# ---- disc_reader ----
Fig. 1: disc_reader, where the registers sit
Drawn at 8 px/µm.
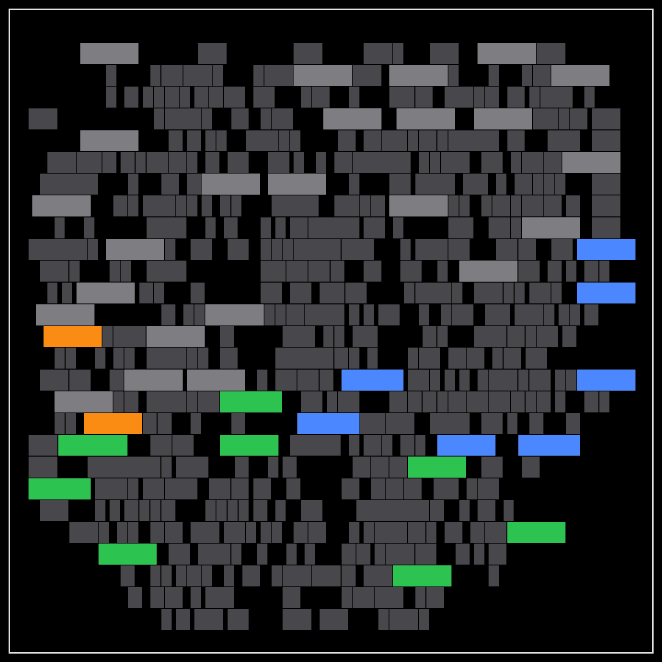

<file path="config.mk">
export PLATFORM = sky130hd
export DESIGN_NAME = disc_reader
export DESIGN_NICKNAME = d
export VERILOG_FILES = /design/src/rtl/disc_reader_pkg.sv /design/src/rtl/disc_input_sync.sv /design/src/rtl/disc_reader.sv
export SDC_FILE = /design/constraint.sdc
export NUM_CORES = 1
export LEC_CHECK = 0
export ABC_AREA = 1
export CAP_MARGIN = 20
export CORE_MARGIN = 2
export CORE_UTILIZATION = 40
export DETAILED_ROUTE_END_ITERATION = 6
export HOLD_SLACK_MARGIN = 0.15
export SLEW_MARGIN = 5
export SYNTH_ARGS = -nofsm -noshare
export SYNTH_HDL_FRONTEND = slang
export SYNTH_SLANG_ARGS = --single-unit
export TNS_END_PERCENT = 100
</file>
<file path="constraint.sdc">
create_clock -name i_clock -period 1.9 [get_ports i_clock]
set_input_delay 0.38 -clock i_clock [delete_from_list [all_inputs] [get_ports i_clock]]
set_output_delay 0.38 -clock i_clock [all_outputs]
set_load 0.05 [all_outputs]
</file>
<file path="src/rtl/disc_reader_pkg.sv">
// Shared encodings for the flux acquisition engine: start modes, byte codes
// and controller states.
package disc_reader_pkg;

    typedef enum logic [1:0] {
        ST_IDLE = 2'd0,
        ST_WAIT = 2'd1,
        ST_ACQ  = 2'd2
    } state_t;

    localparam logic [1:0] MODE_IMMEDIATE = 2'b00;
    localparam logic [1:0] MODE_INDEX     = 2'b01;
    localparam logic [1:0] MODE_TRKMARK   = 2'b10;

    localparam logic [6:0] CARRY_CODE = 7'h00;
    localparam logic [6:0] TIMER_MAX  = 7'd127;

    // Mode 11 is an alias of immediate start.
    function automatic logic mode_is_immediate(input logic [1:0] mode);
        return (mode == MODE_IMMEDIATE) || (mode == 2'b11);
    endfunction

endpackage

</file>
<file path="src/rtl/disc_input_sync.sv">
// Synchroniser for one asynchronous drive input followed by a rising-edge
// detector; o_rise is a single-clock pulse per low-to-high transition.
module disc_input_sync #(
    parameter int SYNC_STAGES = 2
) (
    input  logic i_clock,
    input  logic i_reset,
    input  logic i_async,
    output logic o_rise
);

    logic [SYNC_STAGES-1:0] r_sync;
    logic                   r_prev;

    always_ff @(posedge i_clock) begin
        if (i_reset) begin
            r_sync <= '0;
            r_prev <= 1'b0;
        end else begin
            r_sync <= {r_sync[SYNC_STAGES-2:0], i_async};
            r_prev <= r_sync[SYNC_STAGES-1];
        end
    end

    assign o_rise = r_sync[SYNC_STAGES-1] & ~r_prev;

endmodule

</file>
<file path="src/rtl/disc_reader.sv">
// Flux acquisition engine: times flux intervals in clken ticks and streams
// {index_seen, interval} bytes into acquisition memory.
module disc_reader
    import disc_reader_pkg::*;
#(
    parameter int SYNC_STAGES  = 2,
    parameter int IDXCNT_WIDTH = 8
) (
    input  logic                    i_clock,
    input  logic                    i_reset,
    input  logic                    i_clken,
    input  logic                    i_rddata,
    input  logic                    i_index,
    input  logic                    i_trkmark,
    input  logic                    i_start,
    input  logic                    i_abort,
    input  logic [1:0]              i_start_mode,
    input  logic [IDXCNT_WIDTH-1:0] i_stop_index,
    input  logic                    i_mfull,
    output logic [7:0]              o_mdat,
    output logic                    o_mwrite,
    output logic                    o_waiting,
    output logic                    o_running,
    output logic                    o_full_stop
);

    logic w_rd_rise;
    logic w_idx_rise;
    logic w_trk_rise;

    disc_input_sync #(.SYNC_STAGES(SYNC_STAGES)) u_sync_rd (
        .i_clock (i_clock),
        .i_reset (i_reset),
        .i_async (i_rddata),
        .o_rise  (w_rd_rise)
    );

    disc_input_sync #(.SYNC_STAGES(SYNC_STAGES)) u_sync_idx (
        .i_clock (i_clock),
        .i_reset (i_reset),
        .i_async (i_index),
        .o_rise  (w_idx_rise)
    );

    disc_input_sync #(.SYNC_STAGES(SYNC_STAGES)) u_sync_trk (
        .i_clock (i_clock),
        .i_reset (i_reset),
        .i_async (i_trkmark),
        .o_rise  (w_trk_rise)
    );

    state_t                  r_state;
    logic [1:0]              r_mode;
    logic [6:0]              r_timer;
    logic [IDXCNT_WIDTH-1:0] r_idxcnt;
    logic                    r_idx_flag;
    logic                    r_flux_pend;
    logic                    r_idx_pend;
    logic [7:0]              r_mdat;
    logic                    r_mwrite;
    logic                    r_full_stop;

    state_t                  w_state_nxt;
    logic [6:0]              w_timer_nxt;
    logic [IDXCNT_WIDTH-1:0] w_idxcnt_nxt;
    logic                    w_idx_flag_nxt;
    logic                    w_emit;
    logic [7:0]              w_emit_dat;
    logic                    w_want;
    logic                    w_start_ok;
    logic                    w_full_set;
    logic                    w_consume;

    logic [6:0]              w_n;
    logic                    w_flag;
    logic [IDXCNT_WIDTH-1:0] w_idxcnt_inc;
    logic                    w_stop;

    assign w_n          = r_timer + 7'd1;
    assign w_flag       = r_idx_flag | r_idx_pend;
    assign w_idxcnt_inc = r_idxcnt + {{(IDXCNT_WIDTH-1){1'b0}}, 1'b1};
    assign w_stop       = r_idx_pend && (i_stop_index != '0) && (w_idxcnt_inc == i_stop_index);

    always_ff @(posedge i_clock) begin
        if (i_reset) begin
            r_state <= ST_IDLE;
        end else begin
            r_state <= w_state_nxt;
        end
    end

    always_comb begin
        w_state_nxt    = r_state;
        w_timer_nxt    = r_timer;
        w_idxcnt_nxt   = r_idxcnt;
        w_idx_flag_nxt = r_idx_flag;
        w_emit         = 1'b0;
        w_emit_dat     = 8'h00;
        w_want         = 1'b0;
        w_start_ok     = 1'b0;
        w_full_set     = 1'b0;
        w_consume      = 1'b0;
        case (r_state)
            ST_IDLE: begin
                if (i_start && !i_abort) begin
                    w_start_ok     = 1'b1;
                    w_timer_nxt    = '0;
                    w_idxcnt_nxt   = '0;
                    w_idx_flag_nxt = 1'b0;
                    w_state_nxt    = mode_is_immediate(i_start_mode) ? ST_ACQ : ST_WAIT;
                end
            end
            ST_WAIT: begin
                if (i_abort) begin
                    w_state_nxt = ST_IDLE;
                end else if ((r_mode == MODE_INDEX && w_idx_rise) ||
                             (r_mode == MODE_TRKMARK && w_trk_rise)) begin
                    // Trigger edge only starts the run; it is not counted.
                    w_timer_nxt    = '0;
                    w_idxcnt_nxt   = '0;
                    w_idx_flag_nxt = 1'b0;
                    w_state_nxt    = ST_ACQ;
                end
            end
            ST_ACQ: begin
                if (i_abort) begin
                    w_state_nxt = ST_IDLE;
                end else if (i_clken) begin
                    w_consume = 1'b1;
                    if (r_idx_pend) w_idxcnt_nxt = w_idxcnt_inc;
                    if (w_stop) begin
                        w_want     = 1'b1;
                        w_emit_dat = {1'b1, w_n};
                    end else if (r_flux_pend) begin
                        w_want     = 1'b1;
                        w_emit_dat = {w_flag, w_n};
                    end else if (w_n == TIMER_MAX) begin
                        w_want     = 1'b1;
                        w_emit_dat = {w_flag, CARRY_CODE};
                    end else begin
                        w_timer_nxt    = w_n;
                        w_idx_flag_nxt = w_flag;
                    end
                    if (w_want) begin
                        if (i_mfull) begin
                            w_full_set  = 1'b1;
                            w_state_nxt = ST_IDLE;
                        end else begin
                            w_emit         = 1'b1;
                            w_timer_nxt    = '0;
                            w_idx_flag_nxt = 1'b0;
                            if (w_stop) w_state_nxt = ST_IDLE;
                        end
                    end
                end
            end
            default: w_state_nxt = ST_IDLE;
        endcase
    end

    always_ff @(posedge i_clock) begin
        if (i_reset) begin
            r_mode      <= MODE_IMMEDIATE;
            r_timer     <= '0;
            r_idxcnt    <= '0;
            r_idx_flag  <= 1'b0;
            r_flux_pend <= 1'b0;
            r_idx_pend  <= 1'b0;
            r_mdat      <= 8'h00;
            r_mwrite    <= 1'b0;
            r_full_stop <= 1'b0;
        end else begin
            r_timer    <= w_timer_nxt;
            r_idxcnt   <= w_idxcnt_nxt;
            r_idx_flag <= w_idx_flag_nxt;
            r_mwrite   <= w_emit;
            if (w_emit) r_mdat <= w_emit_dat;
            if (w_start_ok) begin
                r_mode      <= i_start_mode;
                r_full_stop <= 1'b0;
            end else if (w_full_set) begin
                r_full_stop <= 1'b1;
            end
            // Edges are held until the next clken tick; outside ACQ they are dropped.
            if (r_state == ST_ACQ) begin
                r_flux_pend <= (r_flux_pend & ~w_consume) | w_rd_rise;
                r_idx_pend  <= (r_idx_pend & ~w_consume) | w_idx_rise;
            end else begin
                r_flux_pend <= 1'b0;
                r_idx_pend  <= 1'b0;
            end
        end
    end

    assign o_mdat      = r_mdat;
    assign o_mwrite    = r_mwrite;
    assign o_waiting   = (r_state == ST_WAIT);
    assign o_running   = (r_state == ST_ACQ);
    assign o_full_stop = r_full_stop;

endmodule

</file>
# ---- multi_barrel_shifter_reverser ----
### src/rtl/mbsr_pkg.sv
// Shared types and helpers for the multi-function rotator.
// Configuration macro: MBSR_INPUT_REG_EN (registers A/AMT/s ahead of the rotate core).
package mbsr_pkg;

    localparam int MBSR_N     = 3;
    localparam int MBSR_MAX_W = 64;

    typedef enum logic {
        DIR_RIGHT = 1'b0,
        DIR_LEFT  = 1'b1
    } dir_e;

    // Reverses the low w bits of d; bits above w come back as zero.
    function automatic logic [MBSR_MAX_W-1:0] bit_reverse(
        input logic [MBSR_MAX_W-1:0] d,
        input int                    w
    );
        logic [MBSR_MAX_W-1:0] r;
        r = '0;
        for (int i = 0; i < MBSR_MAX_W; i++) begin
            r[i] = d[MBSR_MAX_W-1-i];
        end
        return r >> (MBSR_MAX_W - w);
    endfunction

endpackage

### src/rtl/rotr_core.sv
// Purely combinational log-stage right rotator: stage k rotates right by 2**k
// when amt[k] is set, so N stages cover every amount 0..W-1.
module rotr_core #(
    parameter int N = 3
) (
    input  logic [2**N-1:0] d,
    input  logic [N-1:0]    amt,
    output logic [2**N-1:0] q
);

    localparam int W = 2**N;

    for (genvar k = 0; k < N; k++) begin : g_stage
        localparam int SH = 2**k;
        logic [W-1:0] din;
        logic [W-1:0] dout;

        if (k == 0) begin : g_first
            assign din = d;
        end else begin : g_chain
            assign din = g_stage[k-1].dout;
        end

        assign dout = amt[k] ? {din[SH-1:0], din[W-1:SH]} : din;
    end

    assign q = g_stage[N-1].dout;

endmodule

### src/rtl/multi_barrel_shifter_reverser.sv
// Rotates a 2**N-bit word right (s=0) or left (s=1); left rotation is done as
// rev(rotr(rev(A), AMT)) around a single right-rotation core. Output is registered.
// Defining MBSR_INPUT_REG_EN adds an input register stage (latency 1 -> 2 clk).
module multi_barrel_shifter_reverser
    import mbsr_pkg::*;
#(
    parameter int N = MBSR_N
) (
    input  logic            clk,
    input  logic            reset,
    input  logic [2**N-1:0] A,
    input  logic [N-1:0]    AMT,
    input  logic            s,
    output logic [2**N-1:0] Y
);

    localparam int W = 2**N;

    // No handshake: a new A/AMT/s triple is taken on every rising edge and
    // its result appears a fixed number of edges later; reset drops everything in flight.
    logic [W-1:0] core_a;
    logic [N-1:0] core_amt;
    dir_e         core_dir;

`ifdef MBSR_INPUT_REG_EN
    logic [W-1:0] a_d,   a_q;
    logic [N-1:0] amt_d, amt_q;
    dir_e         dir_d, dir_q;

    always_comb begin
        a_d   = A;
        amt_d = AMT;
        dir_d = dir_e'(s);
    end

    always_ff @(posedge clk) begin
        if (reset) begin
            a_q   <= '0;
            amt_q <= '0;
            dir_q <= DIR_RIGHT;
        end else begin
            a_q   <= a_d;
            amt_q <= amt_d;
            dir_q <= dir_d;
        end
    end

    assign core_a   = a_q;
    assign core_amt = amt_q;
    assign core_dir = dir_q;
`else
    assign core_a   = A;
    assign core_amt = AMT;
    assign core_dir = dir_e'(s);
`endif

    logic [MBSR_MAX_W-1:0] rev_in_full;
    logic [MBSR_MAX_W-1:0] rev_out_full;
    logic [W-1:0]          rot_in;
    logic [W-1:0]          rot_out;
    logic [W-1:0]          y_d, y_q;

    always_comb begin
        rev_in_full = bit_reverse(MBSR_MAX_W'(core_a), W);
        rot_in      = (core_dir == DIR_LEFT) ? rev_in_full[W-1:0] : core_a;
    end

    rotr_core #(
        .N (N)
    ) u_rotr_core (
        .d   (rot_in),
        .amt (core_amt),
        .q   (rot_out)
    );

    always_comb begin
        rev_out_full = bit_reverse(MBSR_MAX_W'(rot_out), W);
        y_d          = (core_dir == DIR_LEFT) ? rev_out_full[W-1:0] : rot_out;
    end

    always_ff @(posedge clk) begin
        if (reset) begin
            y_q <= '0;
        end else begin
            y_q <= y_d;
        end
    end

    assign Y = y_q;

endmodule

### config.mk
export PLATFORM = sky130hd
export DESIGN_NAME = multi_barrel_shifter_reverser
export DESIGN_NICKNAME = d
export VERILOG_FILES = /design/src/rtl/mbsr_pkg.sv /design/src/rtl/rotr_core.sv /design/src/rtl/multi_barrel_shifter_reverser.sv
export SDC_FILE = /design/constraint.sdc
export NUM_CORES = 1
export LEC_CHECK = 0
export CAP_MARGIN = 5
export CORE_AREA = 5 5 45 47
export DETAILED_ROUTE_END_ITERATION = 16
export DIE_AREA = 0 0 50 52
export MAX_ROUTING_LAYER = met4
export PLACE_DENSITY = 0.79
export SLEW_MARGIN = 20
export SYNTH_ARGS = -nofsm -noshare
export SYNTH_HDL_FRONTEND = slang
export SYNTH_SLANG_ARGS = --single-unit
export TNS_END_PERCENT = 50
### constraint.sdc
create_clock -name clk -period 3.8 [get_ports clk]
set_input_delay 0.76 -clock clk [delete_from_list [all_inputs] [get_ports clk]]
set_output_delay 0.76 -clock clk [all_outputs]
set_load 0.01 [all_outputs]
# ---- control_sequencer ----
### config.mk
export PLATFORM = sky130hd
export DESIGN_NAME = control_sequencer
export DESIGN_NICKNAME = d
export VERILOG_FILES = /design/src/rtl/control_sequencer.sv
export SDC_FILE = /design/constraint.sdc
export NUM_CORES = 1
export LEC_CHECK = 0
export ABC_CLOCK_PERIOD_IN_PS = 2000
export CORE_MARGIN = 3
export CORE_UTILIZATION = 25
export CTS_BUF_LIST = sky130_fd_sc_hd__clkbuf_2
export DETAILED_ROUTE_END_ITERATION = 6
export GPL_TIMING_DRIVEN = 1
export PLACE_DENSITY_LB_ADDON = 0.08
export SLEW_MARGIN = 20
export SYNTH_ARGS = -nofsm -noshare
export SYNTH_HDL_FRONTEND = slang
export SYNTH_SLANG_ARGS = --single-unit
### constraint.sdc
create_clock -name clk -period 2 [get_ports clk]
set_input_delay 0.4 -clock clk [delete_from_list [all_inputs] [get_ports clk]]
set_output_delay 0.4 -clock clk [all_outputs]
set_load 0.03 [all_outputs]
### src/rtl/control_sequencer.sv
// Microcoded control unit: instruction register, T-state counter, microcode decode and tick generation.
// Optional feature macro: CTRL_EARLY_STEP_RESET_EN (end each instruction after its last used T-state).
module control_sequencer #(
    parameter int unsigned WIDTH    = 8,
    parameter int unsigned DIV_BITS = 25,
    parameter int unsigned STEPS    = 5
) (
    input  logic             clk,
    input  logic             rst,
    input  logic             manual,
    input  logic             step_btn,
    input  logic [WIDTH-1:0] bus_in,
    input  logic             flag_c,
    input  logic             flag_z,
    output logic             tick,
    output logic [2:0]       step,
    output logic [3:0]       opcode,
    output logic [WIDTH-1:0] operand,
    output logic [15:0]      ctrl,
    output logic             halted
);
    localparam int unsigned OPERAND_W = WIDTH - 4;
    localparam logic [2:0]  LAST_STEP = 3'(STEPS - 1);
    // Divider value one clk before it reaches all ones; tick is registered from it.
    localparam logic [DIV_BITS-1:0] DIV_PRE_WRAP = ~DIV_BITS'(1);

    localparam logic [15:0] C_HLT = 16'h8000;
    localparam logic [15:0] C_MI  = 16'h4000;
    localparam logic [15:0] C_RI  = 16'h2000;
    localparam logic [15:0] C_RO  = 16'h1000;
    localparam logic [15:0] C_IO  = 16'h0800;
    localparam logic [15:0] C_II  = 16'h0400;
    localparam logic [15:0] C_AI  = 16'h0200;
    localparam logic [15:0] C_AO  = 16'h0100;
    localparam logic [15:0] C_EO  = 16'h0080;
    localparam logic [15:0] C_SU  = 16'h0040;
    localparam logic [15:0] C_BI  = 16'h0020;
    localparam logic [15:0] C_OI  = 16'h0010;
    localparam logic [15:0] C_CE  = 16'h0008;
    localparam logic [15:0] C_CO  = 16'h0004;
    localparam logic [15:0] C_J   = 16'h0002;
    localparam logic [15:0] C_FI  = 16'h0001;

    localparam logic [3:0] OP_LDA = 4'd1;
    localparam logic [3:0] OP_ADD = 4'd2;
    localparam logic [3:0] OP_SUB = 4'd3;
    localparam logic [3:0] OP_STA = 4'd4;
    localparam logic [3:0] OP_LDI = 4'd5;
    localparam logic [3:0] OP_JMP = 4'd6;
    localparam logic [3:0] OP_JC  = 4'd7;
    localparam logic [3:0] OP_JZ  = 4'd8;
    localparam logic [3:0] OP_OUT = 4'd14;
    localparam logic [3:0] OP_HLT = 4'd15;

    logic [WIDTH-1:0]    ir, ir_next;
    logic [2:0]          step_next;
    logic                halted_next, tick_next;
    logic [DIV_BITS-1:0] div_cnt;
    logic [1:0]          sync_q;
    logic                btn_prev;
    logic                btn_rise, div_hit, instr_done;

    assign opcode   = ir[WIDTH-1 -: 4];
    assign operand  = {4'b0000, ir[OPERAND_W-1:0]};
    assign btn_rise = sync_q[1] & ~btn_prev;
    assign div_hit  = (div_cnt == DIV_PRE_WRAP);

    // Microcode decode: fetch in T0/T1, opcode-specific execute from T2
    always_comb begin
        ctrl = '0;
        case (step)
            3'd0: ctrl = C_CO | C_MI;
            3'd1: ctrl = C_RO | C_II | C_CE;
            3'd2: begin
                case (opcode)
                    OP_LDA, OP_ADD, OP_SUB, OP_STA: ctrl = C_IO | C_MI;
                    OP_LDI: ctrl = C_IO | C_AI;
                    OP_JMP: ctrl = C_IO | C_J;
                    OP_JC:  ctrl = flag_c ? (C_IO | C_J) : '0;
                    OP_JZ:  ctrl = flag_z ? (C_IO | C_J) : '0;
                    OP_OUT: ctrl = C_AO | C_OI;
                    OP_HLT: ctrl = C_HLT;
                    default: ctrl = '0;
                endcase
            end
            3'd3: begin
                case (opcode)
                    OP_LDA:         ctrl = C_RO | C_AI;
                    OP_ADD, OP_SUB: ctrl = C_RO | C_BI;
                    OP_STA:         ctrl = C_AO | C_RI;
                    default:        ctrl = '0;
                endcase
            end
            3'd4: begin
                case (opcode)
                    OP_ADD:  ctrl = C_EO | C_AI | C_FI;
                    OP_SUB:  ctrl = C_EO | C_AI | C_FI | C_SU;
                    default: ctrl = '0;
                endcase
            end
            default: ctrl = '0;
        endcase
    end

`ifdef CTRL_EARLY_STEP_RESET_EN
    logic [2:0] last_step;

    always_comb begin
        last_step = 3'd2;
        case (opcode)
            OP_LDA, OP_STA: last_step = 3'd3;
            OP_ADD, OP_SUB: last_step = 3'd4;
            default:        last_step = 3'd2;
        endcase
    end

    assign instr_done = (step >= 3'd2) && (step == last_step);
`else
    assign instr_done = 1'b0;
`endif

    // Next-state: IR load, T-state advance and halt latch happen only on tick edges
    always_comb begin
        ir_next     = ir;
        step_next   = step;
        halted_next = halted;
        if (tick) begin
            if ((ctrl & C_II) != '0) ir_next = bus_in;
            if (step == LAST_STEP || instr_done) step_next = '0;
            else                                 step_next = step + 3'd1;
            if ((ctrl & C_HLT) != '0) halted_next = 1'b1;
        end
        tick_next = !halted_next && (manual ? btn_rise : div_hit);
    end

    always_ff @(posedge clk) begin
        if (rst) begin
            ir       <= '0;
            step     <= '0;
            halted   <= 1'b0;
            tick     <= 1'b0;
            div_cnt  <= '0;
            sync_q   <= '0;
            btn_prev <= 1'b0;
        end else begin
            ir       <= ir_next;
            step     <= step_next;
            halted   <= halted_next;
            tick     <= tick_next;
            div_cnt  <= div_cnt + DIV_BITS'(1);
            sync_q   <= {sync_q[0], step_btn};
            btn_prev <= sync_q[1];
        end
    end
endmodule

Fig. 2: control_sequencer, where the registers sit
Drawn at 6 px/µm.
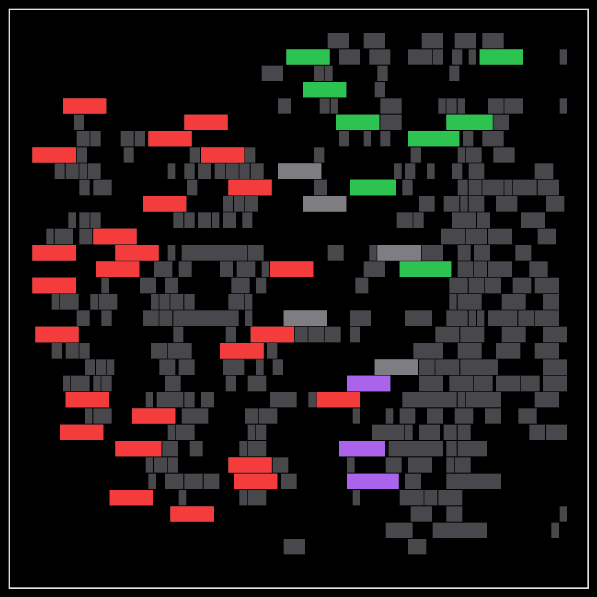
| netlist name | color | placed flops |
|---|---|---|
| `step` | purple | 3 |
| `div_cnt` | red | 25 |
| `ir` | green | 8 |
not colored: 5

==> results.ini, control_sequencer <==
[final_layout]
n_fill_cell = 784
buffer_area_frac = 0.249
antennaDiodeCount = 0
ff_count = 41

[worst_setup_path]
crit_path_max_incr_delay_ns = 0.39
critPathSlowestCell = dfxtp_2
worstRegToRegCells = 4
cp_cell_sequence = inv_2, ha_4, nor2b_4, buf_6, and4_4, nor2b_4, or2_4, buf_6
worst_ep_arrival_time_ns = 1.82
timing.rr.end = div_cnt[23]

[global_route]
antenna_found_initial = 0
grtUsageTotal = 0.119

[yosys]
synth-xor-area-share = 0.0602
synthArstFlopShare = 0

[final_timing]
setup_viol = 12
fmax_ghz = 0.450
slew_viol_final = 0
setup_slack_ns = -0.220
fin_tns_setup_ns = -1.29

[detailed_routing]
post_drt_wl_per_cell_um = 12.3
wl_mm = 5.21

[run_status]
status = complete, but fails checks
violations = setup timing

[clocking]
cts_tree = yes

[placement]
dp.cells = 407
port_buffers = 42

[die]
rows = 32

## control_sequencer: sequential cells by signal, indices dropped and copies added, names as in the netlist
name / count
btn_prev: 1
div_cnt: 25
halted: 1
ir: 8
step: 3
sync_q: 2
tick: 1
## control_sequencer: power by group
part	internal, W	leakage, nW	switching, W	total (W)
logic	0.0000490	0.815	0.0000510	0.000100
clock network	0.000335	0.0529	0.000283	0.000617
registers	0.000824	0.335	0.00000703	0.000831
total	0.00121	1.20	0.000341	0.00155
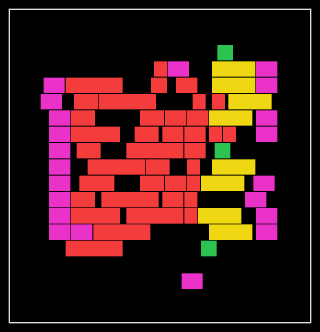
Fig. 3. Cells colored by class (multi_barrel_shifter_reverser).
Drawn at 6 px/µm.
| class | color | cells | share of their area |
|---|---|---|---|
| flops | yellow | 8 | 18% |
| clock drivers | green | 3 | 2.5% |
| other buffers and delay cells | magenta | 21 | 23% |
| combinational and other logic | red | 37 | 56% |

==> results.ini, multi_barrel_shifter_reverser <==
[final_layout]
logic_gate_count = 37
largest_reg_flops = 8
ff_count = 8
layout.nets = 85
comb_area_frac = 0.550

[clocking]
clk_pin_slew_ns = 0.05
root_buffer = clkbuf_4
postCtsSetupRepairBufs = 0

[pwr]
power_leader = combinational logic
pg_seq_w = 0.0000960
clockPowerShare = 0.229
comb_power_share = 0.411
p_int_w = 0.000195

[detailed_routing]
firstDrtPassIters = 4
route.met2.wl_um = 658
drtIter0Drc = 11
highest_layer = met4

[yosys]
ys_cells = 51
synthCells = 51
synth_area_um2 = 699
synthTopCellsByArea = mux4_1 (30%), dfxtp_1 (23%), mux2i_1 (11%)
synthArstFlopShare = 0

[run_status]
status = complete, no violations

[die]
tap_cells = 17

[worst_setup_path]
critPathSlowestCell = clkdlybuf4s50_1
critPathKind = in -> reg
worst_ep_arrival_time_ns = 2.87
cp-endpoint = Y[6]

[final_timing]
setup_slack_ns = 1.05
fmax_ghz = 0.363

[worst_hold_path]
min_path_type = in -> reg

[global_route]
grt-busiest-layer = met2

## multi_barrel_shifter_reverser: logic make-up after synthesis
group,count (synthesis),synth area share
AND-OR/OR-AND,8,0.0716
AND/OR/NAND/NOR,2,0.0197
flip-flops,8,0.229
XOR/XNOR,1,0.0233
buffers and inverters,6,0.0483
multiplexers,26,0.608
## multi_barrel_shifter_reverser: per-stage QoR
stage	instance area [µm²]	hold slack, ns
finish	920	1.31
global route	920	1.33
CTS	920	1.29
detailed placement	897	1.50
global placement	897	1.50
floorplan	699	1.06
Fig. 4: disc_reader, cells colored by class
Drawn at 3 px/µm.
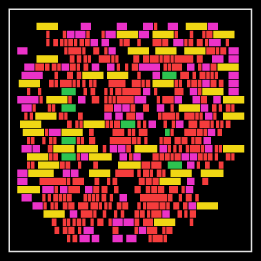
| class | color | cells | share of their area |
|---|---|---|---|
| combinational and other logic | red | 322 | 50% |
| flops | yellow | 41 | 24% |
| clock drivers and dummy loads | green | 8 | 2.9% |
| other buffers and delay cells | magenta | 88 | 23% |

Notes on Fig. 1 above:
| netlist name | color | placed flops |
|---|---|---|
| `r_timer` | blue | 7 |
| `r_idxcnt` | green | 8 |
| `u_sync_idx.r_sync` | orange | 2 |
Seq. pwr: 0.00112 W
flop share of the area: 0.233
Register Area: 831 µm²

==> results.ini, disc_reader <==
[run_status]
status = complete, but fails checks
violations = setup timing

[worst_setup_path]
crit_family = simple AND/OR/NAND/NOR gates

[die]
ioPinCount = 31

[clocking]
cts_tree = yes

[pwr]
peakVddDrop_mv = 0.686

[final_timing]
setup_viol = 17
setup_slack_ns = -0.0743
skew_ns = 0.00968

[placement]
dp_slack_ns = -0.325

[yosys]
netlist.area_leader.share = 0.353
synthDistinctLibCells = 29
synth_nets = 389
synthTopCellsByCount = nand2_1 (88), inv_1 (61), nor2_1 (57)

[final_layout]
nClkBuffers = 7

[detailed_routing]
final_antenna_net_count = 0

[disc_reader: layer usage]
layer  up-vias  GRT usage
li1       1328          -
met1      1158      0.262
met2        49      0.376
met3         9     0.0393
met4         0     0.0542
met5         -          0
[disc_reader: cell usage in the layout, fill, tap and decap left out, drive strengths merged, types with 2 or more instances in the layout]
cell type      netlist  routed
inv                 64      64
nand4                4       4
nand3b               2       2
clkdlybuf4s50        0      28
nand3               29      31
dfxtp               41      41
nand2               94      94
o21ai               22      22
buf                  2      60
a21oi               30      30
clkbuf               4       7
ha                   3       3
nor2                65      65

# ---- p5_16_state_monitor ----
Fig. 5: p5_16_state_monitor, placed standard cells
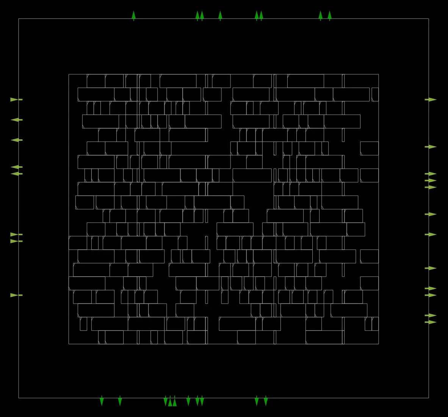

### src/rtl/p5_16_state_monitor.sv
// -----------------------------------------------------------------------------
// p5_16_state_monitor
//
// Purpose:
//   Downstream checker for the Problem 5.16 two-flip-flop circuit (A, B, x).
//   Every clock it samples {A,B,x} and predicts the next {A,B} from
//     D_A = ~B&~x | A&x
//     D_B =  B&x  | A&~x
//   On the following edge it compares the observed state against that
//   prediction. It flags mismatches, counts completed 00->10->11->01
//   rotations and correct x=1 holds, and latches into a sticky FAIL state
//   once ERR_LIMIT mismatches have been seen.
//
// Parameters:
//   CNT_W      width of the err/rot/hold counters (all saturate at all-ones)
//   ERR_LIMIT  mismatch count that drives the monitor into FAIL
//              (1 .. 2**CNT_W-1)
//
// Ports:
//   i_clock        rising-edge clock shared with the monitored circuit
//   i_reset        synchronous active-high reset, clears everything
//   i_clear        synchronous soft clear, same effect as reset
//   i_x_in         circuit input x
//   i_state_a      circuit flip-flop A
//   i_state_b      circuit flip-flop B
//   o_err_pulse    one-cycle high on each counted mismatch
//   o_fail         high while the monitor is in FAIL
//   o_mon_state    00 IDLE, 01 TRACK, 10 FAIL
//   o_err_count    mismatches since reset/clear
//   o_rot_count    completed rotations
//   o_hold_count   correct x=1 hold transitions
//   o_last_exp     {A,B} expected at the last counted mismatch
//   o_last_obs     {A,B} observed at the last counted mismatch
//
// Build option:
//   P5_16_MON_CAPTURE_EN  when defined, o_last_exp/o_last_obs are captured
//                         on each counted mismatch; otherwise they are 2'b00.
// -----------------------------------------------------------------------------
module p5_16_state_monitor #(
    parameter int CNT_W     = 8,
    parameter int ERR_LIMIT = 3
) (
    input  logic             i_clock,
    input  logic             i_reset,
    input  logic             i_clear,
    input  logic             i_x_in,
    input  logic             i_state_a,
    input  logic             i_state_b,
    output logic             o_err_pulse,
    output logic             o_fail,
    output logic [1:0]       o_mon_state,
    output logic [CNT_W-1:0] o_err_count,
    output logic [CNT_W-1:0] o_rot_count,
    output logic [CNT_W-1:0] o_hold_count,
    output logic [1:0]       o_last_exp,
    output logic [1:0]       o_last_obs
);

    typedef enum logic [1:0] {
        ST_IDLE  = 2'b00,
        ST_TRACK = 2'b01,
        ST_FAIL  = 2'b10
    } mon_state_t;

    // Saturating increment shared by all three counters.
    function automatic logic [CNT_W-1:0] sat_inc(input logic [CNT_W-1:0] v);
        if (v == {CNT_W{1'b1}}) begin
            return v;
        end
        return v + {{(CNT_W-1){1'b0}}, 1'b1};
    endfunction

    mon_state_t       r_state;
    logic             r_samp_a;
    logic             r_samp_b;
    logic             r_samp_x;
    logic [1:0]       r_run;
    logic             r_err_pulse;
    logic             r_fail;
    logic [CNT_W-1:0] r_err_cnt;
    logic [CNT_W-1:0] r_rot_cnt;
    logic [CNT_W-1:0] r_hold_cnt;

    logic             w_clr;
    logic [1:0]       w_exp;
    logic [1:0]       w_obs;
    logic             w_mismatch;
    logic             w_count_err;
    logic [CNT_W-1:0] w_err_next;

    assign w_clr       = i_reset | i_clear;
    // Next state predicted from the previous sample.
    assign w_exp       = {(~r_samp_b & ~r_samp_x) | (r_samp_a & r_samp_x),
                          ( r_samp_b &  r_samp_x) | (r_samp_a & ~r_samp_x)};
    assign w_obs       = {i_state_a, i_state_b};
    assign w_mismatch  = (w_exp != w_obs);
    // Only mismatches seen while tracking count; clear/reset take priority.
    assign w_count_err = (r_state == ST_TRACK) && w_mismatch && !w_clr;
    assign w_err_next  = sat_inc(r_err_cnt);

    always_ff @(posedge i_clock) begin
        if (w_clr) begin
            r_state     <= ST_IDLE;
            r_samp_a    <= 1'b0;
            r_samp_b    <= 1'b0;
            r_samp_x    <= 1'b0;
            r_run       <= 2'd0;
            r_err_pulse <= 1'b0;
            r_fail      <= 1'b0;
            r_err_cnt   <= '0;
            r_rot_cnt   <= '0;
            r_hold_cnt  <= '0;
        end else begin
            r_err_pulse <= 1'b0;
            case (r_state)
                ST_IDLE: begin
                    // First sample after reset/clear is captured, never checked.
                    r_samp_a <= i_state_a;
                    r_samp_b <= i_state_b;
                    r_samp_x <= i_x_in;
                    r_state  <= ST_TRACK;
                end
                ST_TRACK: begin
                    r_samp_a <= i_state_a;
                    r_samp_b <= i_state_b;
                    r_samp_x <= i_x_in;
                    if (w_mismatch) begin
                        r_err_pulse <= 1'b1;
                        r_err_cnt   <= w_err_next;
                        r_run       <= 2'd0;
                        if (w_err_next == CNT_W'(ERR_LIMIT)) begin
                            r_state <= ST_FAIL;
                            r_fail  <= 1'b1;
                        end
                    end else if (!r_samp_x) begin
                        // Fourth consecutive advance closes a rotation.
                        if (r_run == 2'd3) begin
                            r_run     <= 2'd0;
                            r_rot_cnt <= sat_inc(r_rot_cnt);
                        end else begin
                            r_run <= r_run + 2'd1;
                        end
                    end else begin
                        // Holds leave the run counter alone.
                        r_hold_cnt <= sat_inc(r_hold_cnt);
                    end
                end
                ST_FAIL: begin
                    // Sticky: everything frozen until reset or clear.
                end
                default: begin
                    r_state <= ST_IDLE;
                end
            endcase
        end
    end

`ifdef P5_16_MON_CAPTURE_EN
    logic [1:0] r_last_exp;
    logic [1:0] r_last_obs;

    always_ff @(posedge i_clock) begin
        if (w_clr) begin
            r_last_exp <= 2'b00;
            r_last_obs <= 2'b00;
        end else if (w_count_err) begin
            r_last_exp <= w_exp;
            r_last_obs <= w_obs;
        end
    end

    assign o_last_exp = r_last_exp;
    assign o_last_obs = r_last_obs;
`else
    logic w_unused_capture;
    assign w_unused_capture = w_count_err;
    assign o_last_exp = 2'b00;
    assign o_last_obs = 2'b00;
`endif

    assign o_err_pulse  = r_err_pulse;
    assign o_fail       = r_fail;
    assign o_mon_state  = r_state;
    assign o_err_count  = r_err_cnt;
    assign o_rot_count  = r_rot_cnt;
    assign o_hold_count = r_hold_cnt;

endmodule

### config.mk
export PLATFORM = sky130hd
export DESIGN_NAME = p5_16_state_monitor
export DESIGN_NICKNAME = d
export VERILOG_FILES = /design/src/rtl/p5_16_state_monitor.sv
export SDC_FILE = /design/constraint.sdc
export NUM_CORES = 1
export LEC_CHECK = 0
export ABC_CLOCK_PERIOD_IN_PS = 3150
export CORE_ASPECT_RATIO = 0.9
export CORE_MARGIN = 10
export CORE_UTILIZATION = 50
export DETAILED_ROUTE_END_ITERATION = 7
export PLACE_DENSITY_LB_ADDON = 0.08
export SYNTH_ARGS = -nofsm -noshare
export SYNTH_HDL_FRONTEND = slang
export SYNTH_SLANG_ARGS = --single-unit
### constraint.sdc
create_clock -name i_clock -period 3.15 [get_ports i_clock]
set_input_delay 0.315 -clock i_clock [delete_from_list [all_inputs] [get_ports i_clock]]
set_output_delay 0.315 -clock i_clock [all_outputs]
set_load 0.02 [all_outputs]
# ---- relu_maxpool_2x2 ----
File: src/rtl/relu_maxpool_2x2.sv
// relu_maxpool_2x2: bias + ReLU + requantise + saturate, then 2x2 stride-2 max-pool over a raster pixel stream.
//   clk, rst_n        : rising-edge clock, asynchronous active-low reset
//   in_valid, in_sof  : pixel strobe and start-of-frame (sof only counts with in_valid)
//   in_sum, bias      : signed W2-bit sum from the channel adder and per-map bias
//   out_valid, out_act: one pooled OW-bit activation per 2x2 window
//   frame_done        : pulses with the last out_valid of a frame
//   sat_flag          : sticky saturation flag, present only when SAT_FLAG_EN is defined
module relu_maxpool_2x2 #(
    parameter int W2    = 24,
    parameter int OW    = 8,
    parameter int SHIFT = 8,
    parameter int IMG_W = 24,
    parameter int IMG_H = 24
) (
    input  logic                 clk,
    input  logic                 rst_n,
    input  logic                 in_valid,
    input  logic                 in_sof,
    input  logic signed [W2-1:0] in_sum,
    input  logic signed [W2-1:0] bias,
    output logic                 out_valid,
    output logic [OW-1:0]        out_act,
    output logic                 frame_done
`ifdef SAT_FLAG_EN
    ,
    output logic                 sat_flag
`endif
);
    localparam int LW = (IMG_W > 2) ? $clog2(IMG_W / 2) : 1;
    localparam int CW = LW + 1;
    localparam int RW = (IMG_H > 2) ? $clog2(IMG_H) : 1;
    localparam logic [CW-1:0] COL_LAST = CW'(IMG_W - 1);
    localparam logic [RW-1:0] ROW_LAST = RW'(IMG_H - 1);

    logic signed [W2:0] sum_d;
    logic [W2:0]        relu_d, shr_d;
    logic               sat_d;
    logic [OW-1:0]      act_d;

    // One extra bit keeps the bias add exact; after ReLU the value is non-negative,
    // so any set bit above OW after the shift means saturation.
    assign sum_d  = {in_sum[W2-1], in_sum} + {bias[W2-1], bias};
    assign relu_d = sum_d[W2] ? '0 : sum_d;
    assign shr_d  = relu_d >> SHIFT;
    assign sat_d  = |shr_d[W2:OW];
    assign act_d  = sat_d ? '1 : shr_d[OW-1:0];

    logic          s1_valid_q, s1_sof_q;
    logic [OW-1:0] s1_act_q;

    always_ff @(posedge clk or negedge rst_n) begin
        if (!rst_n) begin
            s1_valid_q <= 1'b0;
            s1_sof_q   <= 1'b0;
            s1_act_q   <= '0;
        end else begin
            s1_valid_q <= in_valid;
            s1_sof_q   <= in_valid & in_sof;
            s1_act_q   <= act_d;
        end
    end

    logic [CW-1:0] col_q, col_d, col_pos;
    logic [RW-1:0] row_q, row_d, row_pos;
    logic [OW-1:0] hold_q, hold_d, out_act_q, out_act_d, pair_max, lbuf_rd, win_max;
    logic          out_valid_q, out_valid_d, frame_done_q, frame_done_d;
    logic          col_last, row_last, emit, lbuf_we;
    logic [LW-1:0] lidx;
    logic [OW-1:0] lbuf [IMG_W/2];

    // A start-of-frame pixel is placed at (0,0) regardless of the counters.
    assign col_pos  = s1_sof_q ? '0 : col_q;
    assign row_pos  = s1_sof_q ? '0 : row_q;
    assign col_last = col_pos == COL_LAST;
    assign row_last = row_pos == ROW_LAST;
    assign lidx     = col_pos[LW:1];
    assign lbuf_rd  = lbuf[lidx];
    assign pair_max = (s1_act_q > hold_q) ? s1_act_q : hold_q;
    assign win_max  = (lbuf_rd > pair_max) ? lbuf_rd : pair_max;
    assign emit     = s1_valid_q & col_pos[0] & row_pos[0];
    assign lbuf_we  = s1_valid_q & col_pos[0] & ~row_pos[0];

    always_comb begin
        col_d        = !s1_valid_q ? col_q : col_last ? '0 : col_pos + CW'(1);
        row_d        = !s1_valid_q ? row_q : !col_last ? row_pos : row_last ? '0 : row_pos + RW'(1);
        hold_d       = (s1_valid_q & ~col_pos[0]) ? s1_act_q : hold_q;
        out_valid_d  = emit;
        out_act_d    = emit ? win_max : out_act_q;
        frame_done_d = s1_valid_q & row_last & col_last;
    end

    always_ff @(posedge clk or negedge rst_n) begin
        if (!rst_n) begin
            col_q        <= '0;
            row_q        <= '0;
            hold_q       <= '0;
            out_valid_q  <= 1'b0;
            out_act_q    <= '0;
            frame_done_q <= 1'b0;
        end else begin
            col_q        <= col_d;
            row_q        <= row_d;
            hold_q       <= hold_d;
            out_valid_q  <= out_valid_d;
            out_act_q    <= out_act_d;
            frame_done_q <= frame_done_d;
        end
    end

    // Every entry is written on an even row before the odd row reads it.
    always_ff @(posedge clk) begin
        if (lbuf_we) lbuf[lidx] <= pair_max;
    end

    assign out_valid  = out_valid_q;
    assign out_act    = out_act_q;
    assign frame_done = frame_done_q;

`ifdef SAT_FLAG_EN
    logic s1_sat_q, sat_flag_q;

    always_ff @(posedge clk or negedge rst_n) begin
        if (!rst_n) begin
            s1_sat_q   <= 1'b0;
            sat_flag_q <= 1'b0;
        end else begin
            s1_sat_q <= in_valid & sat_d;
            if (s1_valid_q) sat_flag_q <= s1_sat_q | (sat_flag_q & ~s1_sof_q);
        end
    end

    assign sat_flag = sat_flag_q;
`endif
endmodule

File: config.mk
export PLATFORM = sky130hd
export DESIGN_NAME = relu_maxpool_2x2
export DESIGN_NICKNAME = d
export VERILOG_FILES = /design/src/rtl/relu_maxpool_2x2.sv
export SDC_FILE = /design/constraint.sdc
export NUM_CORES = 1
export LEC_CHECK = 0
export CAP_MARGIN = 15
export CORE_MARGIN = 5
export CORE_UTILIZATION = 58
export CTS_CLUSTER_SIZE = 30
export DETAILED_ROUTE_END_ITERATION = 8
export PLACE_DENSITY = 0.8
export SYNTH_ARGS = -nofsm -noshare
export SYNTH_HDL_FRONTEND = slang
export SYNTH_SLANG_ARGS = --single-unit
File: constraint.sdc
create_clock -name clk -period 4.7 [get_ports clk]
set_input_delay 0.94 -clock clk [delete_from_list [all_inputs] [get_ports clk]]
set_output_delay 0.94 -clock clk [all_outputs]
set_load 0.01 [all_outputs]
# ---- mi_rr_arbiter_flat ----
<file path="src/rtl/mi_arb_pkg.sv">
// Shared types and helpers for the round-robin MI arbiter.
package mi_arb_pkg;

   // Bus widths carried by the request struct; the arbiter parameters must match.
   localparam int MI_DATA_WIDTH = 32;
   localparam int MI_ADDR_WIDTH = 32;

   // One MI request as seen on the slave side of the arbiter.
   typedef struct packed {
      logic [MI_DATA_WIDTH-1:0]   dwr;
      logic [MI_ADDR_WIDTH-1:0]   addr;
      logic [MI_DATA_WIDTH/8-1:0] be;
      logic                       rd;
      logic                       wr;
   } mi_req_t;

   // Ceiling log2; log2(1) = 0.
   function automatic int log2(input int n);
      int r;
      r = 0;
      while ((1 << r) < n) r++;
      return r;
   endfunction

   // Width of a master index; never narrower than one bit.
   function automatic int id_width(input int masters);
      return (masters <= 2) ? 1 : log2(masters);
   endfunction

endpackage

</file>
<file path="src/rtl/mi_rr_arbiter_if.sv">
// MI bus bundle. PORTS lanes are packed side by side (lane i at [i*W +: W]).
// The arbiter uses it as a slave towards the masters and as a master towards the slave.
interface mi_rr_arbiter_if #(
   parameter int PORTS      = 1,
   parameter int DATA_WIDTH = 32,
   parameter int ADDR_WIDTH = 32
);
   logic [PORTS*DATA_WIDTH-1:0]   dwr;
   logic [PORTS*ADDR_WIDTH-1:0]   addr;
   logic [PORTS*DATA_WIDTH/8-1:0] be;
   logic [PORTS-1:0]              rd;
   logic [PORTS-1:0]              wr;
   logic [PORTS-1:0]              ardy;
   logic [PORTS*DATA_WIDTH-1:0]   drd;
   logic [PORTS-1:0]              drdy;

   // Requester side: issues requests, receives acceptance and read data.
   modport master (output dwr, addr, be, rd, wr, input ardy, drd, drdy);
   // Responder side: receives requests, returns acceptance and read data.
   modport slave  (input dwr, addr, be, rd, wr, output ardy, drd, drdy);
endinterface

</file>
<file path="src/rtl/mi_arb_id_fifo.sv">
// First-word-fall-through FIFO holding the master index of each in-flight read.
// DEPTH must be a power of two, at least 2. A push while full is dropped even if
// a pop happens in the same cycle.
module mi_arb_id_fifo
   import mi_arb_pkg::*;
#(
   parameter int DEPTH = 16,
   parameter int WIDTH = 1
) (
   input  logic             clk,
   input  logic             reset,
   input  logic             push,
   input  logic [WIDTH-1:0] din,
   input  logic             pop,
   output logic [WIDTH-1:0] dout,
   output logic             full,
   output logic             empty
);
   localparam int AW = log2(DEPTH);

   logic [WIDTH-1:0] mem [DEPTH];
   logic [AW-1:0]    wr_ptr, rd_ptr;
   logic [AW:0]      count;
   logic             do_push, do_pop;

   assign full    = (count == (AW+1)'(DEPTH));
   assign empty   = (count == '0);
   assign do_push = push & ~full;
   assign do_pop  = pop & ~empty;
   assign dout    = mem[rd_ptr];

   // Pointer and occupancy bookkeeping.
   // NOTE: sequential state uses non-blocking assignments so every flop samples pre-edge values.
   always_ff @(posedge clk) begin
      if (reset) begin
         wr_ptr <= '0;
         rd_ptr <= '0;
         count  <= '0;
      end else begin
         if (do_push) wr_ptr <= wr_ptr + AW'(1);
         if (do_pop)  rd_ptr <= rd_ptr + AW'(1);
         case ({do_push, do_pop})
            2'b10:   count <= count + (AW+1)'(1);
            2'b01:   count <= count - (AW+1)'(1);
            default: count <= count;
         endcase
      end
   end

   // Storage write.
   // NOTE: the array has no reset; entries are only read after being written, and leaving it out keeps it in plain RAM.
   always_ff @(posedge clk) begin
      if (do_push) mem[wr_ptr] <= din;
   end

endmodule

</file>
<file path="src/rtl/mi_rr_arbiter.sv">
// Round-robin arbiter sharing one MI slave between MASTERS requesters.
// Requests pass through combinationally; a stalled request locks the grant until
// accepted. Read issuers are queued in order so DRDY is routed back to its master.
module mi_rr_arbiter
   import mi_arb_pkg::*;
#(
   parameter int MASTERS        = 2,
   parameter int DATA_WIDTH     = MI_DATA_WIDTH,
   parameter int ADDR_WIDTH     = MI_ADDR_WIDTH,
   parameter int RD_OUTSTANDING = 16
) (
   input  logic              clk,
   input  logic              reset,
   mi_rr_arbiter_if.slave    rx,
   mi_rr_arbiter_if.master   tx,
   output logic              err_unexp_drdy
);
   localparam int ID_W = id_width(MASTERS);
   localparam int BE_W = DATA_WIDTH / 8;

   if (DATA_WIDTH != MI_DATA_WIDTH || ADDR_WIDTH != MI_ADDR_WIDTH) begin : g_width_check
      $error("mi_rr_arbiter: DATA_WIDTH/ADDR_WIDTH must match mi_arb_pkg widths");
   end

   logic [MASTERS-1:0] req, eligible;
   logic [ID_W-1:0]    rr_ptr, lock_idx, sel, scan_idx;
   logic               lock, sel_valid;
   logic               presented, accept;
   logic               fifo_push, fifo_pop, fifo_full, fifo_empty;
   logic [ID_W-1:0]    fifo_head;
   mi_req_t            req_sel;

   assign req      = rx.rd | rx.wr;
   assign eligible = req & (rx.wr | {MASTERS{~fifo_full}});

   // Pick the locked master, else the first eligible one at or after rr_ptr.
   // NOTE: every combinational output gets a default first so no path leaves it unassigned (no latch).
   always_comb begin
      sel       = lock_idx;
      sel_valid = lock;
      scan_idx  = '0;
      if (!lock) begin
         sel       = '0;
         sel_valid = 1'b0;
         // Descending scan: the nearest eligible master after rr_ptr is written last.
         for (int k = MASTERS - 1; k >= 0; k--) begin
            scan_idx = ID_W'((int'(rr_ptr) + k) % MASTERS);
            if (eligible[scan_idx]) begin
               sel       = scan_idx;
               sel_valid = 1'b1;
            end
         end
      end
   end

   // Route the selected master's request and acceptance.
   always_comb begin
      req_sel = '0;
      rx.ardy = '0;
      for (int i = 0; i < MASTERS; i++) begin
         if (sel_valid && sel == ID_W'(i)) begin
            req_sel.dwr  = rx.dwr[i*DATA_WIDTH +: DATA_WIDTH];
            req_sel.addr = rx.addr[i*ADDR_WIDTH +: ADDR_WIDTH];
            req_sel.be   = rx.be[i*BE_W +: BE_W];
            req_sel.rd   = rx.rd[i];
            req_sel.wr   = rx.wr[i];
            rx.ardy[i]   = tx.ardy[0];
         end
      end
   end

   assign tx.dwr  = req_sel.dwr;
   assign tx.addr = req_sel.addr;
   assign tx.be   = req_sel.be;
   assign tx.rd   = req_sel.rd;
   assign tx.wr   = req_sel.wr;

   assign presented = req_sel.rd | req_sel.wr;
   assign accept    = presented & tx.ardy[0];
   assign fifo_push = accept & req_sel.rd;
   assign fifo_pop  = tx.drdy[0] & ~fifo_empty;

   // Return read data to the master at the head of the ID FIFO.
   always_comb begin
      rx.drdy = '0;
      rx.drd  = '0;
      for (int i = 0; i < MASTERS; i++) begin
         if (fifo_pop && fifo_head == ID_W'(i)) begin
            rx.drdy[i]                         = 1'b1;
            rx.drd[i*DATA_WIDTH +: DATA_WIDTH] = tx.drd;
         end
      end
   end

   // Lock, round-robin pointer and sticky error flag.
   always_ff @(posedge clk) begin
      if (reset) begin
         rr_ptr         <= '0;
         lock           <= 1'b0;
         lock_idx       <= '0;
         err_unexp_drdy <= 1'b0;
      end else begin
         // Hold the grant while the presented request is stalled; release on acceptance.
         lock     <= presented & ~tx.ardy[0];
         lock_idx <= sel;
         if (accept) rr_ptr <= (sel == ID_W'(MASTERS - 1)) ? '0 : sel + ID_W'(1);
         if (tx.drdy[0] && fifo_empty) err_unexp_drdy <= 1'b1;
      end
   end

   mi_arb_id_fifo #(
      .DEPTH (RD_OUTSTANDING),
      .WIDTH (ID_W)
   ) u_id_fifo (
      .clk   (clk),
      .reset (reset),
      .push  (fifo_push),
      .din   (sel),
      .pop   (fifo_pop),
      .dout  (fifo_head),
      .full  (fifo_full),
      .empty (fifo_empty)
   );

   // A master must never request a read and a write at once.
   assert property (@(posedge clk) disable iff (reset) (rx.rd & rx.wr) == '0);

endmodule

</file>
<file path="src/flat_wrapper.sv">
// flat-port wrapper written by rule: the top's interface ports become plain ports
module mi_rr_arbiter_flat import mi_arb_pkg::*;
#(
   parameter int MASTERS        = 2,
   parameter int DATA_WIDTH     = MI_DATA_WIDTH,
   parameter int ADDR_WIDTH     = MI_ADDR_WIDTH,
   parameter int RD_OUTSTANDING = 16
)
  (clk, reset, err_unexp_drdy, rx_dwr, rx_addr, rx_be, rx_rd, rx_wr, rx_ardy, rx_drd, rx_drdy, tx_dwr, tx_addr, tx_be, tx_rd, tx_wr, tx_ardy, tx_drd, tx_drdy);
  mi_rr_arbiter_if #(.PORTS((3)), .DATA_WIDTH(DATA_WIDTH), .ADDR_WIDTH(ADDR_WIDTH)) rx_i ();
  mi_rr_arbiter_if #(.PORTS(1), .DATA_WIDTH(DATA_WIDTH), .ADDR_WIDTH(ADDR_WIDTH)) tx_i ();
  input  logic clk;
  input  logic reset;
  output logic err_unexp_drdy;
  input wire logic [$bits(rx_i.dwr)-1:0] rx_dwr;
  input wire logic [$bits(rx_i.addr)-1:0] rx_addr;
  input wire logic [$bits(rx_i.be)-1:0] rx_be;
  input wire logic [$bits(rx_i.rd)-1:0] rx_rd;
  input wire logic [$bits(rx_i.wr)-1:0] rx_wr;
  output wire logic [$bits(rx_i.ardy)-1:0] rx_ardy;
  output wire logic [$bits(rx_i.drd)-1:0] rx_drd;
  output wire logic [$bits(rx_i.drdy)-1:0] rx_drdy;
  output wire logic [$bits(tx_i.dwr)-1:0] tx_dwr;
  output wire logic [$bits(tx_i.addr)-1:0] tx_addr;
  output wire logic [$bits(tx_i.be)-1:0] tx_be;
  output wire logic [$bits(tx_i.rd)-1:0] tx_rd;
  output wire logic [$bits(tx_i.wr)-1:0] tx_wr;
  input wire logic [$bits(tx_i.ardy)-1:0] tx_ardy;
  input wire logic [$bits(tx_i.drd)-1:0] tx_drd;
  input wire logic [$bits(tx_i.drdy)-1:0] tx_drdy;
  assign rx_i.dwr = rx_dwr;
  assign rx_i.addr = rx_addr;
  assign rx_i.be = rx_be;
  assign rx_i.rd = rx_rd;
  assign rx_i.wr = rx_wr;
  assign rx_ardy = rx_i.ardy;
  assign rx_drd = rx_i.drd;
  assign rx_drdy = rx_i.drdy;
  assign tx_dwr = tx_i.dwr;
  assign tx_addr = tx_i.addr;
  assign tx_be = tx_i.be;
  assign tx_rd = tx_i.rd;
  assign tx_wr = tx_i.wr;
  assign tx_i.ardy = tx_ardy;
  assign tx_i.drd = tx_drd;
  assign tx_i.drdy = tx_drdy;
  mi_rr_arbiter #(.MASTERS(MASTERS), .DATA_WIDTH(DATA_WIDTH), .ADDR_WIDTH(ADDR_WIDTH), .RD_OUTSTANDING(RD_OUTSTANDING)) u_core (.clk(clk), .reset(reset), .rx(rx_i), .tx(tx_i), .err_unexp_drdy(err_unexp_drdy));
endmodule
</file>
<file path="config.mk">
export PLATFORM = sky130hd
export DESIGN_NAME = mi_rr_arbiter_flat
export DESIGN_NICKNAME = d
export VERILOG_FILES = /design/src/rtl/mi_arb_pkg.sv /design/src/rtl/mi_rr_arbiter_if.sv /design/src/rtl/mi_arb_id_fifo.sv /design/src/rtl/mi_rr_arbiter.sv /design/src/flat_wrapper.sv
export SDC_FILE = /design/constraint.sdc
export NUM_CORES = 1
export LEC_CHECK = 0
export CORE_AREA = 2 2 165 167
export DETAILED_ROUTE_END_ITERATION = 10
export DIE_AREA = 0 0 167 169
export GPL_ROUTABILITY_DRIVEN = 0
export PLACE_DENSITY = 0.52
export SLEW_MARGIN = 20
export SYNTH_ARGS = -nofsm -noshare
export SYNTH_HDL_FRONTEND = slang
export SYNTH_SLANG_ARGS = --single-unit
</file>
<file path="constraint.sdc">
create_clock -name clk -period 3.6 [get_ports clk]
set_input_delay 0.54 -clock clk [delete_from_list [all_inputs] [get_ports clk]]
set_output_delay 0.54 -clock clk [all_outputs]
set_load 0.005 [all_outputs]
</file>
# ---- sfp_link_supervisor ----
$ cat config.mk
export PLATFORM = sky130hd
export DESIGN_NAME = sfp_link_supervisor
export DESIGN_NICKNAME = d
export VERILOG_FILES = /design/src/rtl/sfp_link_supervisor.sv
export SDC_FILE = /design/constraint.sdc
export NUM_CORES = 1
export LEC_CHECK = 0
export CORE_ASPECT_RATIO = 1.5
export CORE_MARGIN = 2
export CORE_UTILIZATION = 42
export DETAILED_ROUTE_END_ITERATION = 10
export SLEW_MARGIN = 20
export SYNTH_ARGS = -nofsm -noshare
export SYNTH_HDL_FRONTEND = slang
export SYNTH_SLANG_ARGS = --single-unit
$ cat constraint.sdc
create_clock -name sysclk_100m -period 3.2 [get_ports sysclk_100m]
set_input_delay 0.32 -clock sysclk_100m [delete_from_list [all_inputs] [get_ports sysclk_100m]]
set_output_delay 0.32 -clock sysclk_100m [all_outputs]
set_load 0.02 [all_outputs]
$ cat src/rtl/sfp_link_supervisor.sv
// SFP link supervisor: watches per-lane link-up, pulses a system reset request
// when the links stay down too long, and gives up after a bounded number of retries.
//
// state          | meaning
// WAIT_LINK      | links not all up; timeout timer running
// LINK_OK        | all lanes up; retry count cleared
// RESET_PULSE    | driving user_reset_out for RST_PULSE_CYCLES cycles
// FAIL           | retries exhausted; held until sys_reset
module sfp_link_supervisor #(
  parameter int SFP_COUNT        = 2,
  parameter int TIMEOUT_CYCLES   = 100000000,
  parameter int RST_PULSE_CYCLES = 1000,
  parameter int MAX_RETRY        = 3,
  parameter int BLINK_DIV        = 25000000
) (
  input  logic                 sysclk_100m,
  input  logic                 sys_reset,
  input  logic [SFP_COUNT-1:0] link_status,
  output logic                 user_reset_out,
  output logic [3:0]           sleds,
  output logic [7:0]           retry_count
);

  localparam int TMR_W = $clog2(TIMEOUT_CYCLES);
  localparam int PC_W  = $clog2(RST_PULSE_CYCLES + 1);
  localparam int HB_W  = $clog2(BLINK_DIV + 1);

  localparam logic [TMR_W-1:0] TMR_LAST    = TMR_W'(TIMEOUT_CYCLES - 1);
  localparam logic [PC_W-1:0]  PULSE_LAST  = PC_W'(RST_PULSE_CYCLES);
  localparam logic [HB_W-1:0]  HB_LAST     = HB_W'(BLINK_DIV - 1);
  localparam logic [7:0]       MAX_RETRY_L = 8'(MAX_RETRY);

  typedef enum logic [1:0] {
    WAIT_LINK   = 2'd0,
    LINK_OK     = 2'd1,
    RESET_PULSE = 2'd2,
    FAIL        = 2'd3
  } state_t;

  state_t               state;
  logic [TMR_W-1:0]     timer;
  logic [PC_W-1:0]      pulse_cnt;
  logic [HB_W-1:0]      hb_cnt;
  logic                 hb;
  logic                 hb_wrap;
  logic                 hb_next;
  logic [SFP_COUNT-1:0] sync1;
  logic [SFP_COUNT-1:0] sync2;
  logic                 all_up;
  logic                 lane1_sync;
  logic                 led_lane0;
  logic                 led_lane1;
  logic                 led_state;

  // link_status is asynchronous; two flops per lane before anything looks at it
  always_ff @(posedge sysclk_100m) begin
    if (sys_reset) begin
      sync1 <= '0;
      sync2 <= '0;
    end else begin
      sync1 <= link_status;
      sync2 <= sync1;
    end
  end

  assign all_up = &sync2;

  if (SFP_COUNT > 1) begin : g_lane1
    assign lane1_sync = sync2[SFP_COUNT-1];
  end else begin : g_no_lane1
    assign lane1_sync = 1'b0;
  end

  assign hb_wrap = (hb_cnt == HB_LAST);
  assign hb_next = hb_wrap ? ~hb : hb;

  always_ff @(posedge sysclk_100m) begin
    if (sys_reset) begin
      hb_cnt    <= '0;
      hb        <= 1'b0;
      led_lane0 <= 1'b0;
      led_lane1 <= 1'b0;
    end else begin
      hb_cnt    <= hb_wrap ? '0 : hb_cnt + 1'b1;
      hb        <= hb_next;
      led_lane0 <= sync2[0];
      led_lane1 <= lane1_sync;
    end
  end

  // led_state is loaded with the value matching the state being entered, so it
  // lines up with the registered state and the heartbeat on the same edge
  always_ff @(posedge sysclk_100m) begin
    if (sys_reset) begin
      state          <= WAIT_LINK;
      timer          <= '0;
      pulse_cnt      <= '0;
      retry_count    <= 8'd0;
      user_reset_out <= 1'b0;
      led_state      <= 1'b0;
    end else begin
      case (state)
        WAIT_LINK: begin
          if (all_up) begin
            state       <= LINK_OK;
            timer       <= '0;
            retry_count <= 8'd0;
            led_state   <= 1'b0;
          end else if (timer == TMR_LAST) begin
            timer <= '0;
            if (retry_count < MAX_RETRY_L) begin
              state       <= RESET_PULSE;
              pulse_cnt   <= '0;
              retry_count <= (retry_count == 8'hFF) ? retry_count : retry_count + 8'd1;
              led_state   <= hb_next;
            end else begin
              state     <= FAIL;
              led_state <= 1'b1;
            end
          end else begin
            timer     <= timer + 1'b1;
            led_state <= hb_next;
          end
        end

        LINK_OK: begin
          if (!all_up) begin
            state     <= WAIT_LINK;
            timer     <= '0;
            led_state <= hb_next;
          end else begin
            led_state <= 1'b0;
          end
        end

        RESET_PULSE: begin
          led_state <= hb_next;
          if (pulse_cnt == PULSE_LAST) begin
            state          <= WAIT_LINK;
            timer          <= '0;
            pulse_cnt      <= '0;
            user_reset_out <= 1'b0;
          end else begin
            pulse_cnt      <= pulse_cnt + 1'b1;
            user_reset_out <= 1'b1;
          end
        end

        FAIL: begin
          user_reset_out <= 1'b0;
          led_state      <= 1'b1;
        end

        default: begin
          state          <= WAIT_LINK;
          timer          <= '0;
          pulse_cnt      <= '0;
          user_reset_out <= 1'b0;
          led_state      <= 1'b0;
        end
      endcase
    end
  end

  assign sleds = {led_state, led_lane1, led_lane0, hb};

endmodule

Fig. 6: p5_16_state_monitor, wiring by layer
Drawn at 4 px/µm. Only two layers are drawn.
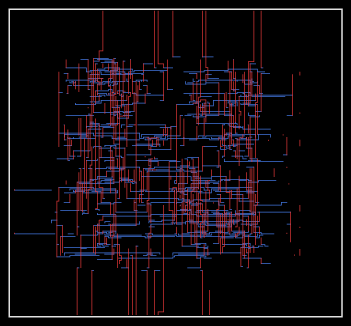
| layer | color | wire length |
|---|---|---|
| metal 2 | red | 1880 µm |
| metal 1 | blue | 1710 µm |
WL per Instance: 14.3 µm
DRT Wirelength: 4.03 mm
GRT Total Usage: 0.134

## Picture notes: Fig. 5
number of fillers in the final layout: 311
Flops: 33

==> results.ini, p5_16_state_monitor <==
[die]
tap_cells = 44
chipArea_um2 = 6330
initCoreUtil = 0.521

[worst_setup_path]
setup.worst_path.end_class = register
timing.rr.end = o_mon_state[1]
crit_path_max_incr_delay_ns = 0.49
crit_buf_inv = 1
r2r_slack_ns = 1.14
worstRegToRegCells = 5
cp-endpoint = o_err_count[3]

[yosys]
synth-edff-count = 0
postSynthSeqShare = 0.372
ys_cells = 204
syn_avg_cell_area_um2 = 8.70
yosys_register_bits = 33
synthTopCellsByArea = dfxtp_1 (37%), xnor2_1 (7.9%), nor2_1 (5.7%)
yosys_area_um2 = 1770

[clocking]
cts_tree = yes
cts_buffers = 5
cts_num_sinks = 33
postCtsSetupRepairBufs = 0
cts_htree_levels = 2

[final_layout]
final_cell_count_no_fill = 281
comb_area_frac = 0.474
layout.nets = 246
inverters = 3
final_core_util = 0.647
buffer_area_frac = 0.150
nClkBuffers = 7
logic_gate_count = 160

[placement]
dpl_cell_area_um2 = 2100
place_hpwl_mm = 2.98

[final_timing]
min_period_ns = 2.04
min_period_over_period = 0.646
setup_slack_ns = 1.11
fin_hold_ws_ns = 0.461
setup_viol = 0
rsz0062_at_grt = no
tightest_slew_ns = 0.667

[detailed_routing]
drtIter0Drc = 161

[global_route]
use_met3 = 0.0601
grt_pass1_wl_mm = 6.87
grt_start_max_net_pins = 31

[run_status]
status = complete, no violations

-- p5_16_state_monitor: state kept, by name, summed over array words and instances (netlist names) --
name and count:
o_hold_count 8, r_samp_a 1, r_samp_x 1, o_fail 1, o_rot_count 8, o_mon_state 2
r_run 2, o_err_count 8, o_err_pulse 1, r_samp_b 1
-- p5_16_state_monitor: report_power, final --
group	switching [W]	internal, W	total [W]
Combinational	0.0000346	0.0000218	0.0000563
Sequential	0.00000460	0.000421	0.000425
Clock	0.000155	0.000197	0.000353
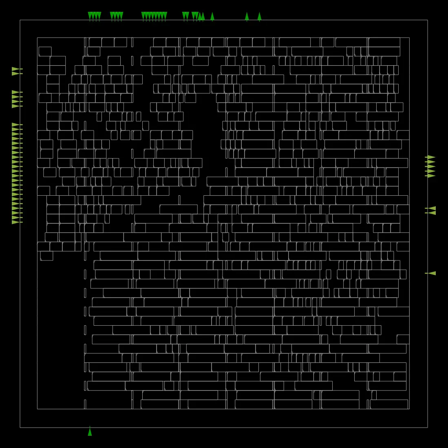
Fig. 7. Placed standard cells (relu_maxpool_2x2).
flop share of the area: 0.463
non-filler cells, final: 829
number of fillers in the final layout: 826
Cell Rows: 40

Fig. 8: relu_maxpool_2x2, cells colored by class
Drawn at 2 px/µm.
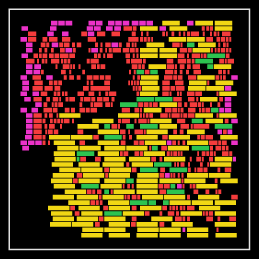
| class | color | cells | share of their area |
|---|---|---|---|
| flops | yellow | 134 | 47% |
| combinational and other logic | red | 448 | 37% |
| other buffers and delay cells | magenta | 68 | 8.1% |
| clock drivers and dummy loads | green | 32 | 7.1% |
fin util: 0.697
design area: 8270 µm²
core area: 11900 µm²

==> results.ini, relu_maxpool_2x2 <==
[run_status]
status = complete, no violations

[worst_hold_path]
hold_start = out_act[2]
hold_path_end = out_act[2]

[worst_setup_path]
critPathSlowestCell = mux2_2
crit_path_max_incr_delay_ns = 0.44
critPathKind = reg -> reg
setup.worst_path.end_class = register
cp_cell_sequence = ha_1, nor2b_1, o21ai_0, nand2b_1, a21oi_1, o21ai_0, o21a_1, mux2_2, inv_1, ha_1, nor2b_1, o21ai_0, nand2b_1, a21oi_1, o21ai_0, o21a_1, mux2_2, o21ai_0
worstRegToRegCells = 18
timing.rr.end = out_act[3]
worst_ep_arrival_time_ns = 4.41
r2r_slack_ns = 0.61

[detailed_routing]
post_drt_wl_per_cell_um = 20.3
highest_layer = met4
vias = 5195

[placement]
port_buffers = 61
place_hpwl_mm = 11.8

[final_timing]
slew_viol_final = 0
skew_ns = 0.0120
slew_headroom = 0.367
tightest_slew_ns = 0.946

[die]
initCoreUtil = 0.585
chipArea_um2 = 14300

[yosys]
synthTopCellsByArea = edfxtp_1 (42%), dfrtp_1 (14%), ha_1 (7.4%)
syn_avg_cell_area_um2 = 11.5
synthSimpleGateAreaFrac = 0.107
synth_top_cell_by_count = edfxtp_1
synthArstFlopShare = 0.284
netlist.area_leader.share = 0.415

[pwr]
p_int_w = 0.00279
power_leader = sequential cells
switching_share = 0.362
p_switching_w = 0.00159
clockPowerShare = 0.295

[clocking]
cts_num_sinks = 134

[global_route]
use_met2 = 0.416
grt_pass1_wl_mm = 27.0
antenna_found_initial = 0

[final_layout]
layout.nets = 762

==> relu_maxpool_2x2: final cells by class <==
cell class,count,area [µm²]
flip-flops and latches,134,3830
fillers,826,3590
multi-input cells,422,2930
repair buffers,68,656
clock buffers,17,425
well taps,147,184
clock inverters,15,150
inverters,26,97.6
==> relu_maxpool_2x2: cell usage in the layout, fill, tap and decap left out, drive strengths merged, types with 13 or more instances in the layout <==
master and instances:
edfxtp 96, nand3 13, mux2 13, o21ai 43, clkdlybuf4s50 60, clkbuf 17, mux2i 14, dfrtp 38
inv 37, nand2 48, ha 41, a22oi 24, a21oi 51, nor2 37
Fig. 9: mi_rr_arbiter_flat, placed standard cells
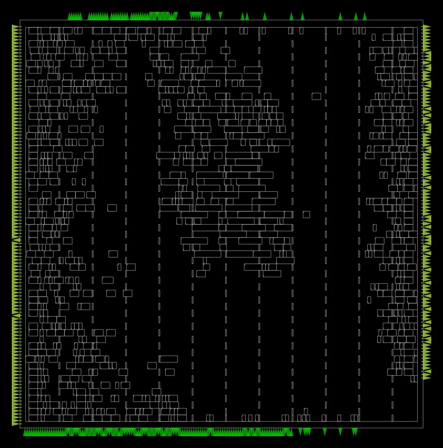
fin util: 0.278
Flops: 37
Cell Rows: 60
core area: 26500 µm²

==> results.ini, mi_rr_arbiter_flat <==
[yosys]
synthTopCellsByArea = nand2_1 (18%), edfxtp_1 (13%), dfxtp_1 (11%)
synth.logic.top_family = simple AND/OR/NAND/NOR gates
yosys_area_um2 = 3760
ys_sh_adder = 0.0300
synth-edff-count = 16

[die]
tap_cells = 341

[worst_setup_path]
cp_max_fo = 36
timing.rr.end = u_core.u_id_fifo.count[4]

[detailed_routing]
firstDrtPassIters = 4
drt-met1-wl_mm = 6.41
wl_mm = 16.1
highest_layer = met4

[final_timing]
min_period_over_period = 0.965

[final_layout]
largest_cell_class = buffers

[run_status]
status = complete, no violations

[worst_hold_path]
whs_path_depth = 2

[pwr]
peakVddDrop_mv = 0.275
clockPowerShare = 0.128

[placement]
port_buffers = 314

-- mi_rr_arbiter_flat: per-stage QoR --
stage / cells / total power [W] / worst slack [ns]
final: 1198 / 0.00338 / 0.127
after global routing: 1198 / 0.00366 / 0.0104
after CTS: 1196 / 0.00340 / 0.103
after detailed placement: 1188 / 0.00296 / 0.0798
after global placement: 1188 / 0.00295 / 0.108
after floorplan: 590 / 0.00172 / 0.163
Fig. 10: sfp_link_supervisor, cells colored by class
Drawn at 2 px/µm.
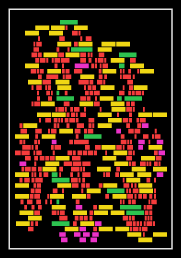
| class | color | cells | share of their area |
|---|---|---|---|
| other buffers and delay cells | magenta | 20 | 4.9% |
| combinational and other logic | red | 317 | 48% |
| clock drivers and dummy loads | green | 16 | 7.7% |
| flops | yellow | 81 | 39% |

==> results.ini, sfp_link_supervisor <==
[final_timing]
fin_tns_setup_ns = 0
setup_viol = 0
tightest_slew_ns = 0.653

[yosys]
synth-edff-count = 0
yosys_area_um2 = 3700
synth_nets = 430
ys_cells = 415
compound_area_frac = 0.0571
ys_sh_adder = 0.0371
yosysWarnings = 0

[run_status]
status = complete, no violations

[global_route]
grt-busiest-layer = met2
use_met1 = 0.187
grt_pass1_vias = 2748
use_met3 = 0.0447

[placement]
place_hpwl_mm = 5.21
dp.cells = 528

[final_layout]
final_cell_mix = dfxtp_1 (81), nor2_1 (67), xor2_1 (35)
largest_reg_flops = 27
final_core_util = 0.491
layout_top_cell = dfxtp_1

[worst_setup_path]
cp_cell_sequence = ha_1, nor4_1, nand4_1, nor4_4, nor2_4, nor2_1, nor3_1
r2r_slack_ns = 0.68
worst_ep_arrival_time_ns = 2.72
cp-endpoint = pulse_cnt[7]
timing.rr.end = pulse_cnt[7]
critPathSlowestCell = nor2_1
required_ns = 3.40

[detailed_routing]
final_antenna_net_count = 0
route.met2.wl_mm = 3.68
drt-met1-wl_mm = 3.11
wl_mm = 7.24
vias = 2798

[pwr]
peakVddDrop_mv = 0.265
p_clk_w = 0.00109
power.density_nw_per_um2 = 528
p_switching_w = 0.000502

[clocking]
ctsResizeCount = 0
postCtsSetupRepairBufs = 0
cts_tree = yes

[sfp_link_supervisor: synth_stat cells (all sizes together) (2+ instances only)]
master and count:
a211oi 2, o21ai 8, nor3 19, nand2b 3, and4 6, and3 9, nor2b 9, nor2 68
or3 2, nand4b 3, clkbuf 10, nor4b 3, ha 11, xor2 35, nand2 23, nor4 5
mux2i 3, o31a 2, and2 9, inv 12, nand3b 3, buf 7, o21bai 2, nand4 21
nand3 18, a31oi 2, a21oi 7, o211ai 2, dfxtp 81, or4b 2, xnor2 19

# ---- perceptron_train_ctrl ----
Fig. 11: perceptron_train_ctrl, cells colored by class
Drawn at 3 px/µm.
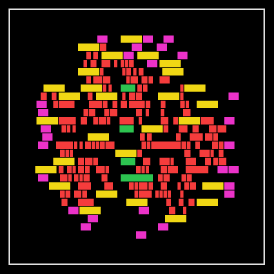

<file path="config.mk">
export PLATFORM = sky130hd
export DESIGN_NAME = perceptron_train_ctrl
export DESIGN_NICKNAME = d
export VERILOG_FILES = /design/src/rtl/perceptron_train_ctrl.sv
export SDC_FILE = /design/constraint.sdc
export NUM_CORES = 1
export LEC_CHECK = 0
export CORE_MARGIN = 8
export CORE_UTILIZATION = 35
export CTS_CLUSTER_DIAMETER = 40
export CTS_CLUSTER_SIZE = 20
export DETAILED_ROUTE_END_ITERATION = 16
export GPL_ROUTABILITY_DRIVEN = 0
export HOLD_SLACK_MARGIN = 0.05
export SLEW_MARGIN = 10
export SYNTH_ARGS = -nofsm -noshare
export SYNTH_HDL_FRONTEND = slang
export SYNTH_SLANG_ARGS = --single-unit
</file>
<file path="constraint.sdc">
create_clock -name clk_i -period 5.2 [get_ports clk_i]
set_clock_uncertainty 0.2 [all_clocks]
set_input_delay 1.04 -clock clk_i [delete_from_list [all_inputs] [get_ports clk_i]]
set_output_delay 1.04 -clock clk_i [all_outputs]
set_load 0.05 [all_outputs]
</file>
<file path="src/rtl/perceptron_train_ctrl.sv">
// ----------------------------------------------------------------------------
// perceptron_train_ctrl
//
// Training sequencer for the perceptron neuron datapath. The datapath holds
// the x1/x2/t sample ROM, the w1/w2/bias registers, the y accumulator and the
// error compare. This block walks the ROM one sample at a time and pulses
// the datapath enables. It repeats epochs until a whole epoch is error-free
// or MAX_EPOCHS epochs have run, then raises ready_o.
//
// Ports
//   clk_i        clock, rising edge
//   rst_i        synchronous reset, active low
//   start_i      begin a training run; only looked at in IDLE and DONE
//   err_i        datapath error flag for the current sample; used in CHECK
//   rom_addr_o   training ROM address (the ROM is combinational)
//   clr_w_o      clear w1, w2 and bias
//   ld_x_o       load the x1, x2 and t registers from the ROM word
//   ld_y_o       register y = w1*x1 + w2*x2 + bias
//   upd_w_o      apply the weight/bias update for the current sample
//   busy_o       high in every state except IDLE and DONE
//   ready_o      training finished; high only in DONE
//   converged_o  valid while ready_o is high; 1 = last epoch was error-free
//   epoch_cnt_o  number of epochs completed in the current run
//
// States
//   S_IDLE      | waiting for the first start after reset
//   S_CLEAR     | weights cleared, run bookkeeping reset
//   S_FETCH     | ROM address settling
//   S_LOAD      | x1/x2/t loaded from ROM
//   S_EVAL      | y computed
//   S_CHECK     | err sampled, weights updated on error, address advanced
//   S_EPOCH_END | epoch count bumped; stop or start another epoch
//   S_DONE      | training finished, result held until the next start
// ----------------------------------------------------------------------------
module perceptron_train_ctrl #(
  parameter int N_SAMPLES  = 100,
  parameter int ADDR_W     = 7,
  parameter int MAX_EPOCHS = 1000,
  parameter int EPOCH_W    = 10
) (
  input  logic               clk_i,
  input  logic               rst_i,
  input  logic               start_i,
  input  logic               err_i,
  output logic [ADDR_W-1:0]  rom_addr_o,
  output logic               clr_w_o,
  output logic               ld_x_o,
  output logic               ld_y_o,
  output logic               upd_w_o,
  output logic               busy_o,
  output logic               ready_o,
  output logic               converged_o,
  output logic [EPOCH_W-1:0] epoch_cnt_o
);

  typedef enum logic [2:0] {
    S_IDLE,
    S_CLEAR,
    S_FETCH,
    S_LOAD,
    S_EVAL,
    S_CHECK,
    S_EPOCH_END,
    S_DONE
  } state_t;

  localparam logic [ADDR_W-1:0]  LAST_ADDR = ADDR_W'(N_SAMPLES - 1);
  localparam logic [EPOCH_W-1:0] EPOCH_LIM = EPOCH_W'(MAX_EPOCHS);

  state_t               state_q, state_d;
  logic [ADDR_W-1:0]    rom_addr_q, rom_addr_d;
  logic [EPOCH_W-1:0]   epoch_cnt_q, epoch_cnt_d;
  logic                 converged_q, converged_d;
  logic                 epoch_err_q, epoch_err_d;
  logic                 clr_w_q, ld_x_q, ld_y_q, busy_q, ready_q;
  logic                 check_q;
  logic [EPOCH_W-1:0]   epoch_next;

  assign epoch_next = epoch_cnt_q + EPOCH_W'(1);

  // Next-state and bookkeeping decode.
  always_comb begin
    state_d     = state_q;
    rom_addr_d  = rom_addr_q;
    epoch_cnt_d = epoch_cnt_q;
    converged_d = converged_q;
    epoch_err_d = epoch_err_q;

    case (state_q)
      S_IDLE, S_DONE: begin
        // Run bookkeeping is cleared on entry to CLEAR so that epoch_cnt and
        // converged already read 0 in the same cycle clr_w is pulsed.
        if (start_i) begin
          state_d     = S_CLEAR;
          rom_addr_d  = '0;
          epoch_cnt_d = '0;
          converged_d = 1'b0;
          epoch_err_d = 1'b0;
        end
      end
      S_CLEAR: state_d = S_FETCH;
      S_FETCH: state_d = S_LOAD;
      S_LOAD:  state_d = S_EVAL;
      S_EVAL:  state_d = S_CHECK;
      S_CHECK: begin
        if (err_i) begin
          epoch_err_d = 1'b1;
        end
        if (rom_addr_q == LAST_ADDR) begin
          state_d = S_EPOCH_END;
        end else begin
          rom_addr_d = rom_addr_q + ADDR_W'(1);
          state_d    = S_FETCH;
        end
      end
      S_EPOCH_END: begin
        // epoch_err_q already includes the final CHECK of this epoch.
        epoch_cnt_d = epoch_next;
        if (!epoch_err_q) begin
          state_d     = S_DONE;
          converged_d = 1'b1;
        end else if (epoch_next == EPOCH_LIM) begin
          state_d     = S_DONE;
          converged_d = 1'b0;
        end else begin
          rom_addr_d  = '0;
          epoch_err_d = 1'b0;
          state_d     = S_FETCH;
        end
      end
      default: state_d = S_IDLE;
    endcase
  end

  // State, bookkeeping and registered outputs. Outputs are decoded from the
  // next state so each enable lines up with the state it belongs to.
  always_ff @(posedge clk_i) begin
    if (!rst_i) begin
      state_q     <= S_IDLE;
      rom_addr_q  <= '0;
      epoch_cnt_q <= '0;
      converged_q <= 1'b0;
      epoch_err_q <= 1'b0;
      clr_w_q     <= 1'b0;
      ld_x_q      <= 1'b0;
      ld_y_q      <= 1'b0;
      busy_q      <= 1'b0;
      ready_q     <= 1'b0;
      check_q     <= 1'b0;
    end else begin
      state_q     <= state_d;
      rom_addr_q  <= rom_addr_d;
      epoch_cnt_q <= epoch_cnt_d;
      converged_q <= converged_d;
      epoch_err_q <= epoch_err_d;
      clr_w_q     <= (state_d == S_CLEAR);
      ld_x_q      <= (state_d == S_LOAD);
      ld_y_q      <= (state_d == S_EVAL);
      busy_q      <= (state_d != S_IDLE) && (state_d != S_DONE);
      ready_q     <= (state_d == S_DONE);
      check_q     <= (state_d == S_CHECK);
    end
  end

  // err is only valid during CHECK, so the update enable is the registered
  // CHECK flag gated by the live error; outside CHECK err has no effect.
  assign upd_w_o     = check_q & err_i;
  assign rom_addr_o  = rom_addr_q;
  assign clr_w_o     = clr_w_q;
  assign ld_x_o      = ld_x_q;
  assign ld_y_o      = ld_y_q;
  assign busy_o      = busy_q;
  assign ready_o     = ready_q;
  assign converged_o = converged_q;
  assign epoch_cnt_o = epoch_cnt_q;

endmodule

</file>
# ---- fdiv_seq ----
==> src/rtl/fdiv_seq.sv <==
// Single-precision divide wrapper around an external mantissa divider (mdiv):
// unpacks operands, short-circuits special values, sequences mdiv and packs the result.
`timescale 1ns/1ps

module fdiv_seq #(
    parameter int WIDTH = 23,
    parameter int EXP   = 8,
    parameter int LAT   = 6
) (
    input  logic               clk,
    input  logic               reset,
    input  logic               in_valid,
    output logic               in_ready,
    input  logic [EXP+WIDTH:0] a,
    input  logic [EXP+WIDTH:0] b,
    input  logic               round_mode,
    output logic               out_valid,
    input  logic               out_ready,
    output logic [EXP+WIDTH:0] y,
    output logic [3:0]         flags,
    output logic               md_reset,
    output logic               md_round,
    output logic [WIDTH-1:0]   md_m1,
    output logic [WIDTH-1:0]   md_m2,
    input  logic [WIDTH-1:0]   md_m3,
    input  logic               md_dec
);

    localparam int FW = 1 + EXP + WIDTH;
    localparam int CW = (LAT > 1) ? $clog2(LAT) : 1;
    localparam logic [CW-1:0]         CNT_LOAD = CW'(LAT - 1);
    localparam logic signed [EXP+1:0] BIAS     = (EXP+2)'((1 << (EXP - 1)) - 1);
    localparam logic signed [EXP+1:0] EMAX     = (EXP+2)'((1 << EXP) - 1);
    localparam logic [EXP-1:0]        EXP_ONES = '1;
    localparam logic [FW-1:0]         QNAN     = {1'b0, {EXP{1'b1}}, 1'b1, {(WIDTH-1){1'b0}}};

    localparam logic [3:0] FLAG_INVALID   = 4'b1000;
    localparam logic [3:0] FLAG_DIVZERO   = 4'b0100;
    localparam logic [3:0] FLAG_OVERFLOW  = 4'b0010;
    localparam logic [3:0] FLAG_UNDERFLOW = 4'b0001;

    typedef enum logic [1:0] {IDLE, LAUNCH, WAIT, DONE} state_t;

    state_t state, state_next;

    logic [EXP-1:0]   a_exp, b_exp, ea_r, eb_r;
    logic [WIDTH-1:0] a_man, b_man;
    logic             q_sign, sign_r;
    logic             a_zero, a_inf, a_nan, b_zero, b_inf, b_nan;
    logic             is_special;
    logic [FW-1:0]    special_y;
    logic [3:0]       special_flags;
    logic [CW-1:0]    cnt;
    logic signed [EXP+1:0] e_calc;
    logic             e_ovf, e_unf;

    assign a_exp  = a[FW-2 -: EXP];
    assign b_exp  = b[FW-2 -: EXP];
    assign a_man  = a[WIDTH-1:0];
    assign b_man  = b[WIDTH-1:0];
    assign q_sign = a[FW-1] ^ b[FW-1];

    // Subnormal inputs classify as zero, so an all-zero exponent is enough.
    assign a_zero = (a_exp == '0);
    assign b_zero = (b_exp == '0);
    assign a_inf  = (a_exp == EXP_ONES) && (a_man == '0);
    assign b_inf  = (b_exp == EXP_ONES) && (b_man == '0);
    assign a_nan  = (a_exp == EXP_ONES) && (a_man != '0);
    assign b_nan  = (b_exp == EXP_ONES) && (b_man != '0);

    // NOTE: every signal written in an always_comb gets a default first, so no latch is inferred.
    always_comb begin
        is_special    = 1'b1;
        special_y     = '0;
        special_flags = '0;
        if (a_nan || b_nan || (a_zero && b_zero) || (a_inf && b_inf)) begin
            special_y     = QNAN;
            special_flags = FLAG_INVALID;
        end else if (b_zero && !a_inf) begin
            special_y     = {q_sign, {EXP{1'b1}}, {WIDTH{1'b0}}};
            special_flags = FLAG_DIVZERO;
        end else if (a_inf) begin
            special_y     = {q_sign, {EXP{1'b1}}, {WIDTH{1'b0}}};
        end else if (a_zero || b_inf) begin
            special_y     = {q_sign, {(FW-1){1'b0}}};
        end else begin
            is_special    = 1'b0;
        end
    end

    // Biased result exponent; the extra two bits hold both overflow and negative results.
    assign e_calc = $signed({2'b00, ea_r}) - $signed({2'b00, eb_r}) + BIAS
                  - $signed({{(EXP+1){1'b0}}, md_dec});
    assign e_ovf  = (e_calc >= EMAX);
    assign e_unf  = e_calc[EXP+1] || (e_calc == '0);

    always_comb begin
        state_next = state;
        case (state)
            IDLE:    if (in_valid) state_next = is_special ? DONE : LAUNCH;
            LAUNCH:  state_next = WAIT;
            WAIT:    if (cnt == '0) state_next = DONE;
            DONE:    if (out_ready) state_next = IDLE;
            default: state_next = IDLE;
        endcase
    end

    assign in_ready  = (state == IDLE) && !reset;
    assign out_valid = (state == DONE);
    assign md_reset  = reset || (state == LAUNCH);

    // NOTE: sequential state is updated with non-blocking assignments only.
    always_ff @(posedge clk or posedge reset) begin
        if (reset) state <= IDLE;
        else       state <= state_next;
    end

    always_ff @(posedge clk or posedge reset) begin
        if (reset) begin
            y        <= '0;
            flags    <= '0;
            sign_r   <= 1'b0;
            ea_r     <= '0;
            eb_r     <= '0;
            md_m1    <= '0;
            md_m2    <= '0;
            md_round <= 1'b0;
            cnt      <= '0;
        end else begin
            case (state)
                IDLE: begin
                    if (in_valid) begin
                        sign_r   <= q_sign;
                        ea_r     <= a_exp;
                        eb_r     <= b_exp;
                        md_m1    <= a_man;
                        md_m2    <= b_man;
                        md_round <= round_mode;
                        flags    <= is_special ? special_flags : 4'b0000;
                        if (is_special) y <= special_y;
                    end
                end
                LAUNCH: cnt <= CNT_LOAD;
                WAIT: begin
                    if (cnt != '0) begin
                        cnt <= cnt - CW'(1);
                    end else if (e_ovf) begin
                        // RZ never rounds up to infinity, so it saturates to max finite.
                        y     <= md_round ? {sign_r, {(EXP-1){1'b1}}, 1'b0, {WIDTH{1'b1}}}
                                          : {sign_r, {EXP{1'b1}}, {WIDTH{1'b0}}};
                        flags <= FLAG_OVERFLOW;
                    end else if (e_unf) begin
                        y     <= {sign_r, {(FW-1){1'b0}}};
                        flags <= FLAG_UNDERFLOW;
                    end else begin
                        y     <= {sign_r, e_calc[EXP-1:0], md_m3};
                    end
                end
                default: ;
            endcase
        end
    end

endmodule

==> config.mk <==
export PLATFORM = sky130hd
export DESIGN_NAME = fdiv_seq
export DESIGN_NICKNAME = d
export VERILOG_FILES = /design/src/rtl/fdiv_seq.sv
export SDC_FILE = /design/constraint.sdc
export NUM_CORES = 1
export LEC_CHECK = 0
export ABC_AREA = 1
export CORE_ASPECT_RATIO = 0.75
export CORE_UTILIZATION = 35
export CTS_BUF_LIST = sky130_fd_sc_hd__clkbuf_8 sky130_fd_sc_hd__clkbuf_16
export CTS_CLUSTER_DIAMETER = 60
export DETAILED_ROUTE_END_ITERATION = 6
export PLACE_DENSITY = 0.7
export SLEW_MARGIN = 10
export SYNTH_ARGS = -nofsm -noshare
export SYNTH_HDL_FRONTEND = slang
export SYNTH_SLANG_ARGS = --single-unit
==> constraint.sdc <==
create_clock -name clk -period 4.2 [get_ports clk]
set_clock_uncertainty 0.15 [all_clocks]
set_input_delay 0.63 -clock clk [delete_from_list [all_inputs] [get_ports clk]]
set_output_delay 0.63 -clock clk [all_outputs]
set_load 0.1 [all_outputs]
# ---- rf_write_arbiter ----
$ cat src/rtl/rf_write_arbiter.sv
// Register-file write-port arbiter: core writeback vs. a buffered
// long-latency requester, with starvation guard and pending-write hazard flags.
module rf_write_arbiter #(
  parameter int DEPTH    = 4,
  parameter int MAX_WAIT = 8
) (
  input  logic                     clk,
  input  logic                     reset_n,
  input  logic                     a_we,
  input  logic [4:0]               a_rd,
  input  logic [31:0]              a_wd,
  input  logic                     b_valid,
  output logic                     b_ready,
  input  logic [4:0]               b_rd,
  input  logic [31:0]              b_wd,
  output logic                     rf_we,
  output logic [4:0]               rf_a3,
  output logic [31:0]              rf_wd,
  output logic                     core_stall,
  input  logic [4:0]               chk_a1,
  input  logic [4:0]               chk_a2,
  output logic                     pend_hit1,
  output logic                     pend_hit2,
  output logic [$clog2(DEPTH):0]   fifo_count
);

  localparam int AW = $clog2(DEPTH);
  localparam int CW = AW + 1;
  localparam int WW = $clog2(MAX_WAIT + 1);

  logic [4:0]       q_rd [DEPTH];
  logic [31:0]      q_wd [DEPTH];
  logic [DEPTH-1:0] vld;
  logic [AW-1:0]    wptr;
  logic [AW-1:0]    rptr;
  logic [CW-1:0]    count;
  logic [WW-1:0]    wait_cnt;

  logic empty;
  logic full;
  logic force_b;
  logic a_eff;
  logic push;
  logic pop;
  logic hit1;
  logic hit2;

  assign empty   = (count == '0);
  assign full    = (count == CW'(DEPTH));
  assign force_b = !empty && (wait_cnt == WW'(MAX_WAIT));
  assign a_eff   = a_we && (a_rd != 5'd0);
  assign pop     = !empty && (force_b || !a_eff);
  assign push    = b_valid && !full && (b_rd != 5'd0);

  always_comb begin
    rf_we      = 1'b0;
    rf_a3      = 5'd0;
    rf_wd      = 32'd0;
    core_stall = 1'b0;
    if (reset_n) begin
      core_stall = force_b;
      if (pop) begin
        rf_we = 1'b1;
        rf_a3 = q_rd[rptr];
        rf_wd = q_wd[rptr];
      end else if (a_eff) begin
        rf_we = 1'b1;
        rf_a3 = a_rd;
        rf_wd = a_wd;
      end
    end
  end

  // Hazard lookup sees the queue as it stands before this edge.
  always_comb begin
    hit1 = 1'b0;
    hit2 = 1'b0;
    for (int i = 0; i < DEPTH; i++) begin
      if (vld[i] && (q_rd[i] == chk_a1)) hit1 = 1'b1;
      if (vld[i] && (q_rd[i] == chk_a2)) hit2 = 1'b1;
    end
  end

  assign pend_hit1  = reset_n && (chk_a1 != 5'd0) && hit1;
  assign pend_hit2  = reset_n && (chk_a2 != 5'd0) && hit2;
  assign b_ready    = reset_n && !full;
  assign fifo_count = reset_n ? count : '0;

  always_ff @(posedge clk) begin
    if (push) begin
      q_rd[wptr] <= b_rd;
      q_wd[wptr] <= b_wd;
    end
  end

  always_ff @(posedge clk) begin
    if (!reset_n) begin
      wptr     <= '0;
      rptr     <= '0;
      count    <= '0;
      wait_cnt <= '0;
      vld      <= '0;
    end else begin
      if (push) begin
        vld[wptr] <= 1'b1;
        wptr      <= wptr + 1'b1;
      end
      if (pop) begin
        vld[rptr] <= 1'b0;
        rptr      <= rptr + 1'b1;
      end
      count <= count + CW'(push) - CW'(pop);
      if (pop || empty) begin
        wait_cnt <= '0;
      end else if (wait_cnt != WW'(MAX_WAIT)) begin
        wait_cnt <= wait_cnt + 1'b1;
      end
    end
  end

endmodule

$ cat config.mk
export PLATFORM = sky130hd
export DESIGN_NAME = rf_write_arbiter
export DESIGN_NICKNAME = d
export VERILOG_FILES = /design/src/rtl/rf_write_arbiter.sv
export SDC_FILE = /design/constraint.sdc
export NUM_CORES = 1
export LEC_CHECK = 0
export CORE_ASPECT_RATIO = 0.9
export CORE_MARGIN = 2
export CORE_UTILIZATION = 50
export DETAILED_ROUTE_END_ITERATION = 7
export PLACE_DENSITY = 0.77
export SYNTH_ARGS = -nofsm -noshare
export SYNTH_HDL_FRONTEND = slang
export SYNTH_SLANG_ARGS = --single-unit
$ cat constraint.sdc
create_clock -name clk -period 4.3 [get_ports clk]
set_input_delay 0.86 -clock clk [delete_from_list [all_inputs] [get_ports clk]]
set_output_delay 0.86 -clock clk [all_outputs]
set_load 0.01 [all_outputs]
# ---- mac_arbiter ----
--- config.mk ---
export PLATFORM = sky130hd
export DESIGN_NAME = mac_arbiter
export DESIGN_NICKNAME = d
export VERILOG_FILES = /design/src/rtl/mac_pkg.sv /design/src/rtl/rr_pick.sv /design/src/rtl/mac_arbiter.sv
export SDC_FILE = /design/constraint.sdc
export NUM_CORES = 1
export LEC_CHECK = 0
export CORE_MARGIN = 5
export CORE_UTILIZATION = 30
export DETAILED_ROUTE_END_ITERATION = 10
export GPL_ROUTABILITY_DRIVEN = 1
export HOLD_SLACK_MARGIN = 0.08
export PLACE_DENSITY = 0.67
export SLEW_MARGIN = 20
export SYNTH_ARGS = -nofsm -noshare
export SYNTH_HDL_FRONTEND = slang
export SYNTH_SLANG_ARGS = --single-unit
--- constraint.sdc ---
create_clock -name clk -period 1.7 [get_ports clk]
set_input_delay 0.34 -clock clk [delete_from_list [all_inputs] [get_ports clk]]
set_output_delay 0.34 -clock clk [all_outputs]
set_load 0.01 [all_outputs]
--- src/rtl/mac_pkg.sv ---
// Shared state type and default sizing for the MAC operand arbiter.
package mac_pkg;

  typedef enum logic {
    IDLE  = 1'b0,
    BURST = 1'b1
  } state_t;

  localparam int DEF_WIDTH = 4;
  localparam int DEF_NREQ  = 4;
  localparam int DEF_BURST = 4;

endpackage

--- src/rtl/rr_pick.sv ---
// Combinational round-robin selector: first set request at or after ptr, wrapping modulo NREQ.
module rr_pick
  import mac_pkg::*;
#(
  parameter  int NREQ = DEF_NREQ,
  localparam int IW   = $clog2(NREQ)
) (
  input  logic [NREQ-1:0] req,
  input  logic [IW-1:0]   ptr,
  output logic [IW-1:0]   idx,
  output logic            any
);

  logic [IW-1:0] cand;

  // Walk offsets from farthest to nearest so the nearest hit is the last write.
  always_comb begin
    idx  = '0;
    any  = 1'b0;
    cand = '0;
    for (int off = NREQ - 1; off >= 0; off--) begin
      cand = IW'((int'(ptr) + off) % NREQ);
      if (req[cand]) begin
        idx = cand;
        any = 1'b1;
      end
    end
  end

endmodule

--- src/rtl/mac_arbiter.sv ---
// Round-robin burst arbiter feeding operand pairs from NREQ requesters into one multiplier.
//   state | meaning
//   IDLE  | no grant; pick next requester from rr_ptr
//   BURST | one requester granted, up to BURST beats
module mac_arbiter
  import mac_pkg::*;
#(
  parameter int WIDTH = DEF_WIDTH,
  parameter int NREQ  = DEF_NREQ,
  parameter int BURST = DEF_BURST
) (
  input  logic                    clk,
  input  logic                    reset,
  input  logic [NREQ-1:0]         req_valid,
  output logic [NREQ-1:0]         req_ready,
  input  logic [NREQ*WIDTH-1:0]   req_d1,
  input  logic [NREQ*WIDTH-1:0]   req_d2,
  output logic                    out_valid,
  input  logic                    out_ready,
  output logic [WIDTH-1:0]        out_d1,
  output logic [WIDTH-1:0]        out_d2,
  output logic [$clog2(NREQ)-1:0] out_src,
  output logic                    busy
);

  localparam int            IW        = $clog2(NREQ);
  localparam int            CW        = 4;
  localparam logic [CW-1:0] LAST_BEAT = CW'(BURST - 1);
  localparam logic [IW-1:0] LAST_REQ  = IW'(NREQ - 1);

  state_t           state_q, state_d;
  logic [IW-1:0]    gnt_q, rr_ptr_q, pick_idx, ptr_next;
  logic [CW-1:0]    cnt_q;
  logic             pick_any, in_burst, stall, gnt_valid;
  logic             xfer, last_xfer, drop, exit_burst;
  logic [WIDTH-1:0] sel_d1, sel_d2;

  rr_pick #(.NREQ(NREQ)) u_rr_pick (
    .req (req_valid),
    .ptr (rr_ptr_q),
    .idx (pick_idx),
    .any (pick_any)
  );

  assign in_burst   = (state_q == mac_pkg::BURST);
  assign stall      = out_valid & ~out_ready;
  assign gnt_valid  = req_valid[gnt_q];
  assign xfer       = in_burst & gnt_valid & ~stall;
  assign last_xfer  = xfer & (cnt_q == LAST_BEAT);
  // A stalled output holds the burst open even if the requester lets valid go.
  assign drop       = in_burst & ~gnt_valid & ~stall;
  assign exit_burst = last_xfer | drop;
  assign ptr_next   = (gnt_q == LAST_REQ) ? '0 : gnt_q + IW'(1);

  always_ff @(posedge clk or posedge reset) begin
    if (reset) state_q <= mac_pkg::IDLE;
    else       state_q <= state_d;
  end

  always_comb begin
    state_d = state_q;
    case (state_q)
      mac_pkg::IDLE:  if (pick_any)   state_d = mac_pkg::BURST;
      mac_pkg::BURST: if (exit_burst) state_d = mac_pkg::IDLE;
      default:                        state_d = mac_pkg::IDLE;
    endcase
  end

  always_comb begin
    req_ready = '0;
    busy      = 1'b0;
    if (in_burst) begin
      busy             = 1'b1;
      req_ready[gnt_q] = ~stall;
    end
  end

  always_comb begin
    sel_d1 = '0;
    sel_d2 = '0;
    for (int i = 0; i < NREQ; i++) begin
      if (gnt_q == IW'(i)) begin
        sel_d1 = req_d1[i*WIDTH +: WIDTH];
        sel_d2 = req_d2[i*WIDTH +: WIDTH];
      end
    end
  end

  always_ff @(posedge clk or posedge reset) begin
    if (reset) begin
      gnt_q    <= '0;
      rr_ptr_q <= '0;
      cnt_q    <= '0;
    end else begin
      if (state_q == mac_pkg::IDLE && pick_any) begin
        gnt_q <= pick_idx;
        cnt_q <= '0;
      end else if (xfer) begin
        cnt_q <= cnt_q + CW'(1);
      end
      if (exit_burst) rr_ptr_q <= ptr_next;
    end
  end

  always_ff @(posedge clk or posedge reset) begin
    if (reset) begin
      out_valid <= 1'b0;
      out_d1    <= '0;
      out_d2    <= '0;
      out_src   <= '0;
    end else if (xfer) begin
      out_valid <= 1'b1;
      out_d1    <= sel_d1;
      out_d2    <= sel_d2;
      out_src   <= gnt_q;
    end else if (out_ready) begin
      out_valid <= 1'b0;
    end
  end

endmodule

Fig. 12: mac_arbiter, wiring by layer
Drawn at 4 px/µm. Only two layers are drawn.
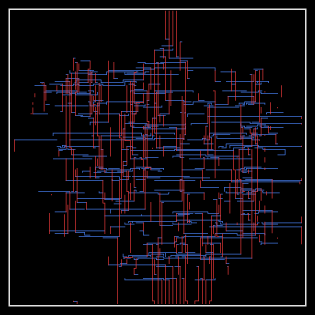
| layer | color | wire length |
|---|---|---|
| metal 2 | red | 1420 µm |
| metal 1 | blue | 1620 µm |
DRT Wirelength: 3.37 mm
GRT Total Usage: 0.128
WL per Instance: 13.5 µm
vias: 1193

==> results.ini, mac_arbiter <==
[final_timing]
setup_slack_ns = -0.0168
setup_viol = 2
rsz0062_at_grt = yes
skew_ns = 0.00303
finalHoldViolations = 0
min_period_ns = 1.72
tightest_slew_ns = 0.311

[final_layout]
final_cell_mix = clkdlybuf4s50_1 (49), a21oi_1 (22), dfrtp_1 (19)
final_area_um2 = 2010
seq_area_um2 = 502
n_fill_cell = 397
sh_seq_area = 0.249

[die]
initCoreUtil = 0.307

[placement]
dpl_cell_area_um2 = 1880

[run_status]
violations = setup timing
status = complete, but fails checks

[global_route]
grt_pass1_wl_mm = 5.35

[yosys]
synthDistinctLibCells = 27
synth_nets = 179
yosysTopAreaCell = dfrtp_1
synth-xor-area-share = 0.00718
synth_area_um2 = 1220
yosysWarnings = 0
compound_area_frac = 0.232

[worst_setup_path]
cp_cell_sequence = clkdlybuf4s50_1, mux4_2, and3_4, mux2_1
worstRegToRegCells = 3
critPathSlowestCell = mux4_2

[clocking]
clockBufferDepth = 2
cts_num_sinks = 20

[detailed_routing]
route.met2.wl_mm = 1.42

[worst_hold_path]
min_path_type = in -> async

## mac_arbiter: how the worst max path moves through the flow
stage                             end  slack (ns)  cells past startpoint
after global placement    rr_ptr_q[1]       -0.37                      4
after detailed placement  rr_ptr_q[0]       -0.42                      4
final                      out_src[0]       -0.02                      4
after floorplan              cnt_q[3]       0.009                      6
after CTS                  out_src[0]       0.002                      4
after global routing         cnt_q[1]       -0.06                      5
Fig. 13: perceptron_train_ctrl, placed standard cells
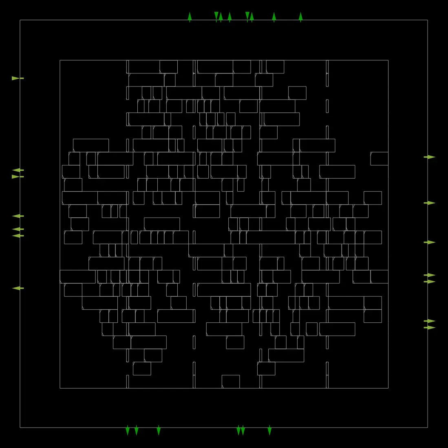
tap cells: 54
flop share of the area: 0.282
number of fillers in the final layout: 491
fin util: 0.429
Cell Rows: 25

Fig. 14: perceptron_train_ctrl, where the registers sit
Drawn at 6 px/µm.
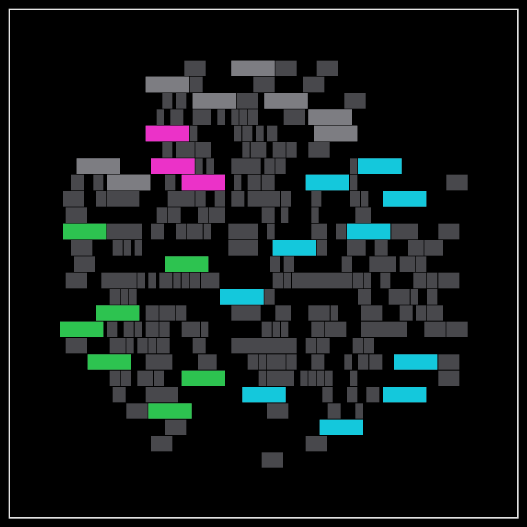
| netlist name | color | placed flops |
|---|---|---|
| `state_q` | magenta | 3 |
| `epoch_cnt_o` | cyan | 10 |
| `rom_addr_o` | green | 7 |
not colored: 8

About Fig. 11:
| class | color | cells | share of their area |
|---|---|---|---|
| combinational and other logic | red | 163 | 53% |
| other buffers and delay cells | magenta | 27 | 14% |
| flops | yellow | 28 | 29% |
| clock drivers and dummy loads | green | 4 | 3.7% |
design area: 1990 µm²
core area: 4630 µm²

==> results.ini, perceptron_train_ctrl <==
[yosys]
yosys_area_um2 = 1640
synth.logic.top_family = simple AND/OR/NAND/NOR gates
syn_avg_cell_area_um2 = 8.13
ys_cells = 202
synthArstFlopShare = 0
postSynthSeqShare = 0.341

[final_layout]
inverters = 6
nClkBuffers = 3
logic_gate_count = 157
layout_top_cell = dfxtp_1
final-clk-cell-share = 0.0359
antennaDiodeCount = 0
post_route_cells_drive_above_1_share = 0.0856
final_cell_count_no_fill = 276
largest_cell_class = multi-input combinational cells

[run]
drv_cap = 0

[die]
chipArea_um2 = 7140

[worst_setup_path]
cp_max_fo = 3
r2r-start = state_q[1]
r2r_slack_ns = 2.78
crit_path_max_incr_delay_ns = 0.80
crit_top_cell = clkdlybuf4s50_1

[placement]
dp_slack_ns = 1.51
dpl_cell_area_um2 = 1920

[global_route]
grt_pass1_wl_mm = 6.52

[clocking]
cts_tree = yes
postCtsHoldBufs = 0
cts_num_sinks = 28
root_buffer = clkbuf_8
ctsResizeCount = 0

[worst_hold_path]
hold_start = rom_addr_o[6]

[final_timing]
slew_viol_final = 0

[run_status]
status = complete, no violations

[perceptron_train_ctrl: routing by layer]
metal	routed length [µm]	GRT usage
met1	1930	0.134
met2	1840	0.183
met3	129	0.0215
met4	24	0.0388
met5	0	0
[perceptron_train_ctrl: worst max-delay path by stage]
stage                     cells past startpoint   from       to  slack (ns)
after global placement                        3  err_i  upd_w_o        1.52
after floorplan                               1  err_i  upd_w_o        2.51
after detailed placement                      3  err_i  upd_w_o        1.51
after global routing                          3  err_i  upd_w_o        1.45
after CTS                                     3  err_i  upd_w_o        1.50
final                                         3  err_i  upd_w_o        1.51
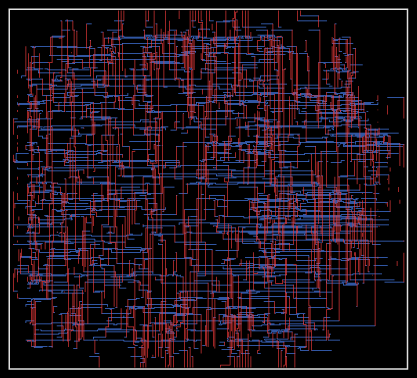
Fig. 15. Wiring by layer (rf_write_arbiter).
Drawn at 3 px/µm. Only two layers are drawn.
| layer | color | wire length |
|---|---|---|
| metal 2 | red | 7490 µm |
| metal 1 | blue | 7260 µm |
vias: 4417
WL per Instance: 19.1 µm
DRT Wirelength: 15.8 mm
GRT Total Usage: 0.212

Fig. 16: rf_write_arbiter, placed standard cells
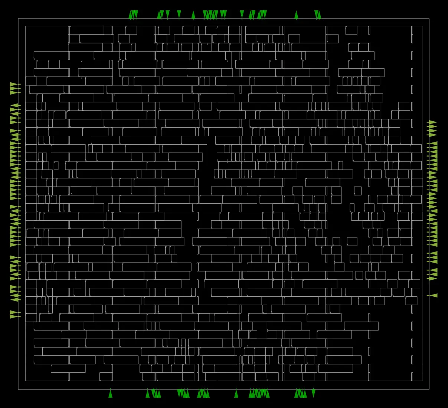
flop share of the area: 0.509
tap cells: 198

==> results.ini, rf_write_arbiter <==
[run_status]
status = complete, no violations

[final_timing]
setup_viol = 0
slew_viol_final = 0
setup_slack_ns = 0.127
min_period_ns = 4.17
tightest_slew_ns = 1.04

[yosys]
ys_dominant_reg_cell = edfxtp_1
yosysTopAreaCell = edfxtp_1
yosysWarnings = 0
yosys_register_bits = 165
synth.area.mux_share = 0.114
synthDistinctLibCells = 39
synth_top_cell_by_count = edfxtp_1
postSynthSeqShare = 0.647
netlist.area_leader.share = 0.601
synthArstFlopShare = 0

[global_route]
antenna_found_initial = 0
grt_start_max_net_pins = 38
grt_pass1_wl_mm = 25.4

[worst_setup_path]
cp_max_fo = 22
critPathSlowestCell = clkdlybuf4s50_1
cp_cell_sequence = clkdlybuf4s50_1, or4_4, o21ai_4, o21ai_4, inv_8, buf_12, nand2_1, a21oi_1, clkdlybuf4s50_1

[final_layout]
buffer_area_frac = 0.150
largestRegisters = q_wd: 128 flops, q_rd: 20 flops
area_growth_pct = 27.2
final_cell_count_no_fill = 828
comb_area_frac = 0.251

[die]
chipArea_um2 = 15800
dieHeight_um = 119
initCoreUtil = 0.506

[clocking]
clockBufferDepth = 2

[placement]
dp.cells = 796
gp_congestion = 0.917
place_hpwl_mm = 10.4

rf_write_arbiter: worst max-delay path by stage:
stage                  from   endpoint  slack (ns)  cells after the start
floorplan           a_rd[1]   count[2]        1.19                     12
global placement    a_rd[1]  rf_wd[13]        0.19                      9
detailed placement  a_rd[1]  rf_wd[17]        0.09                      9
CTS                 a_rd[1]  rf_wd[17]        0.08                      9
global route        a_rd[1]  rf_wd[17]       0.008                      9
finish              a_rd[1]  rf_wd[17]        0.13                      9
rf_write_arbiter: per-layer routing:
metal,GRT usage,part of all wire
met2,0.336,0.47
met4,0.0558,0.0063
met1,0.292,0.46
met3,0.0596,0.061
met5,0,0
Fig. 17: fdiv_seq, wiring by layer
Drawn at 2 px/µm. Only two layers are drawn.
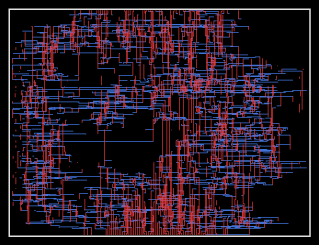
| layer | color | wire length |
|---|---|---|
| metal 1 | blue | 6980 µm |
| metal 2 | red | 6370 µm |
GRT Total Usage: 0.182
WL per Instance: 13.0 µm
vias: 5051
DRT Wirelength: 14.4 mm

==> results.ini, fdiv_seq <==
[final_layout]
buffer_area_frac = 0.227
sh_seq_area = 0.330
layout_top_cell = nand2_1
comb_area_frac = 0.319

[placement]
port_buffers = 178
place_hpwl_mm = 10.8

[final_timing]
setup_viol = 0

[worst_setup_path]
critPathKind = reg -> reg
crit_family = simple AND/OR/NAND/NOR gates
crit_buf_inv = 4

[detailed_routing]
met3_length_um = 883

[run_status]
status = complete, no violations

[yosys]
synthCells = 718
synth.area.mux_share = 0.0138

[global_route]
grt_start_max_net_pins = 122

-- fdiv_seq: sequential cells by signal, indices dropped and copies added (netlist names) --
| signal | flops |
|---|---|
| cnt | 3 |
| state | 2 |
| sign_r | 1 |
| md_m1 | 23 |
| ea_r | 8 |
| md_round | 1 |
| md_m2 | 23 |
| y | 32 |
| flags | 4 |
| eb_r | 8 |
-- fdiv_seq: worst reg2reg max path: cells and delay by family (launching register included) --
family	cells	cell delay, ns
DFF	1	0.38
and+or+nand+nor	10	1.37
buffers and inverters	4	0.32
xor gates and xnor gates	1	0.19
adders and majority gates	4	1.23

==> notes/layouts.md <==
Pictures saved along the way, in no particular order.

Cells colored by class.
Plate I
Drawn at 2 px/µm.
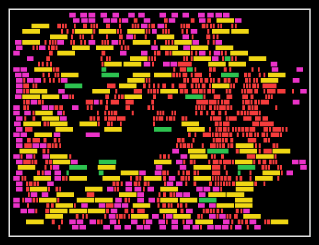
Plate II
Drawn at 4 px/µm.
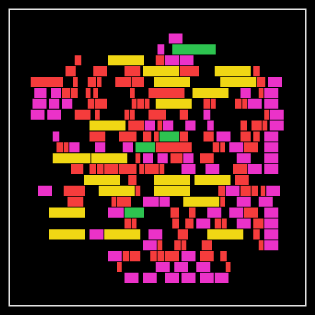
Plate III
Drawn at 2 px/µm.
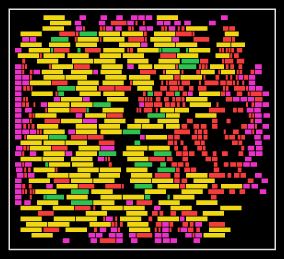
Plate III is rf_write_arbiter.
Plate II is mac_arbiter.
Plate I is fdiv_seq.
Of these, highest utilization: Plate III
Of these, most sequential cells: Plate III


# ---- alu_issue_ctrl ----
$ cat src/rtl/alu_issue_ctrl_pkg.sv
// Shared execute-stage definitions: ALU funct3 encodings, word/adder types and the
// issue-sequencer state enum, exported so monitors can decode the sequencer state.
package alu_issue_ctrl_pkg;

   typedef logic [31:0] word_t;

   typedef enum logic {
      ADDER_ADD = 1'b0,
      ADDER_SUB = 1'b1
   } adderOp_t;

   localparam logic [2:0] FUNC_ADD  = 3'b000;
   localparam logic [2:0] FUNC_SLL  = 3'b001;
   localparam logic [2:0] FUNC_SLT  = 3'b010;
   localparam logic [2:0] FUNC_SLTU = 3'b011;
   localparam logic [2:0] FUNC_XOR  = 3'b100;
   localparam logic [2:0] FUNC_SR   = 3'b101;
   localparam logic [2:0] FUNC_OR   = 3'b110;
   localparam logic [2:0] FUNC_AND  = 3'b111;

   localparam logic [2:0] FUNC_BEQ  = 3'b000;
   localparam logic [2:0] FUNC_BNE  = 3'b001;
   localparam logic [2:0] FUNC_BLT  = 3'b100;
   localparam logic [2:0] FUNC_BGE  = 3'b101;
   localparam logic [2:0] FUNC_BLTU = 3'b110;
   localparam logic [2:0] FUNC_BGEU = 3'b111;

   typedef enum logic [1:0] {
      IDLE  = 2'd0,
      ISSUE = 2'd1,
      WAIT  = 2'd2,
      RESP  = 2'd3
   } aluq_state_t;

   // Shifts run over several ALU cycles; their done flag is stale until the ALU loads.
   function automatic logic is_pure_shift(input logic branch, input logic [2:0] f3);
      return !branch && (f3 == FUNC_SLL || f3 == FUNC_SR);
   endfunction

endpackage

$ cat src/rtl/alu_issue_ctrl.sv
// Execute-stage sequencer between decode and writeback: issues one op at a time to the
// multi-cycle ALU, waits for done (with a watchdog) and returns the result on a response port.
module alu_issue_ctrl
   import alu_issue_ctrl_pkg::*;
#(
   parameter int WIDTH   = 32,
   parameter int TIMEOUT = 40,
   parameter int RDW     = 5
) (
   input  logic             clk,
   input  logic             rst_n,
   input  logic             flush,
   input  logic             req_valid,
   output logic             req_ready,
   input  logic [WIDTH-1:0] req_a,
   input  logic [WIDTH-1:0] req_b,
   input  logic [2:0]       req_f3,
   input  logic             req_arith,
   input  logic             req_branch,
   input  logic [RDW-1:0]   req_rd,
   output logic             alu_start,
   output logic [WIDTH-1:0] alu_a,
   output logic [WIDTH-1:0] alu_b,
   output logic [2:0]       alu_f3,
   output logic             alu_arith,
   output logic             alu_branch,
   input  logic [WIDTH-1:0] alu_out,
   input  logic             alu_done,
   output logic             rsp_valid,
   input  logic             rsp_ready,
   output logic [WIDTH-1:0] rsp_result,
   output logic             rsp_taken,
   output logic [RDW-1:0]   rsp_rd,
   output logic             rsp_err,
   output logic [31:0]      busy_cycles,
   output aluq_state_t      dbg_state
);

   // Both ports use strict valid/ready: a transfer happens on a rising edge where valid
   // and ready are both high; a raised valid holds its payload until that transfer.
   aluq_state_t        state, state_nx;
   logic [7:0]         wd_cnt;
   logic [RDW-1:0]     rd_q;
   logic               req_fire, rsp_fire, done_ok, timeout;

   assign req_fire = req_valid && req_ready;
   assign rsp_fire = rsp_valid && rsp_ready;
   assign timeout  = (state == WAIT) && !alu_done && (wd_cnt == 8'(TIMEOUT - 1));
   assign dbg_state = state;

   always_comb begin
      state_nx  = state;
      req_ready = 1'b0;
      alu_start = 1'b0;
      rsp_valid = 1'b0;
      done_ok   = 1'b0;
      unique case (state)
         IDLE: begin
            req_ready = !flush;
            if (req_valid && !flush) state_nx = ISSUE;
         end
         ISSUE: begin
            alu_start = 1'b1;
            done_ok   = alu_done && !is_pure_shift(alu_branch, alu_f3);
            state_nx  = done_ok ? RESP : WAIT;
         end
         WAIT: begin
            done_ok = alu_done;
            if (alu_done || timeout) state_nx = RESP;
         end
         RESP: begin
            rsp_valid = 1'b1;
            req_ready = !flush && rsp_ready;
            if (rsp_ready) state_nx = (req_valid && !flush) ? ISSUE : IDLE;
         end
         default: state_nx = IDLE;
      endcase
      // Flush overrides done, timeout and both handshakes.
      if (flush) state_nx = IDLE;
   end

   always_ff @(posedge clk or negedge rst_n) begin
      if (!rst_n) state <= IDLE;
      else        state <= state_nx;
   end

   always_ff @(posedge clk or negedge rst_n) begin
      if (!rst_n) begin
         alu_a      <= '0;
         alu_b      <= '0;
         alu_f3     <= '0;
         alu_arith  <= 1'b0;
         alu_branch <= 1'b0;
         rd_q       <= '0;
      end else if (req_fire) begin
         alu_a      <= req_a;
         alu_b      <= req_b;
         alu_f3     <= req_f3;
         alu_arith  <= req_arith;
         alu_branch <= req_branch;
         rd_q       <= req_rd;
      end
   end

   always_ff @(posedge clk or negedge rst_n) begin
      if (!rst_n) begin
         wd_cnt      <= '0;
         busy_cycles <= '0;
      end else begin
         if (state == ISSUE)     wd_cnt <= '0;
         else if (state == WAIT) wd_cnt <= wd_cnt + 8'd1;
         if (state == ISSUE || state == WAIT) busy_cycles <= busy_cycles + 32'd1;
      end
   end

   // Response registers only change on completion, so they stay stable while stalled in RESP.
   always_ff @(posedge clk or negedge rst_n) begin
      if (!rst_n) begin
         rsp_result <= '0;
         rsp_taken  <= 1'b0;
         rsp_rd     <= '0;
         rsp_err    <= 1'b0;
      end else if (!flush && done_ok) begin
         rsp_result <= alu_out;
         rsp_taken  <= alu_branch & alu_out[0];
         rsp_rd     <= rd_q;
         rsp_err    <= 1'b0;
      end else if (!flush && timeout) begin
         rsp_result <= '0;
         rsp_taken  <= 1'b0;
         rsp_rd     <= rd_q;
         rsp_err    <= 1'b1;
      end
   end

endmodule

$ cat config.mk
export PLATFORM = sky130hd
export DESIGN_NAME = alu_issue_ctrl
export DESIGN_NICKNAME = d
export VERILOG_FILES = /design/src/rtl/alu_issue_ctrl_pkg.sv /design/src/rtl/alu_issue_ctrl.sv
export SDC_FILE = /design/constraint.sdc
export NUM_CORES = 1
export LEC_CHECK = 0
export ABC_AREA = 0
export ABC_CLOCK_PERIOD_IN_PS = 4400
export CAP_MARGIN = 20
export CORE_MARGIN = 2
export CORE_UTILIZATION = 25
export DETAILED_ROUTE_END_ITERATION = 12
export SYNTH_ARGS = -nofsm -noshare
export SYNTH_HDL_FRONTEND = slang
export SYNTH_SLANG_ARGS = --single-unit
$ cat constraint.sdc
create_clock -name clk -period 4.4 [get_ports clk]
set_clock_uncertainty 0.2 [all_clocks]
set_input_delay 0.44 -clock clk [delete_from_list [all_inputs] [get_ports clk]]
set_output_delay 0.44 -clock clk [all_outputs]
set_load 0.01 [all_outputs]
# ---- retire_trace_buffer ----
**src/rtl/retire_trace_buffer.sv**
```systemverilog
// rtl/retire_trace_buffer.sv - circular retire trace buffer with valid/ready drain and cycle watchdog
// Optional: TRACE_X0_FILTER_EN drops register writes to x0 from capture.
module retire_trace_buffer #(
    parameter int DEPTH      = 16,
    parameter int MAX_CYCLES = 2000,
    parameter int OVERWRITE  = 0,
    parameter int CNT_W      = 16
) (
    input  logic                     clk,
    input  logic                     reset,
    input  logic                     reg_write,
    input  logic [4:0]               rd_idx,
    input  logic [31:0]              wb_data,
    input  logic                     mem_write,
    input  logic [31:0]              mem_addr,
    input  logic [31:0]              mem_data,
    input  logic [31:0]              pc,
    output logic                     out_valid,
    input  logic                     out_ready,
    output logic [97:0]              out_data,
    output logic [$clog2(DEPTH):0]   count,
    output logic [CNT_W-1:0]         drop_cnt,
    output logic [CNT_W-1:0]         cycles,
    output logic                     timeout,
    output logic                     done,
    output logic                     err
);
    localparam int PW = $clog2(DEPTH);
    localparam logic [CNT_W-1:0] MAX_C  = CNT_W'(MAX_CYCLES);
    localparam logic [CNT_W-1:0] LAST_C = CNT_W'(MAX_CYCLES - 1);

    logic [97:0]   mem [DEPTH];
    logic [PW-1:0] wr_ptr, rd_ptr, rd_next;
    logic [PW:0]   count_next;
    logic [97:0]   entry, head_next;
    logic          ev_reg, push, pop, full, do_write, grow, drop;

    always_comb begin
        ev_reg = reg_write;
`ifdef TRACE_X0_FILTER_EN
        ev_reg = reg_write && (rd_idx != 5'd0);
`else
        ev_reg = reg_write;
`endif
        push  = !done && (ev_reg || mem_write);
        entry = ev_reg ? {2'b01, pc, {27'b0, rd_idx}, wb_data}
                       : {2'b10, pc, mem_addr, mem_data};
        full  = (count == (PW+1)'(DEPTH));
        pop   = out_valid && out_ready;
        // A full buffer only takes a push if a pop frees a slot or overwrite is enabled.
        do_write   = push && (!full || pop || (OVERWRITE != 0));
        drop       = push && full && !pop;
        grow       = do_write && (!full || pop);
        rd_next    = rd_ptr + PW'(pop || (do_write && full && !pop));
        count_next = count + (PW+1)'(grow) - (PW+1)'(pop);
        // The head may be the entry written on this very edge.
        if (count_next == '0)
            head_next = '0;
        else if (do_write && (wr_ptr == rd_next))
            head_next = entry;
        else
            head_next = mem[rd_next];
    end

    assign out_valid = (count != '0);

    always_ff @(posedge clk) begin
        if (do_write)
            mem[wr_ptr] <= entry;
    end

    always_ff @(posedge clk) begin
        if (reset) begin
            wr_ptr   <= '0;
            rd_ptr   <= '0;
            count    <= '0;
            out_data <= '0;
            drop_cnt <= '0;
            cycles   <= '0;
            timeout  <= 1'b0;
            done     <= 1'b0;
            err      <= 1'b0;
        end else begin
            wr_ptr   <= wr_ptr + PW'(do_write);
            rd_ptr   <= rd_next;
            count    <= count_next;
            out_data <= head_next;
            if (drop && (drop_cnt != '1))
                drop_cnt <= drop_cnt + 1'b1;
            if (!done && ev_reg && mem_write)
                err <= 1'b1;
            if (cycles != MAX_C)
                cycles <= cycles + 1'b1;
            timeout <= (cycles == LAST_C);
            if (cycles == LAST_C)
                done <= 1'b1;
        end
    end
endmodule

```
**config.mk**
```make
export PLATFORM = sky130hd
export DESIGN_NAME = retire_trace_buffer
export DESIGN_NICKNAME = d
export VERILOG_FILES = /design/src/rtl/retire_trace_buffer.sv
export SDC_FILE = /design/constraint.sdc
export NUM_CORES = 2
export LEC_CHECK = 0
export CORE_MARGIN = 1
export CORE_UTILIZATION = 40
export DETAILED_ROUTE_END_ITERATION = 6
export PLACE_DENSITY = 0.63
export SLEW_MARGIN = 5
export SYNTH_ARGS = -nofsm -noshare
export SYNTH_HDL_FRONTEND = slang
export SYNTH_SLANG_ARGS = --single-unit
```
**constraint.sdc**
```tcl
create_clock -name clk -period 13.05 [get_ports clk]
set_input_delay 2.61 -clock clk [delete_from_list [all_inputs] [get_ports clk]]
set_output_delay 2.61 -clock clk [all_outputs]
set_load 0.05 [all_outputs]
```
Fig. 18: alu_issue_ctrl, placed standard cells
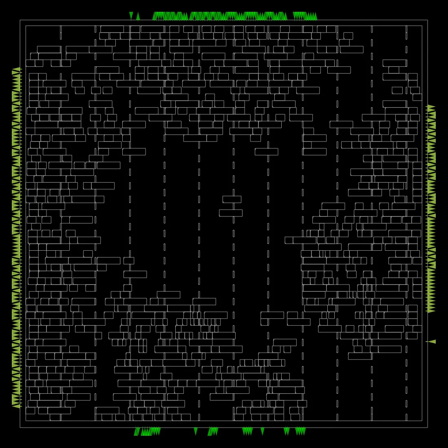
Flops: 155
Cell Rows: 58

Fig. 19: alu_issue_ctrl, wiring by layer
Drawn at 2 px/µm. Only two layers are drawn.
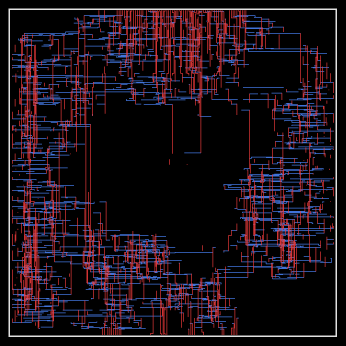
| layer | color | wire length |
|---|---|---|
| metal 1 | blue | 6860 µm |
| metal 2 | red | 7210 µm |

==> results.ini, alu_issue_ctrl <==
[clocking]
cts_htree_levels = 4
clock_latency_ns = 0.41
ctsResizeCount = 0
clockBufferDepth = 2
clk_pin_slew_ns = 0.07

[final_layout]
final-clk-cell-share = 0.0569
largest_cell_class = registers
logic_gate_count = 259
final_core_util = 0.390

[detailed_routing]
highest_layer = met4
drt-met1-wl_mm = 6.86
post_drt_wl_per_cell_um = 15.1

[pwr]
p_switching_w = 0.00200
power.density_nw_per_um2 = 652
p_clk_w = 0.00141
comb_power_share = 0.412
pwr-share-seq = 0.367
p_comb_w = 0.00262
clockPowerShare = 0.221

[final_timing]
fmax_ghz = 0.323
min_period_over_period = 0.704

[yosys]
compound_area_frac = 0.0701
yosysWarnings = 0
synthSimpleGateAreaFrac = 0.0762
synth_area_um2 = 6300
postSynthSeqShare = 0.615
ys_sh_adder = 0.0119

[run_status]
status = complete, no violations

[worst_setup_path]
crit_family = buffers and inverters
cp.depth = 4
worst_setup_path_start_kind = register
cp-endpoint = req_ready
cp_cell_sequence = inv_1, ha_1, nor3_2, clkdlybuf4s50_1
worst_ep_arrival_time_ns = 2.46
r2r_slack_ns = 1.57

[placement]
port_buffers = 256
dp_slack_ns = 1.54

[global_route]
grt-busiest-layer = met2

[alu_issue_ctrl: Yosys cell counts, types with 7 or more instances]
master | count | area (µm²)
a22o_1 | 33 | 289
xnor2_1 | 29 | 254
mux2_2 | 76 | 856
nor2_1 | 11 | 41.3
buf_6 | 9 | 101
nand2_1 | 19 | 71.3
buf_2 | 7 | 35.0
dfrtp_1 | 155 | 3880
nand4_1 | 16 | 100
inv_1 | 8 | 30.0
nand3_1 | 16 | 80.1
Fig. 20: retire_trace_buffer, metal 3
Drawn at 1 px/µm.
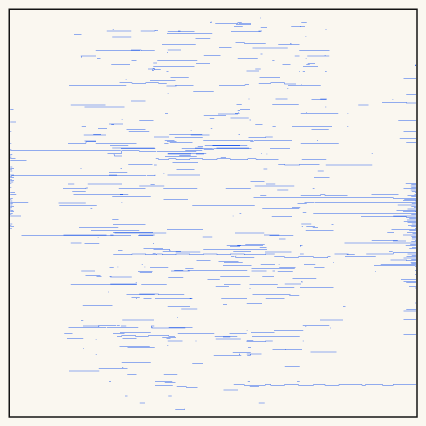
nets with wire on the layer: 244
share of all routed wire: 5.9%
DRT Wirelength: 149 mm
vias: 30600
routing usage on met3: 0.0335

==> results.ini, retire_trace_buffer <==
[final_layout]
antennaDiodeCount = 4
logic_area_um2 = 14800
signal_buffers = 336
comb_area_frac = 0.194
largest_cell_class = registers

[yosys]
synth-xor-area-share = 0.00483
synthDistinctLibCells = 45
synth.area.mux_share = 0.187
syn_avg_cell_area_um2 = 22.1
netlist.area_leader.share = 0.721

[final_timing]
slew_viol_final = 0
setup_viol = 0

[run_status]
status = complete, no violations

[die]
core-area_um2 = 161000
rows = 147

[clocking]
cts_num_sinks = 1714
clock_latency_ns = 0.79
cts_htree_levels = 4

[worst_setup_path]
worstRegToRegCells = 12
cp-endpoint = out_data[4]
setup.worst_path.start = out_ready

[global_route]
overflow = 0
grt_pass1_vias = 31400
use_met2 = 0.296

[pwr]
p_comb_w = 0.00469

[run]
warnings = 38

[detailed_routing]
drtIter0Drc = 2605
route.met2.wl_mm = 72.8

-- retire_trace_buffer: per-stage QoR --
step / std cells / power (W) / hold slack (ns) / instance area, µm² / setup slack [ns]
after floorplan: 2956 / 0.0102 / 0.557 / 65300 / 0.0228
after global placement: 5294 / 0.0114 / 0.449 / 71000 / 6.13
after detailed placement: 5294 / 0.0114 / 0.466 / 71000 / 6.10
after CTS: 5605 / 0.0162 / 0.480 / 76400 / 6.93
after global routing: 5606 / 0.0166 / 0.511 / 76400 / 6.62
final: 5609 / 0.0159 / 0.472 / 76400 / 6.97

==> gallery <==
Where the registers sit.
panel A
Drawn at 1.5 px/µm.
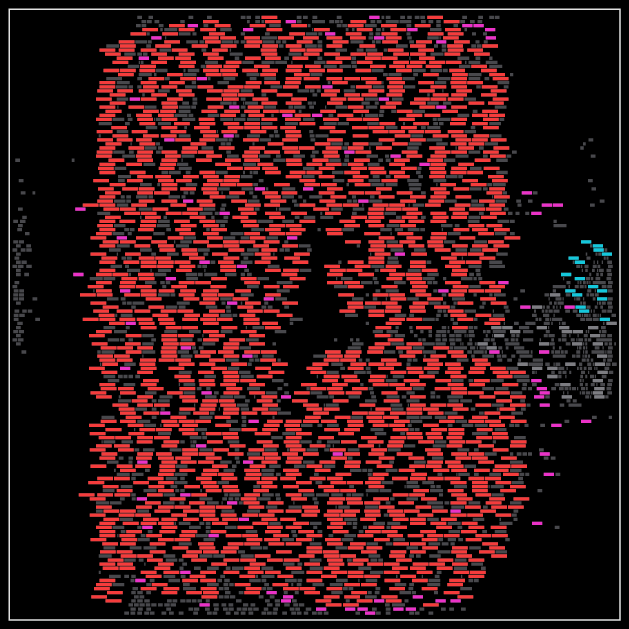
panel B
Drawn at 4 px/µm.
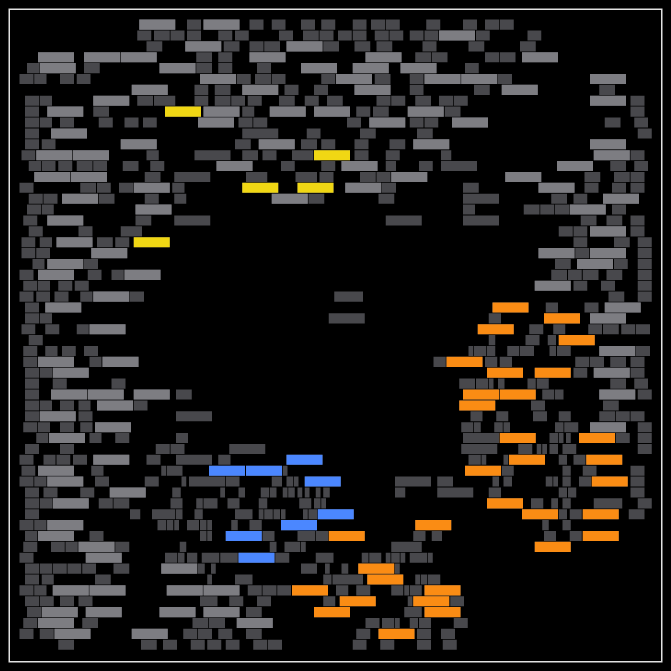
alu_issue_ctrl is panel B.
retire_trace_buffer is panel A.
- largest die: panel A
- most sequential cells: panel A



==> layout pictures side by side <==
Cells colored by class.
(a)
Drawn at 1 px/µm.
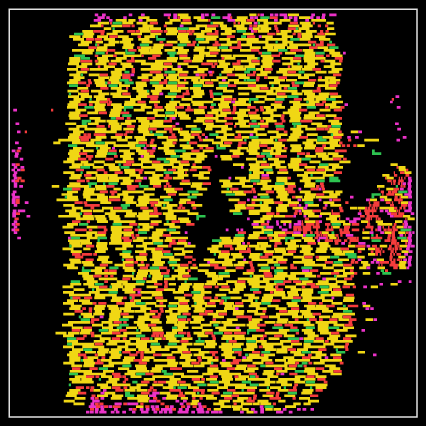
(b)
Drawn at 3 px/µm.
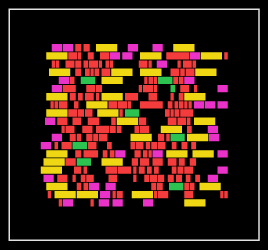
(c)
Drawn at 1.5 px/µm.
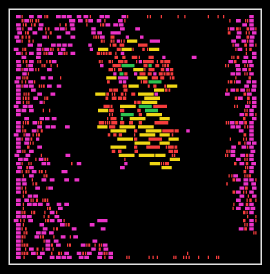
(d)
Drawn at 1.5 px/µm.
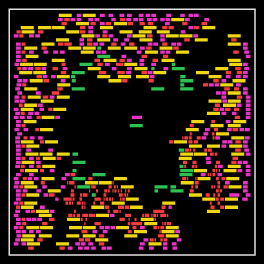
(e)
Drawn at 3 px/µm.
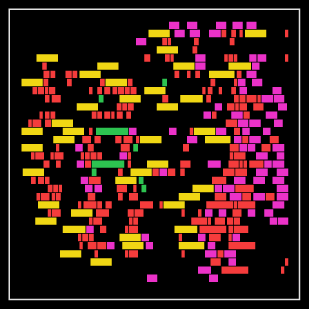
For mi_rr_arbiter_flat, see (c).
For retire_trace_buffer, see (a).
For control_sequencer, see (e).
For alu_issue_ctrl, see (d).
For p5_16_state_monitor, see (b).
Of these, largest die: (a)


## Gallery

Where the registers sit.
shot_01.png
Drawn at 3 px/µm.
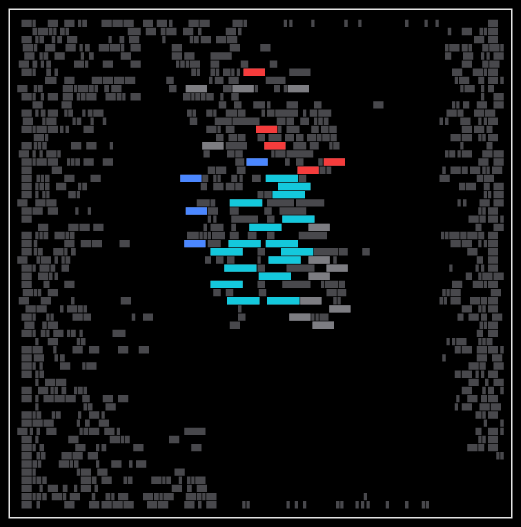
shot_02.png
Drawn at 4 px/µm.
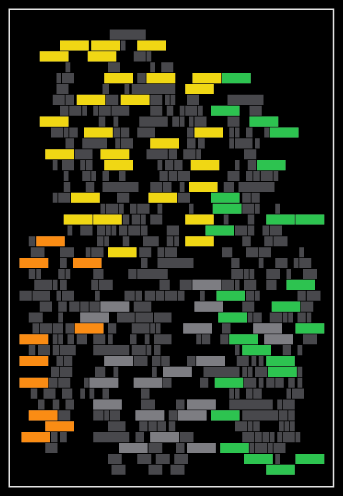
shot_03.png
Drawn at 4 px/µm.
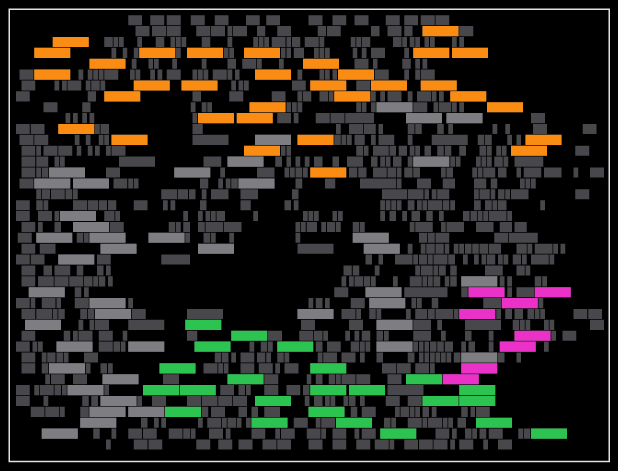
shot_04.png
Drawn at 4 px/µm.
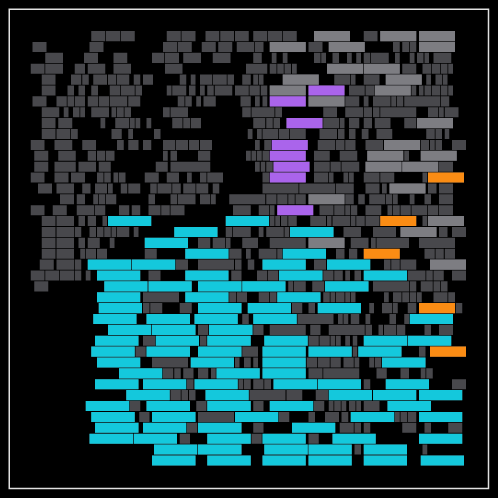
shot_05.png
Drawn at 8 px/µm.
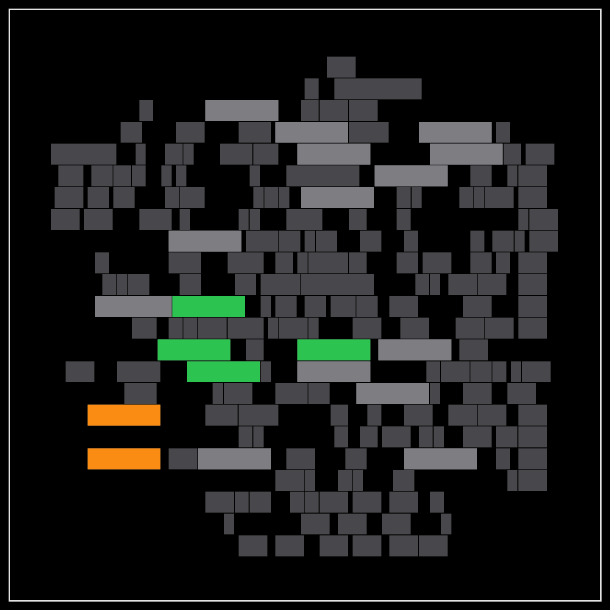
shot_06.png
Drawn at 6 px/µm.
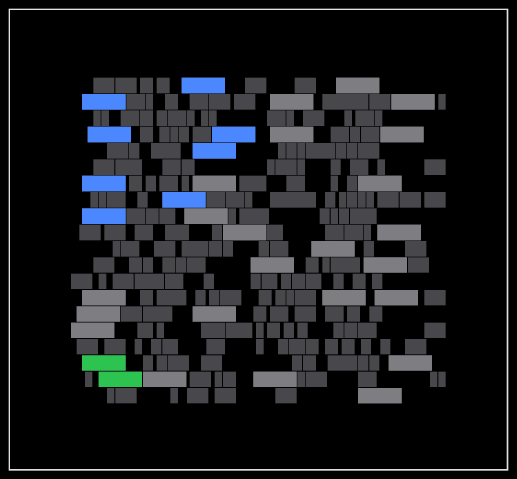
The one with the smallest die is shot_05.png.
The one with the fewest sequential cells is shot_05.png.
shot_02.png -> sfp_link_supervisor
shot_01.png -> mi_rr_arbiter_flat
shot_05.png -> mac_arbiter
shot_04.png -> relu_maxpool_2x2
shot_03.png -> fdiv_seq
shot_06.png -> p5_16_state_monitor

Key to shot_01.png:
| netlist name | color | placed flops |
|---|---|---|
| `u_core.u_id_fifo.wr_ptr` | blue | 4 |
| `u_core.u_id_fifo.count` | red | 5 |
| `u_core.u_id_fifo.mem` | cyan | 16 |
not colored: 12

Power is estimated from default activity; no workload was simulated.
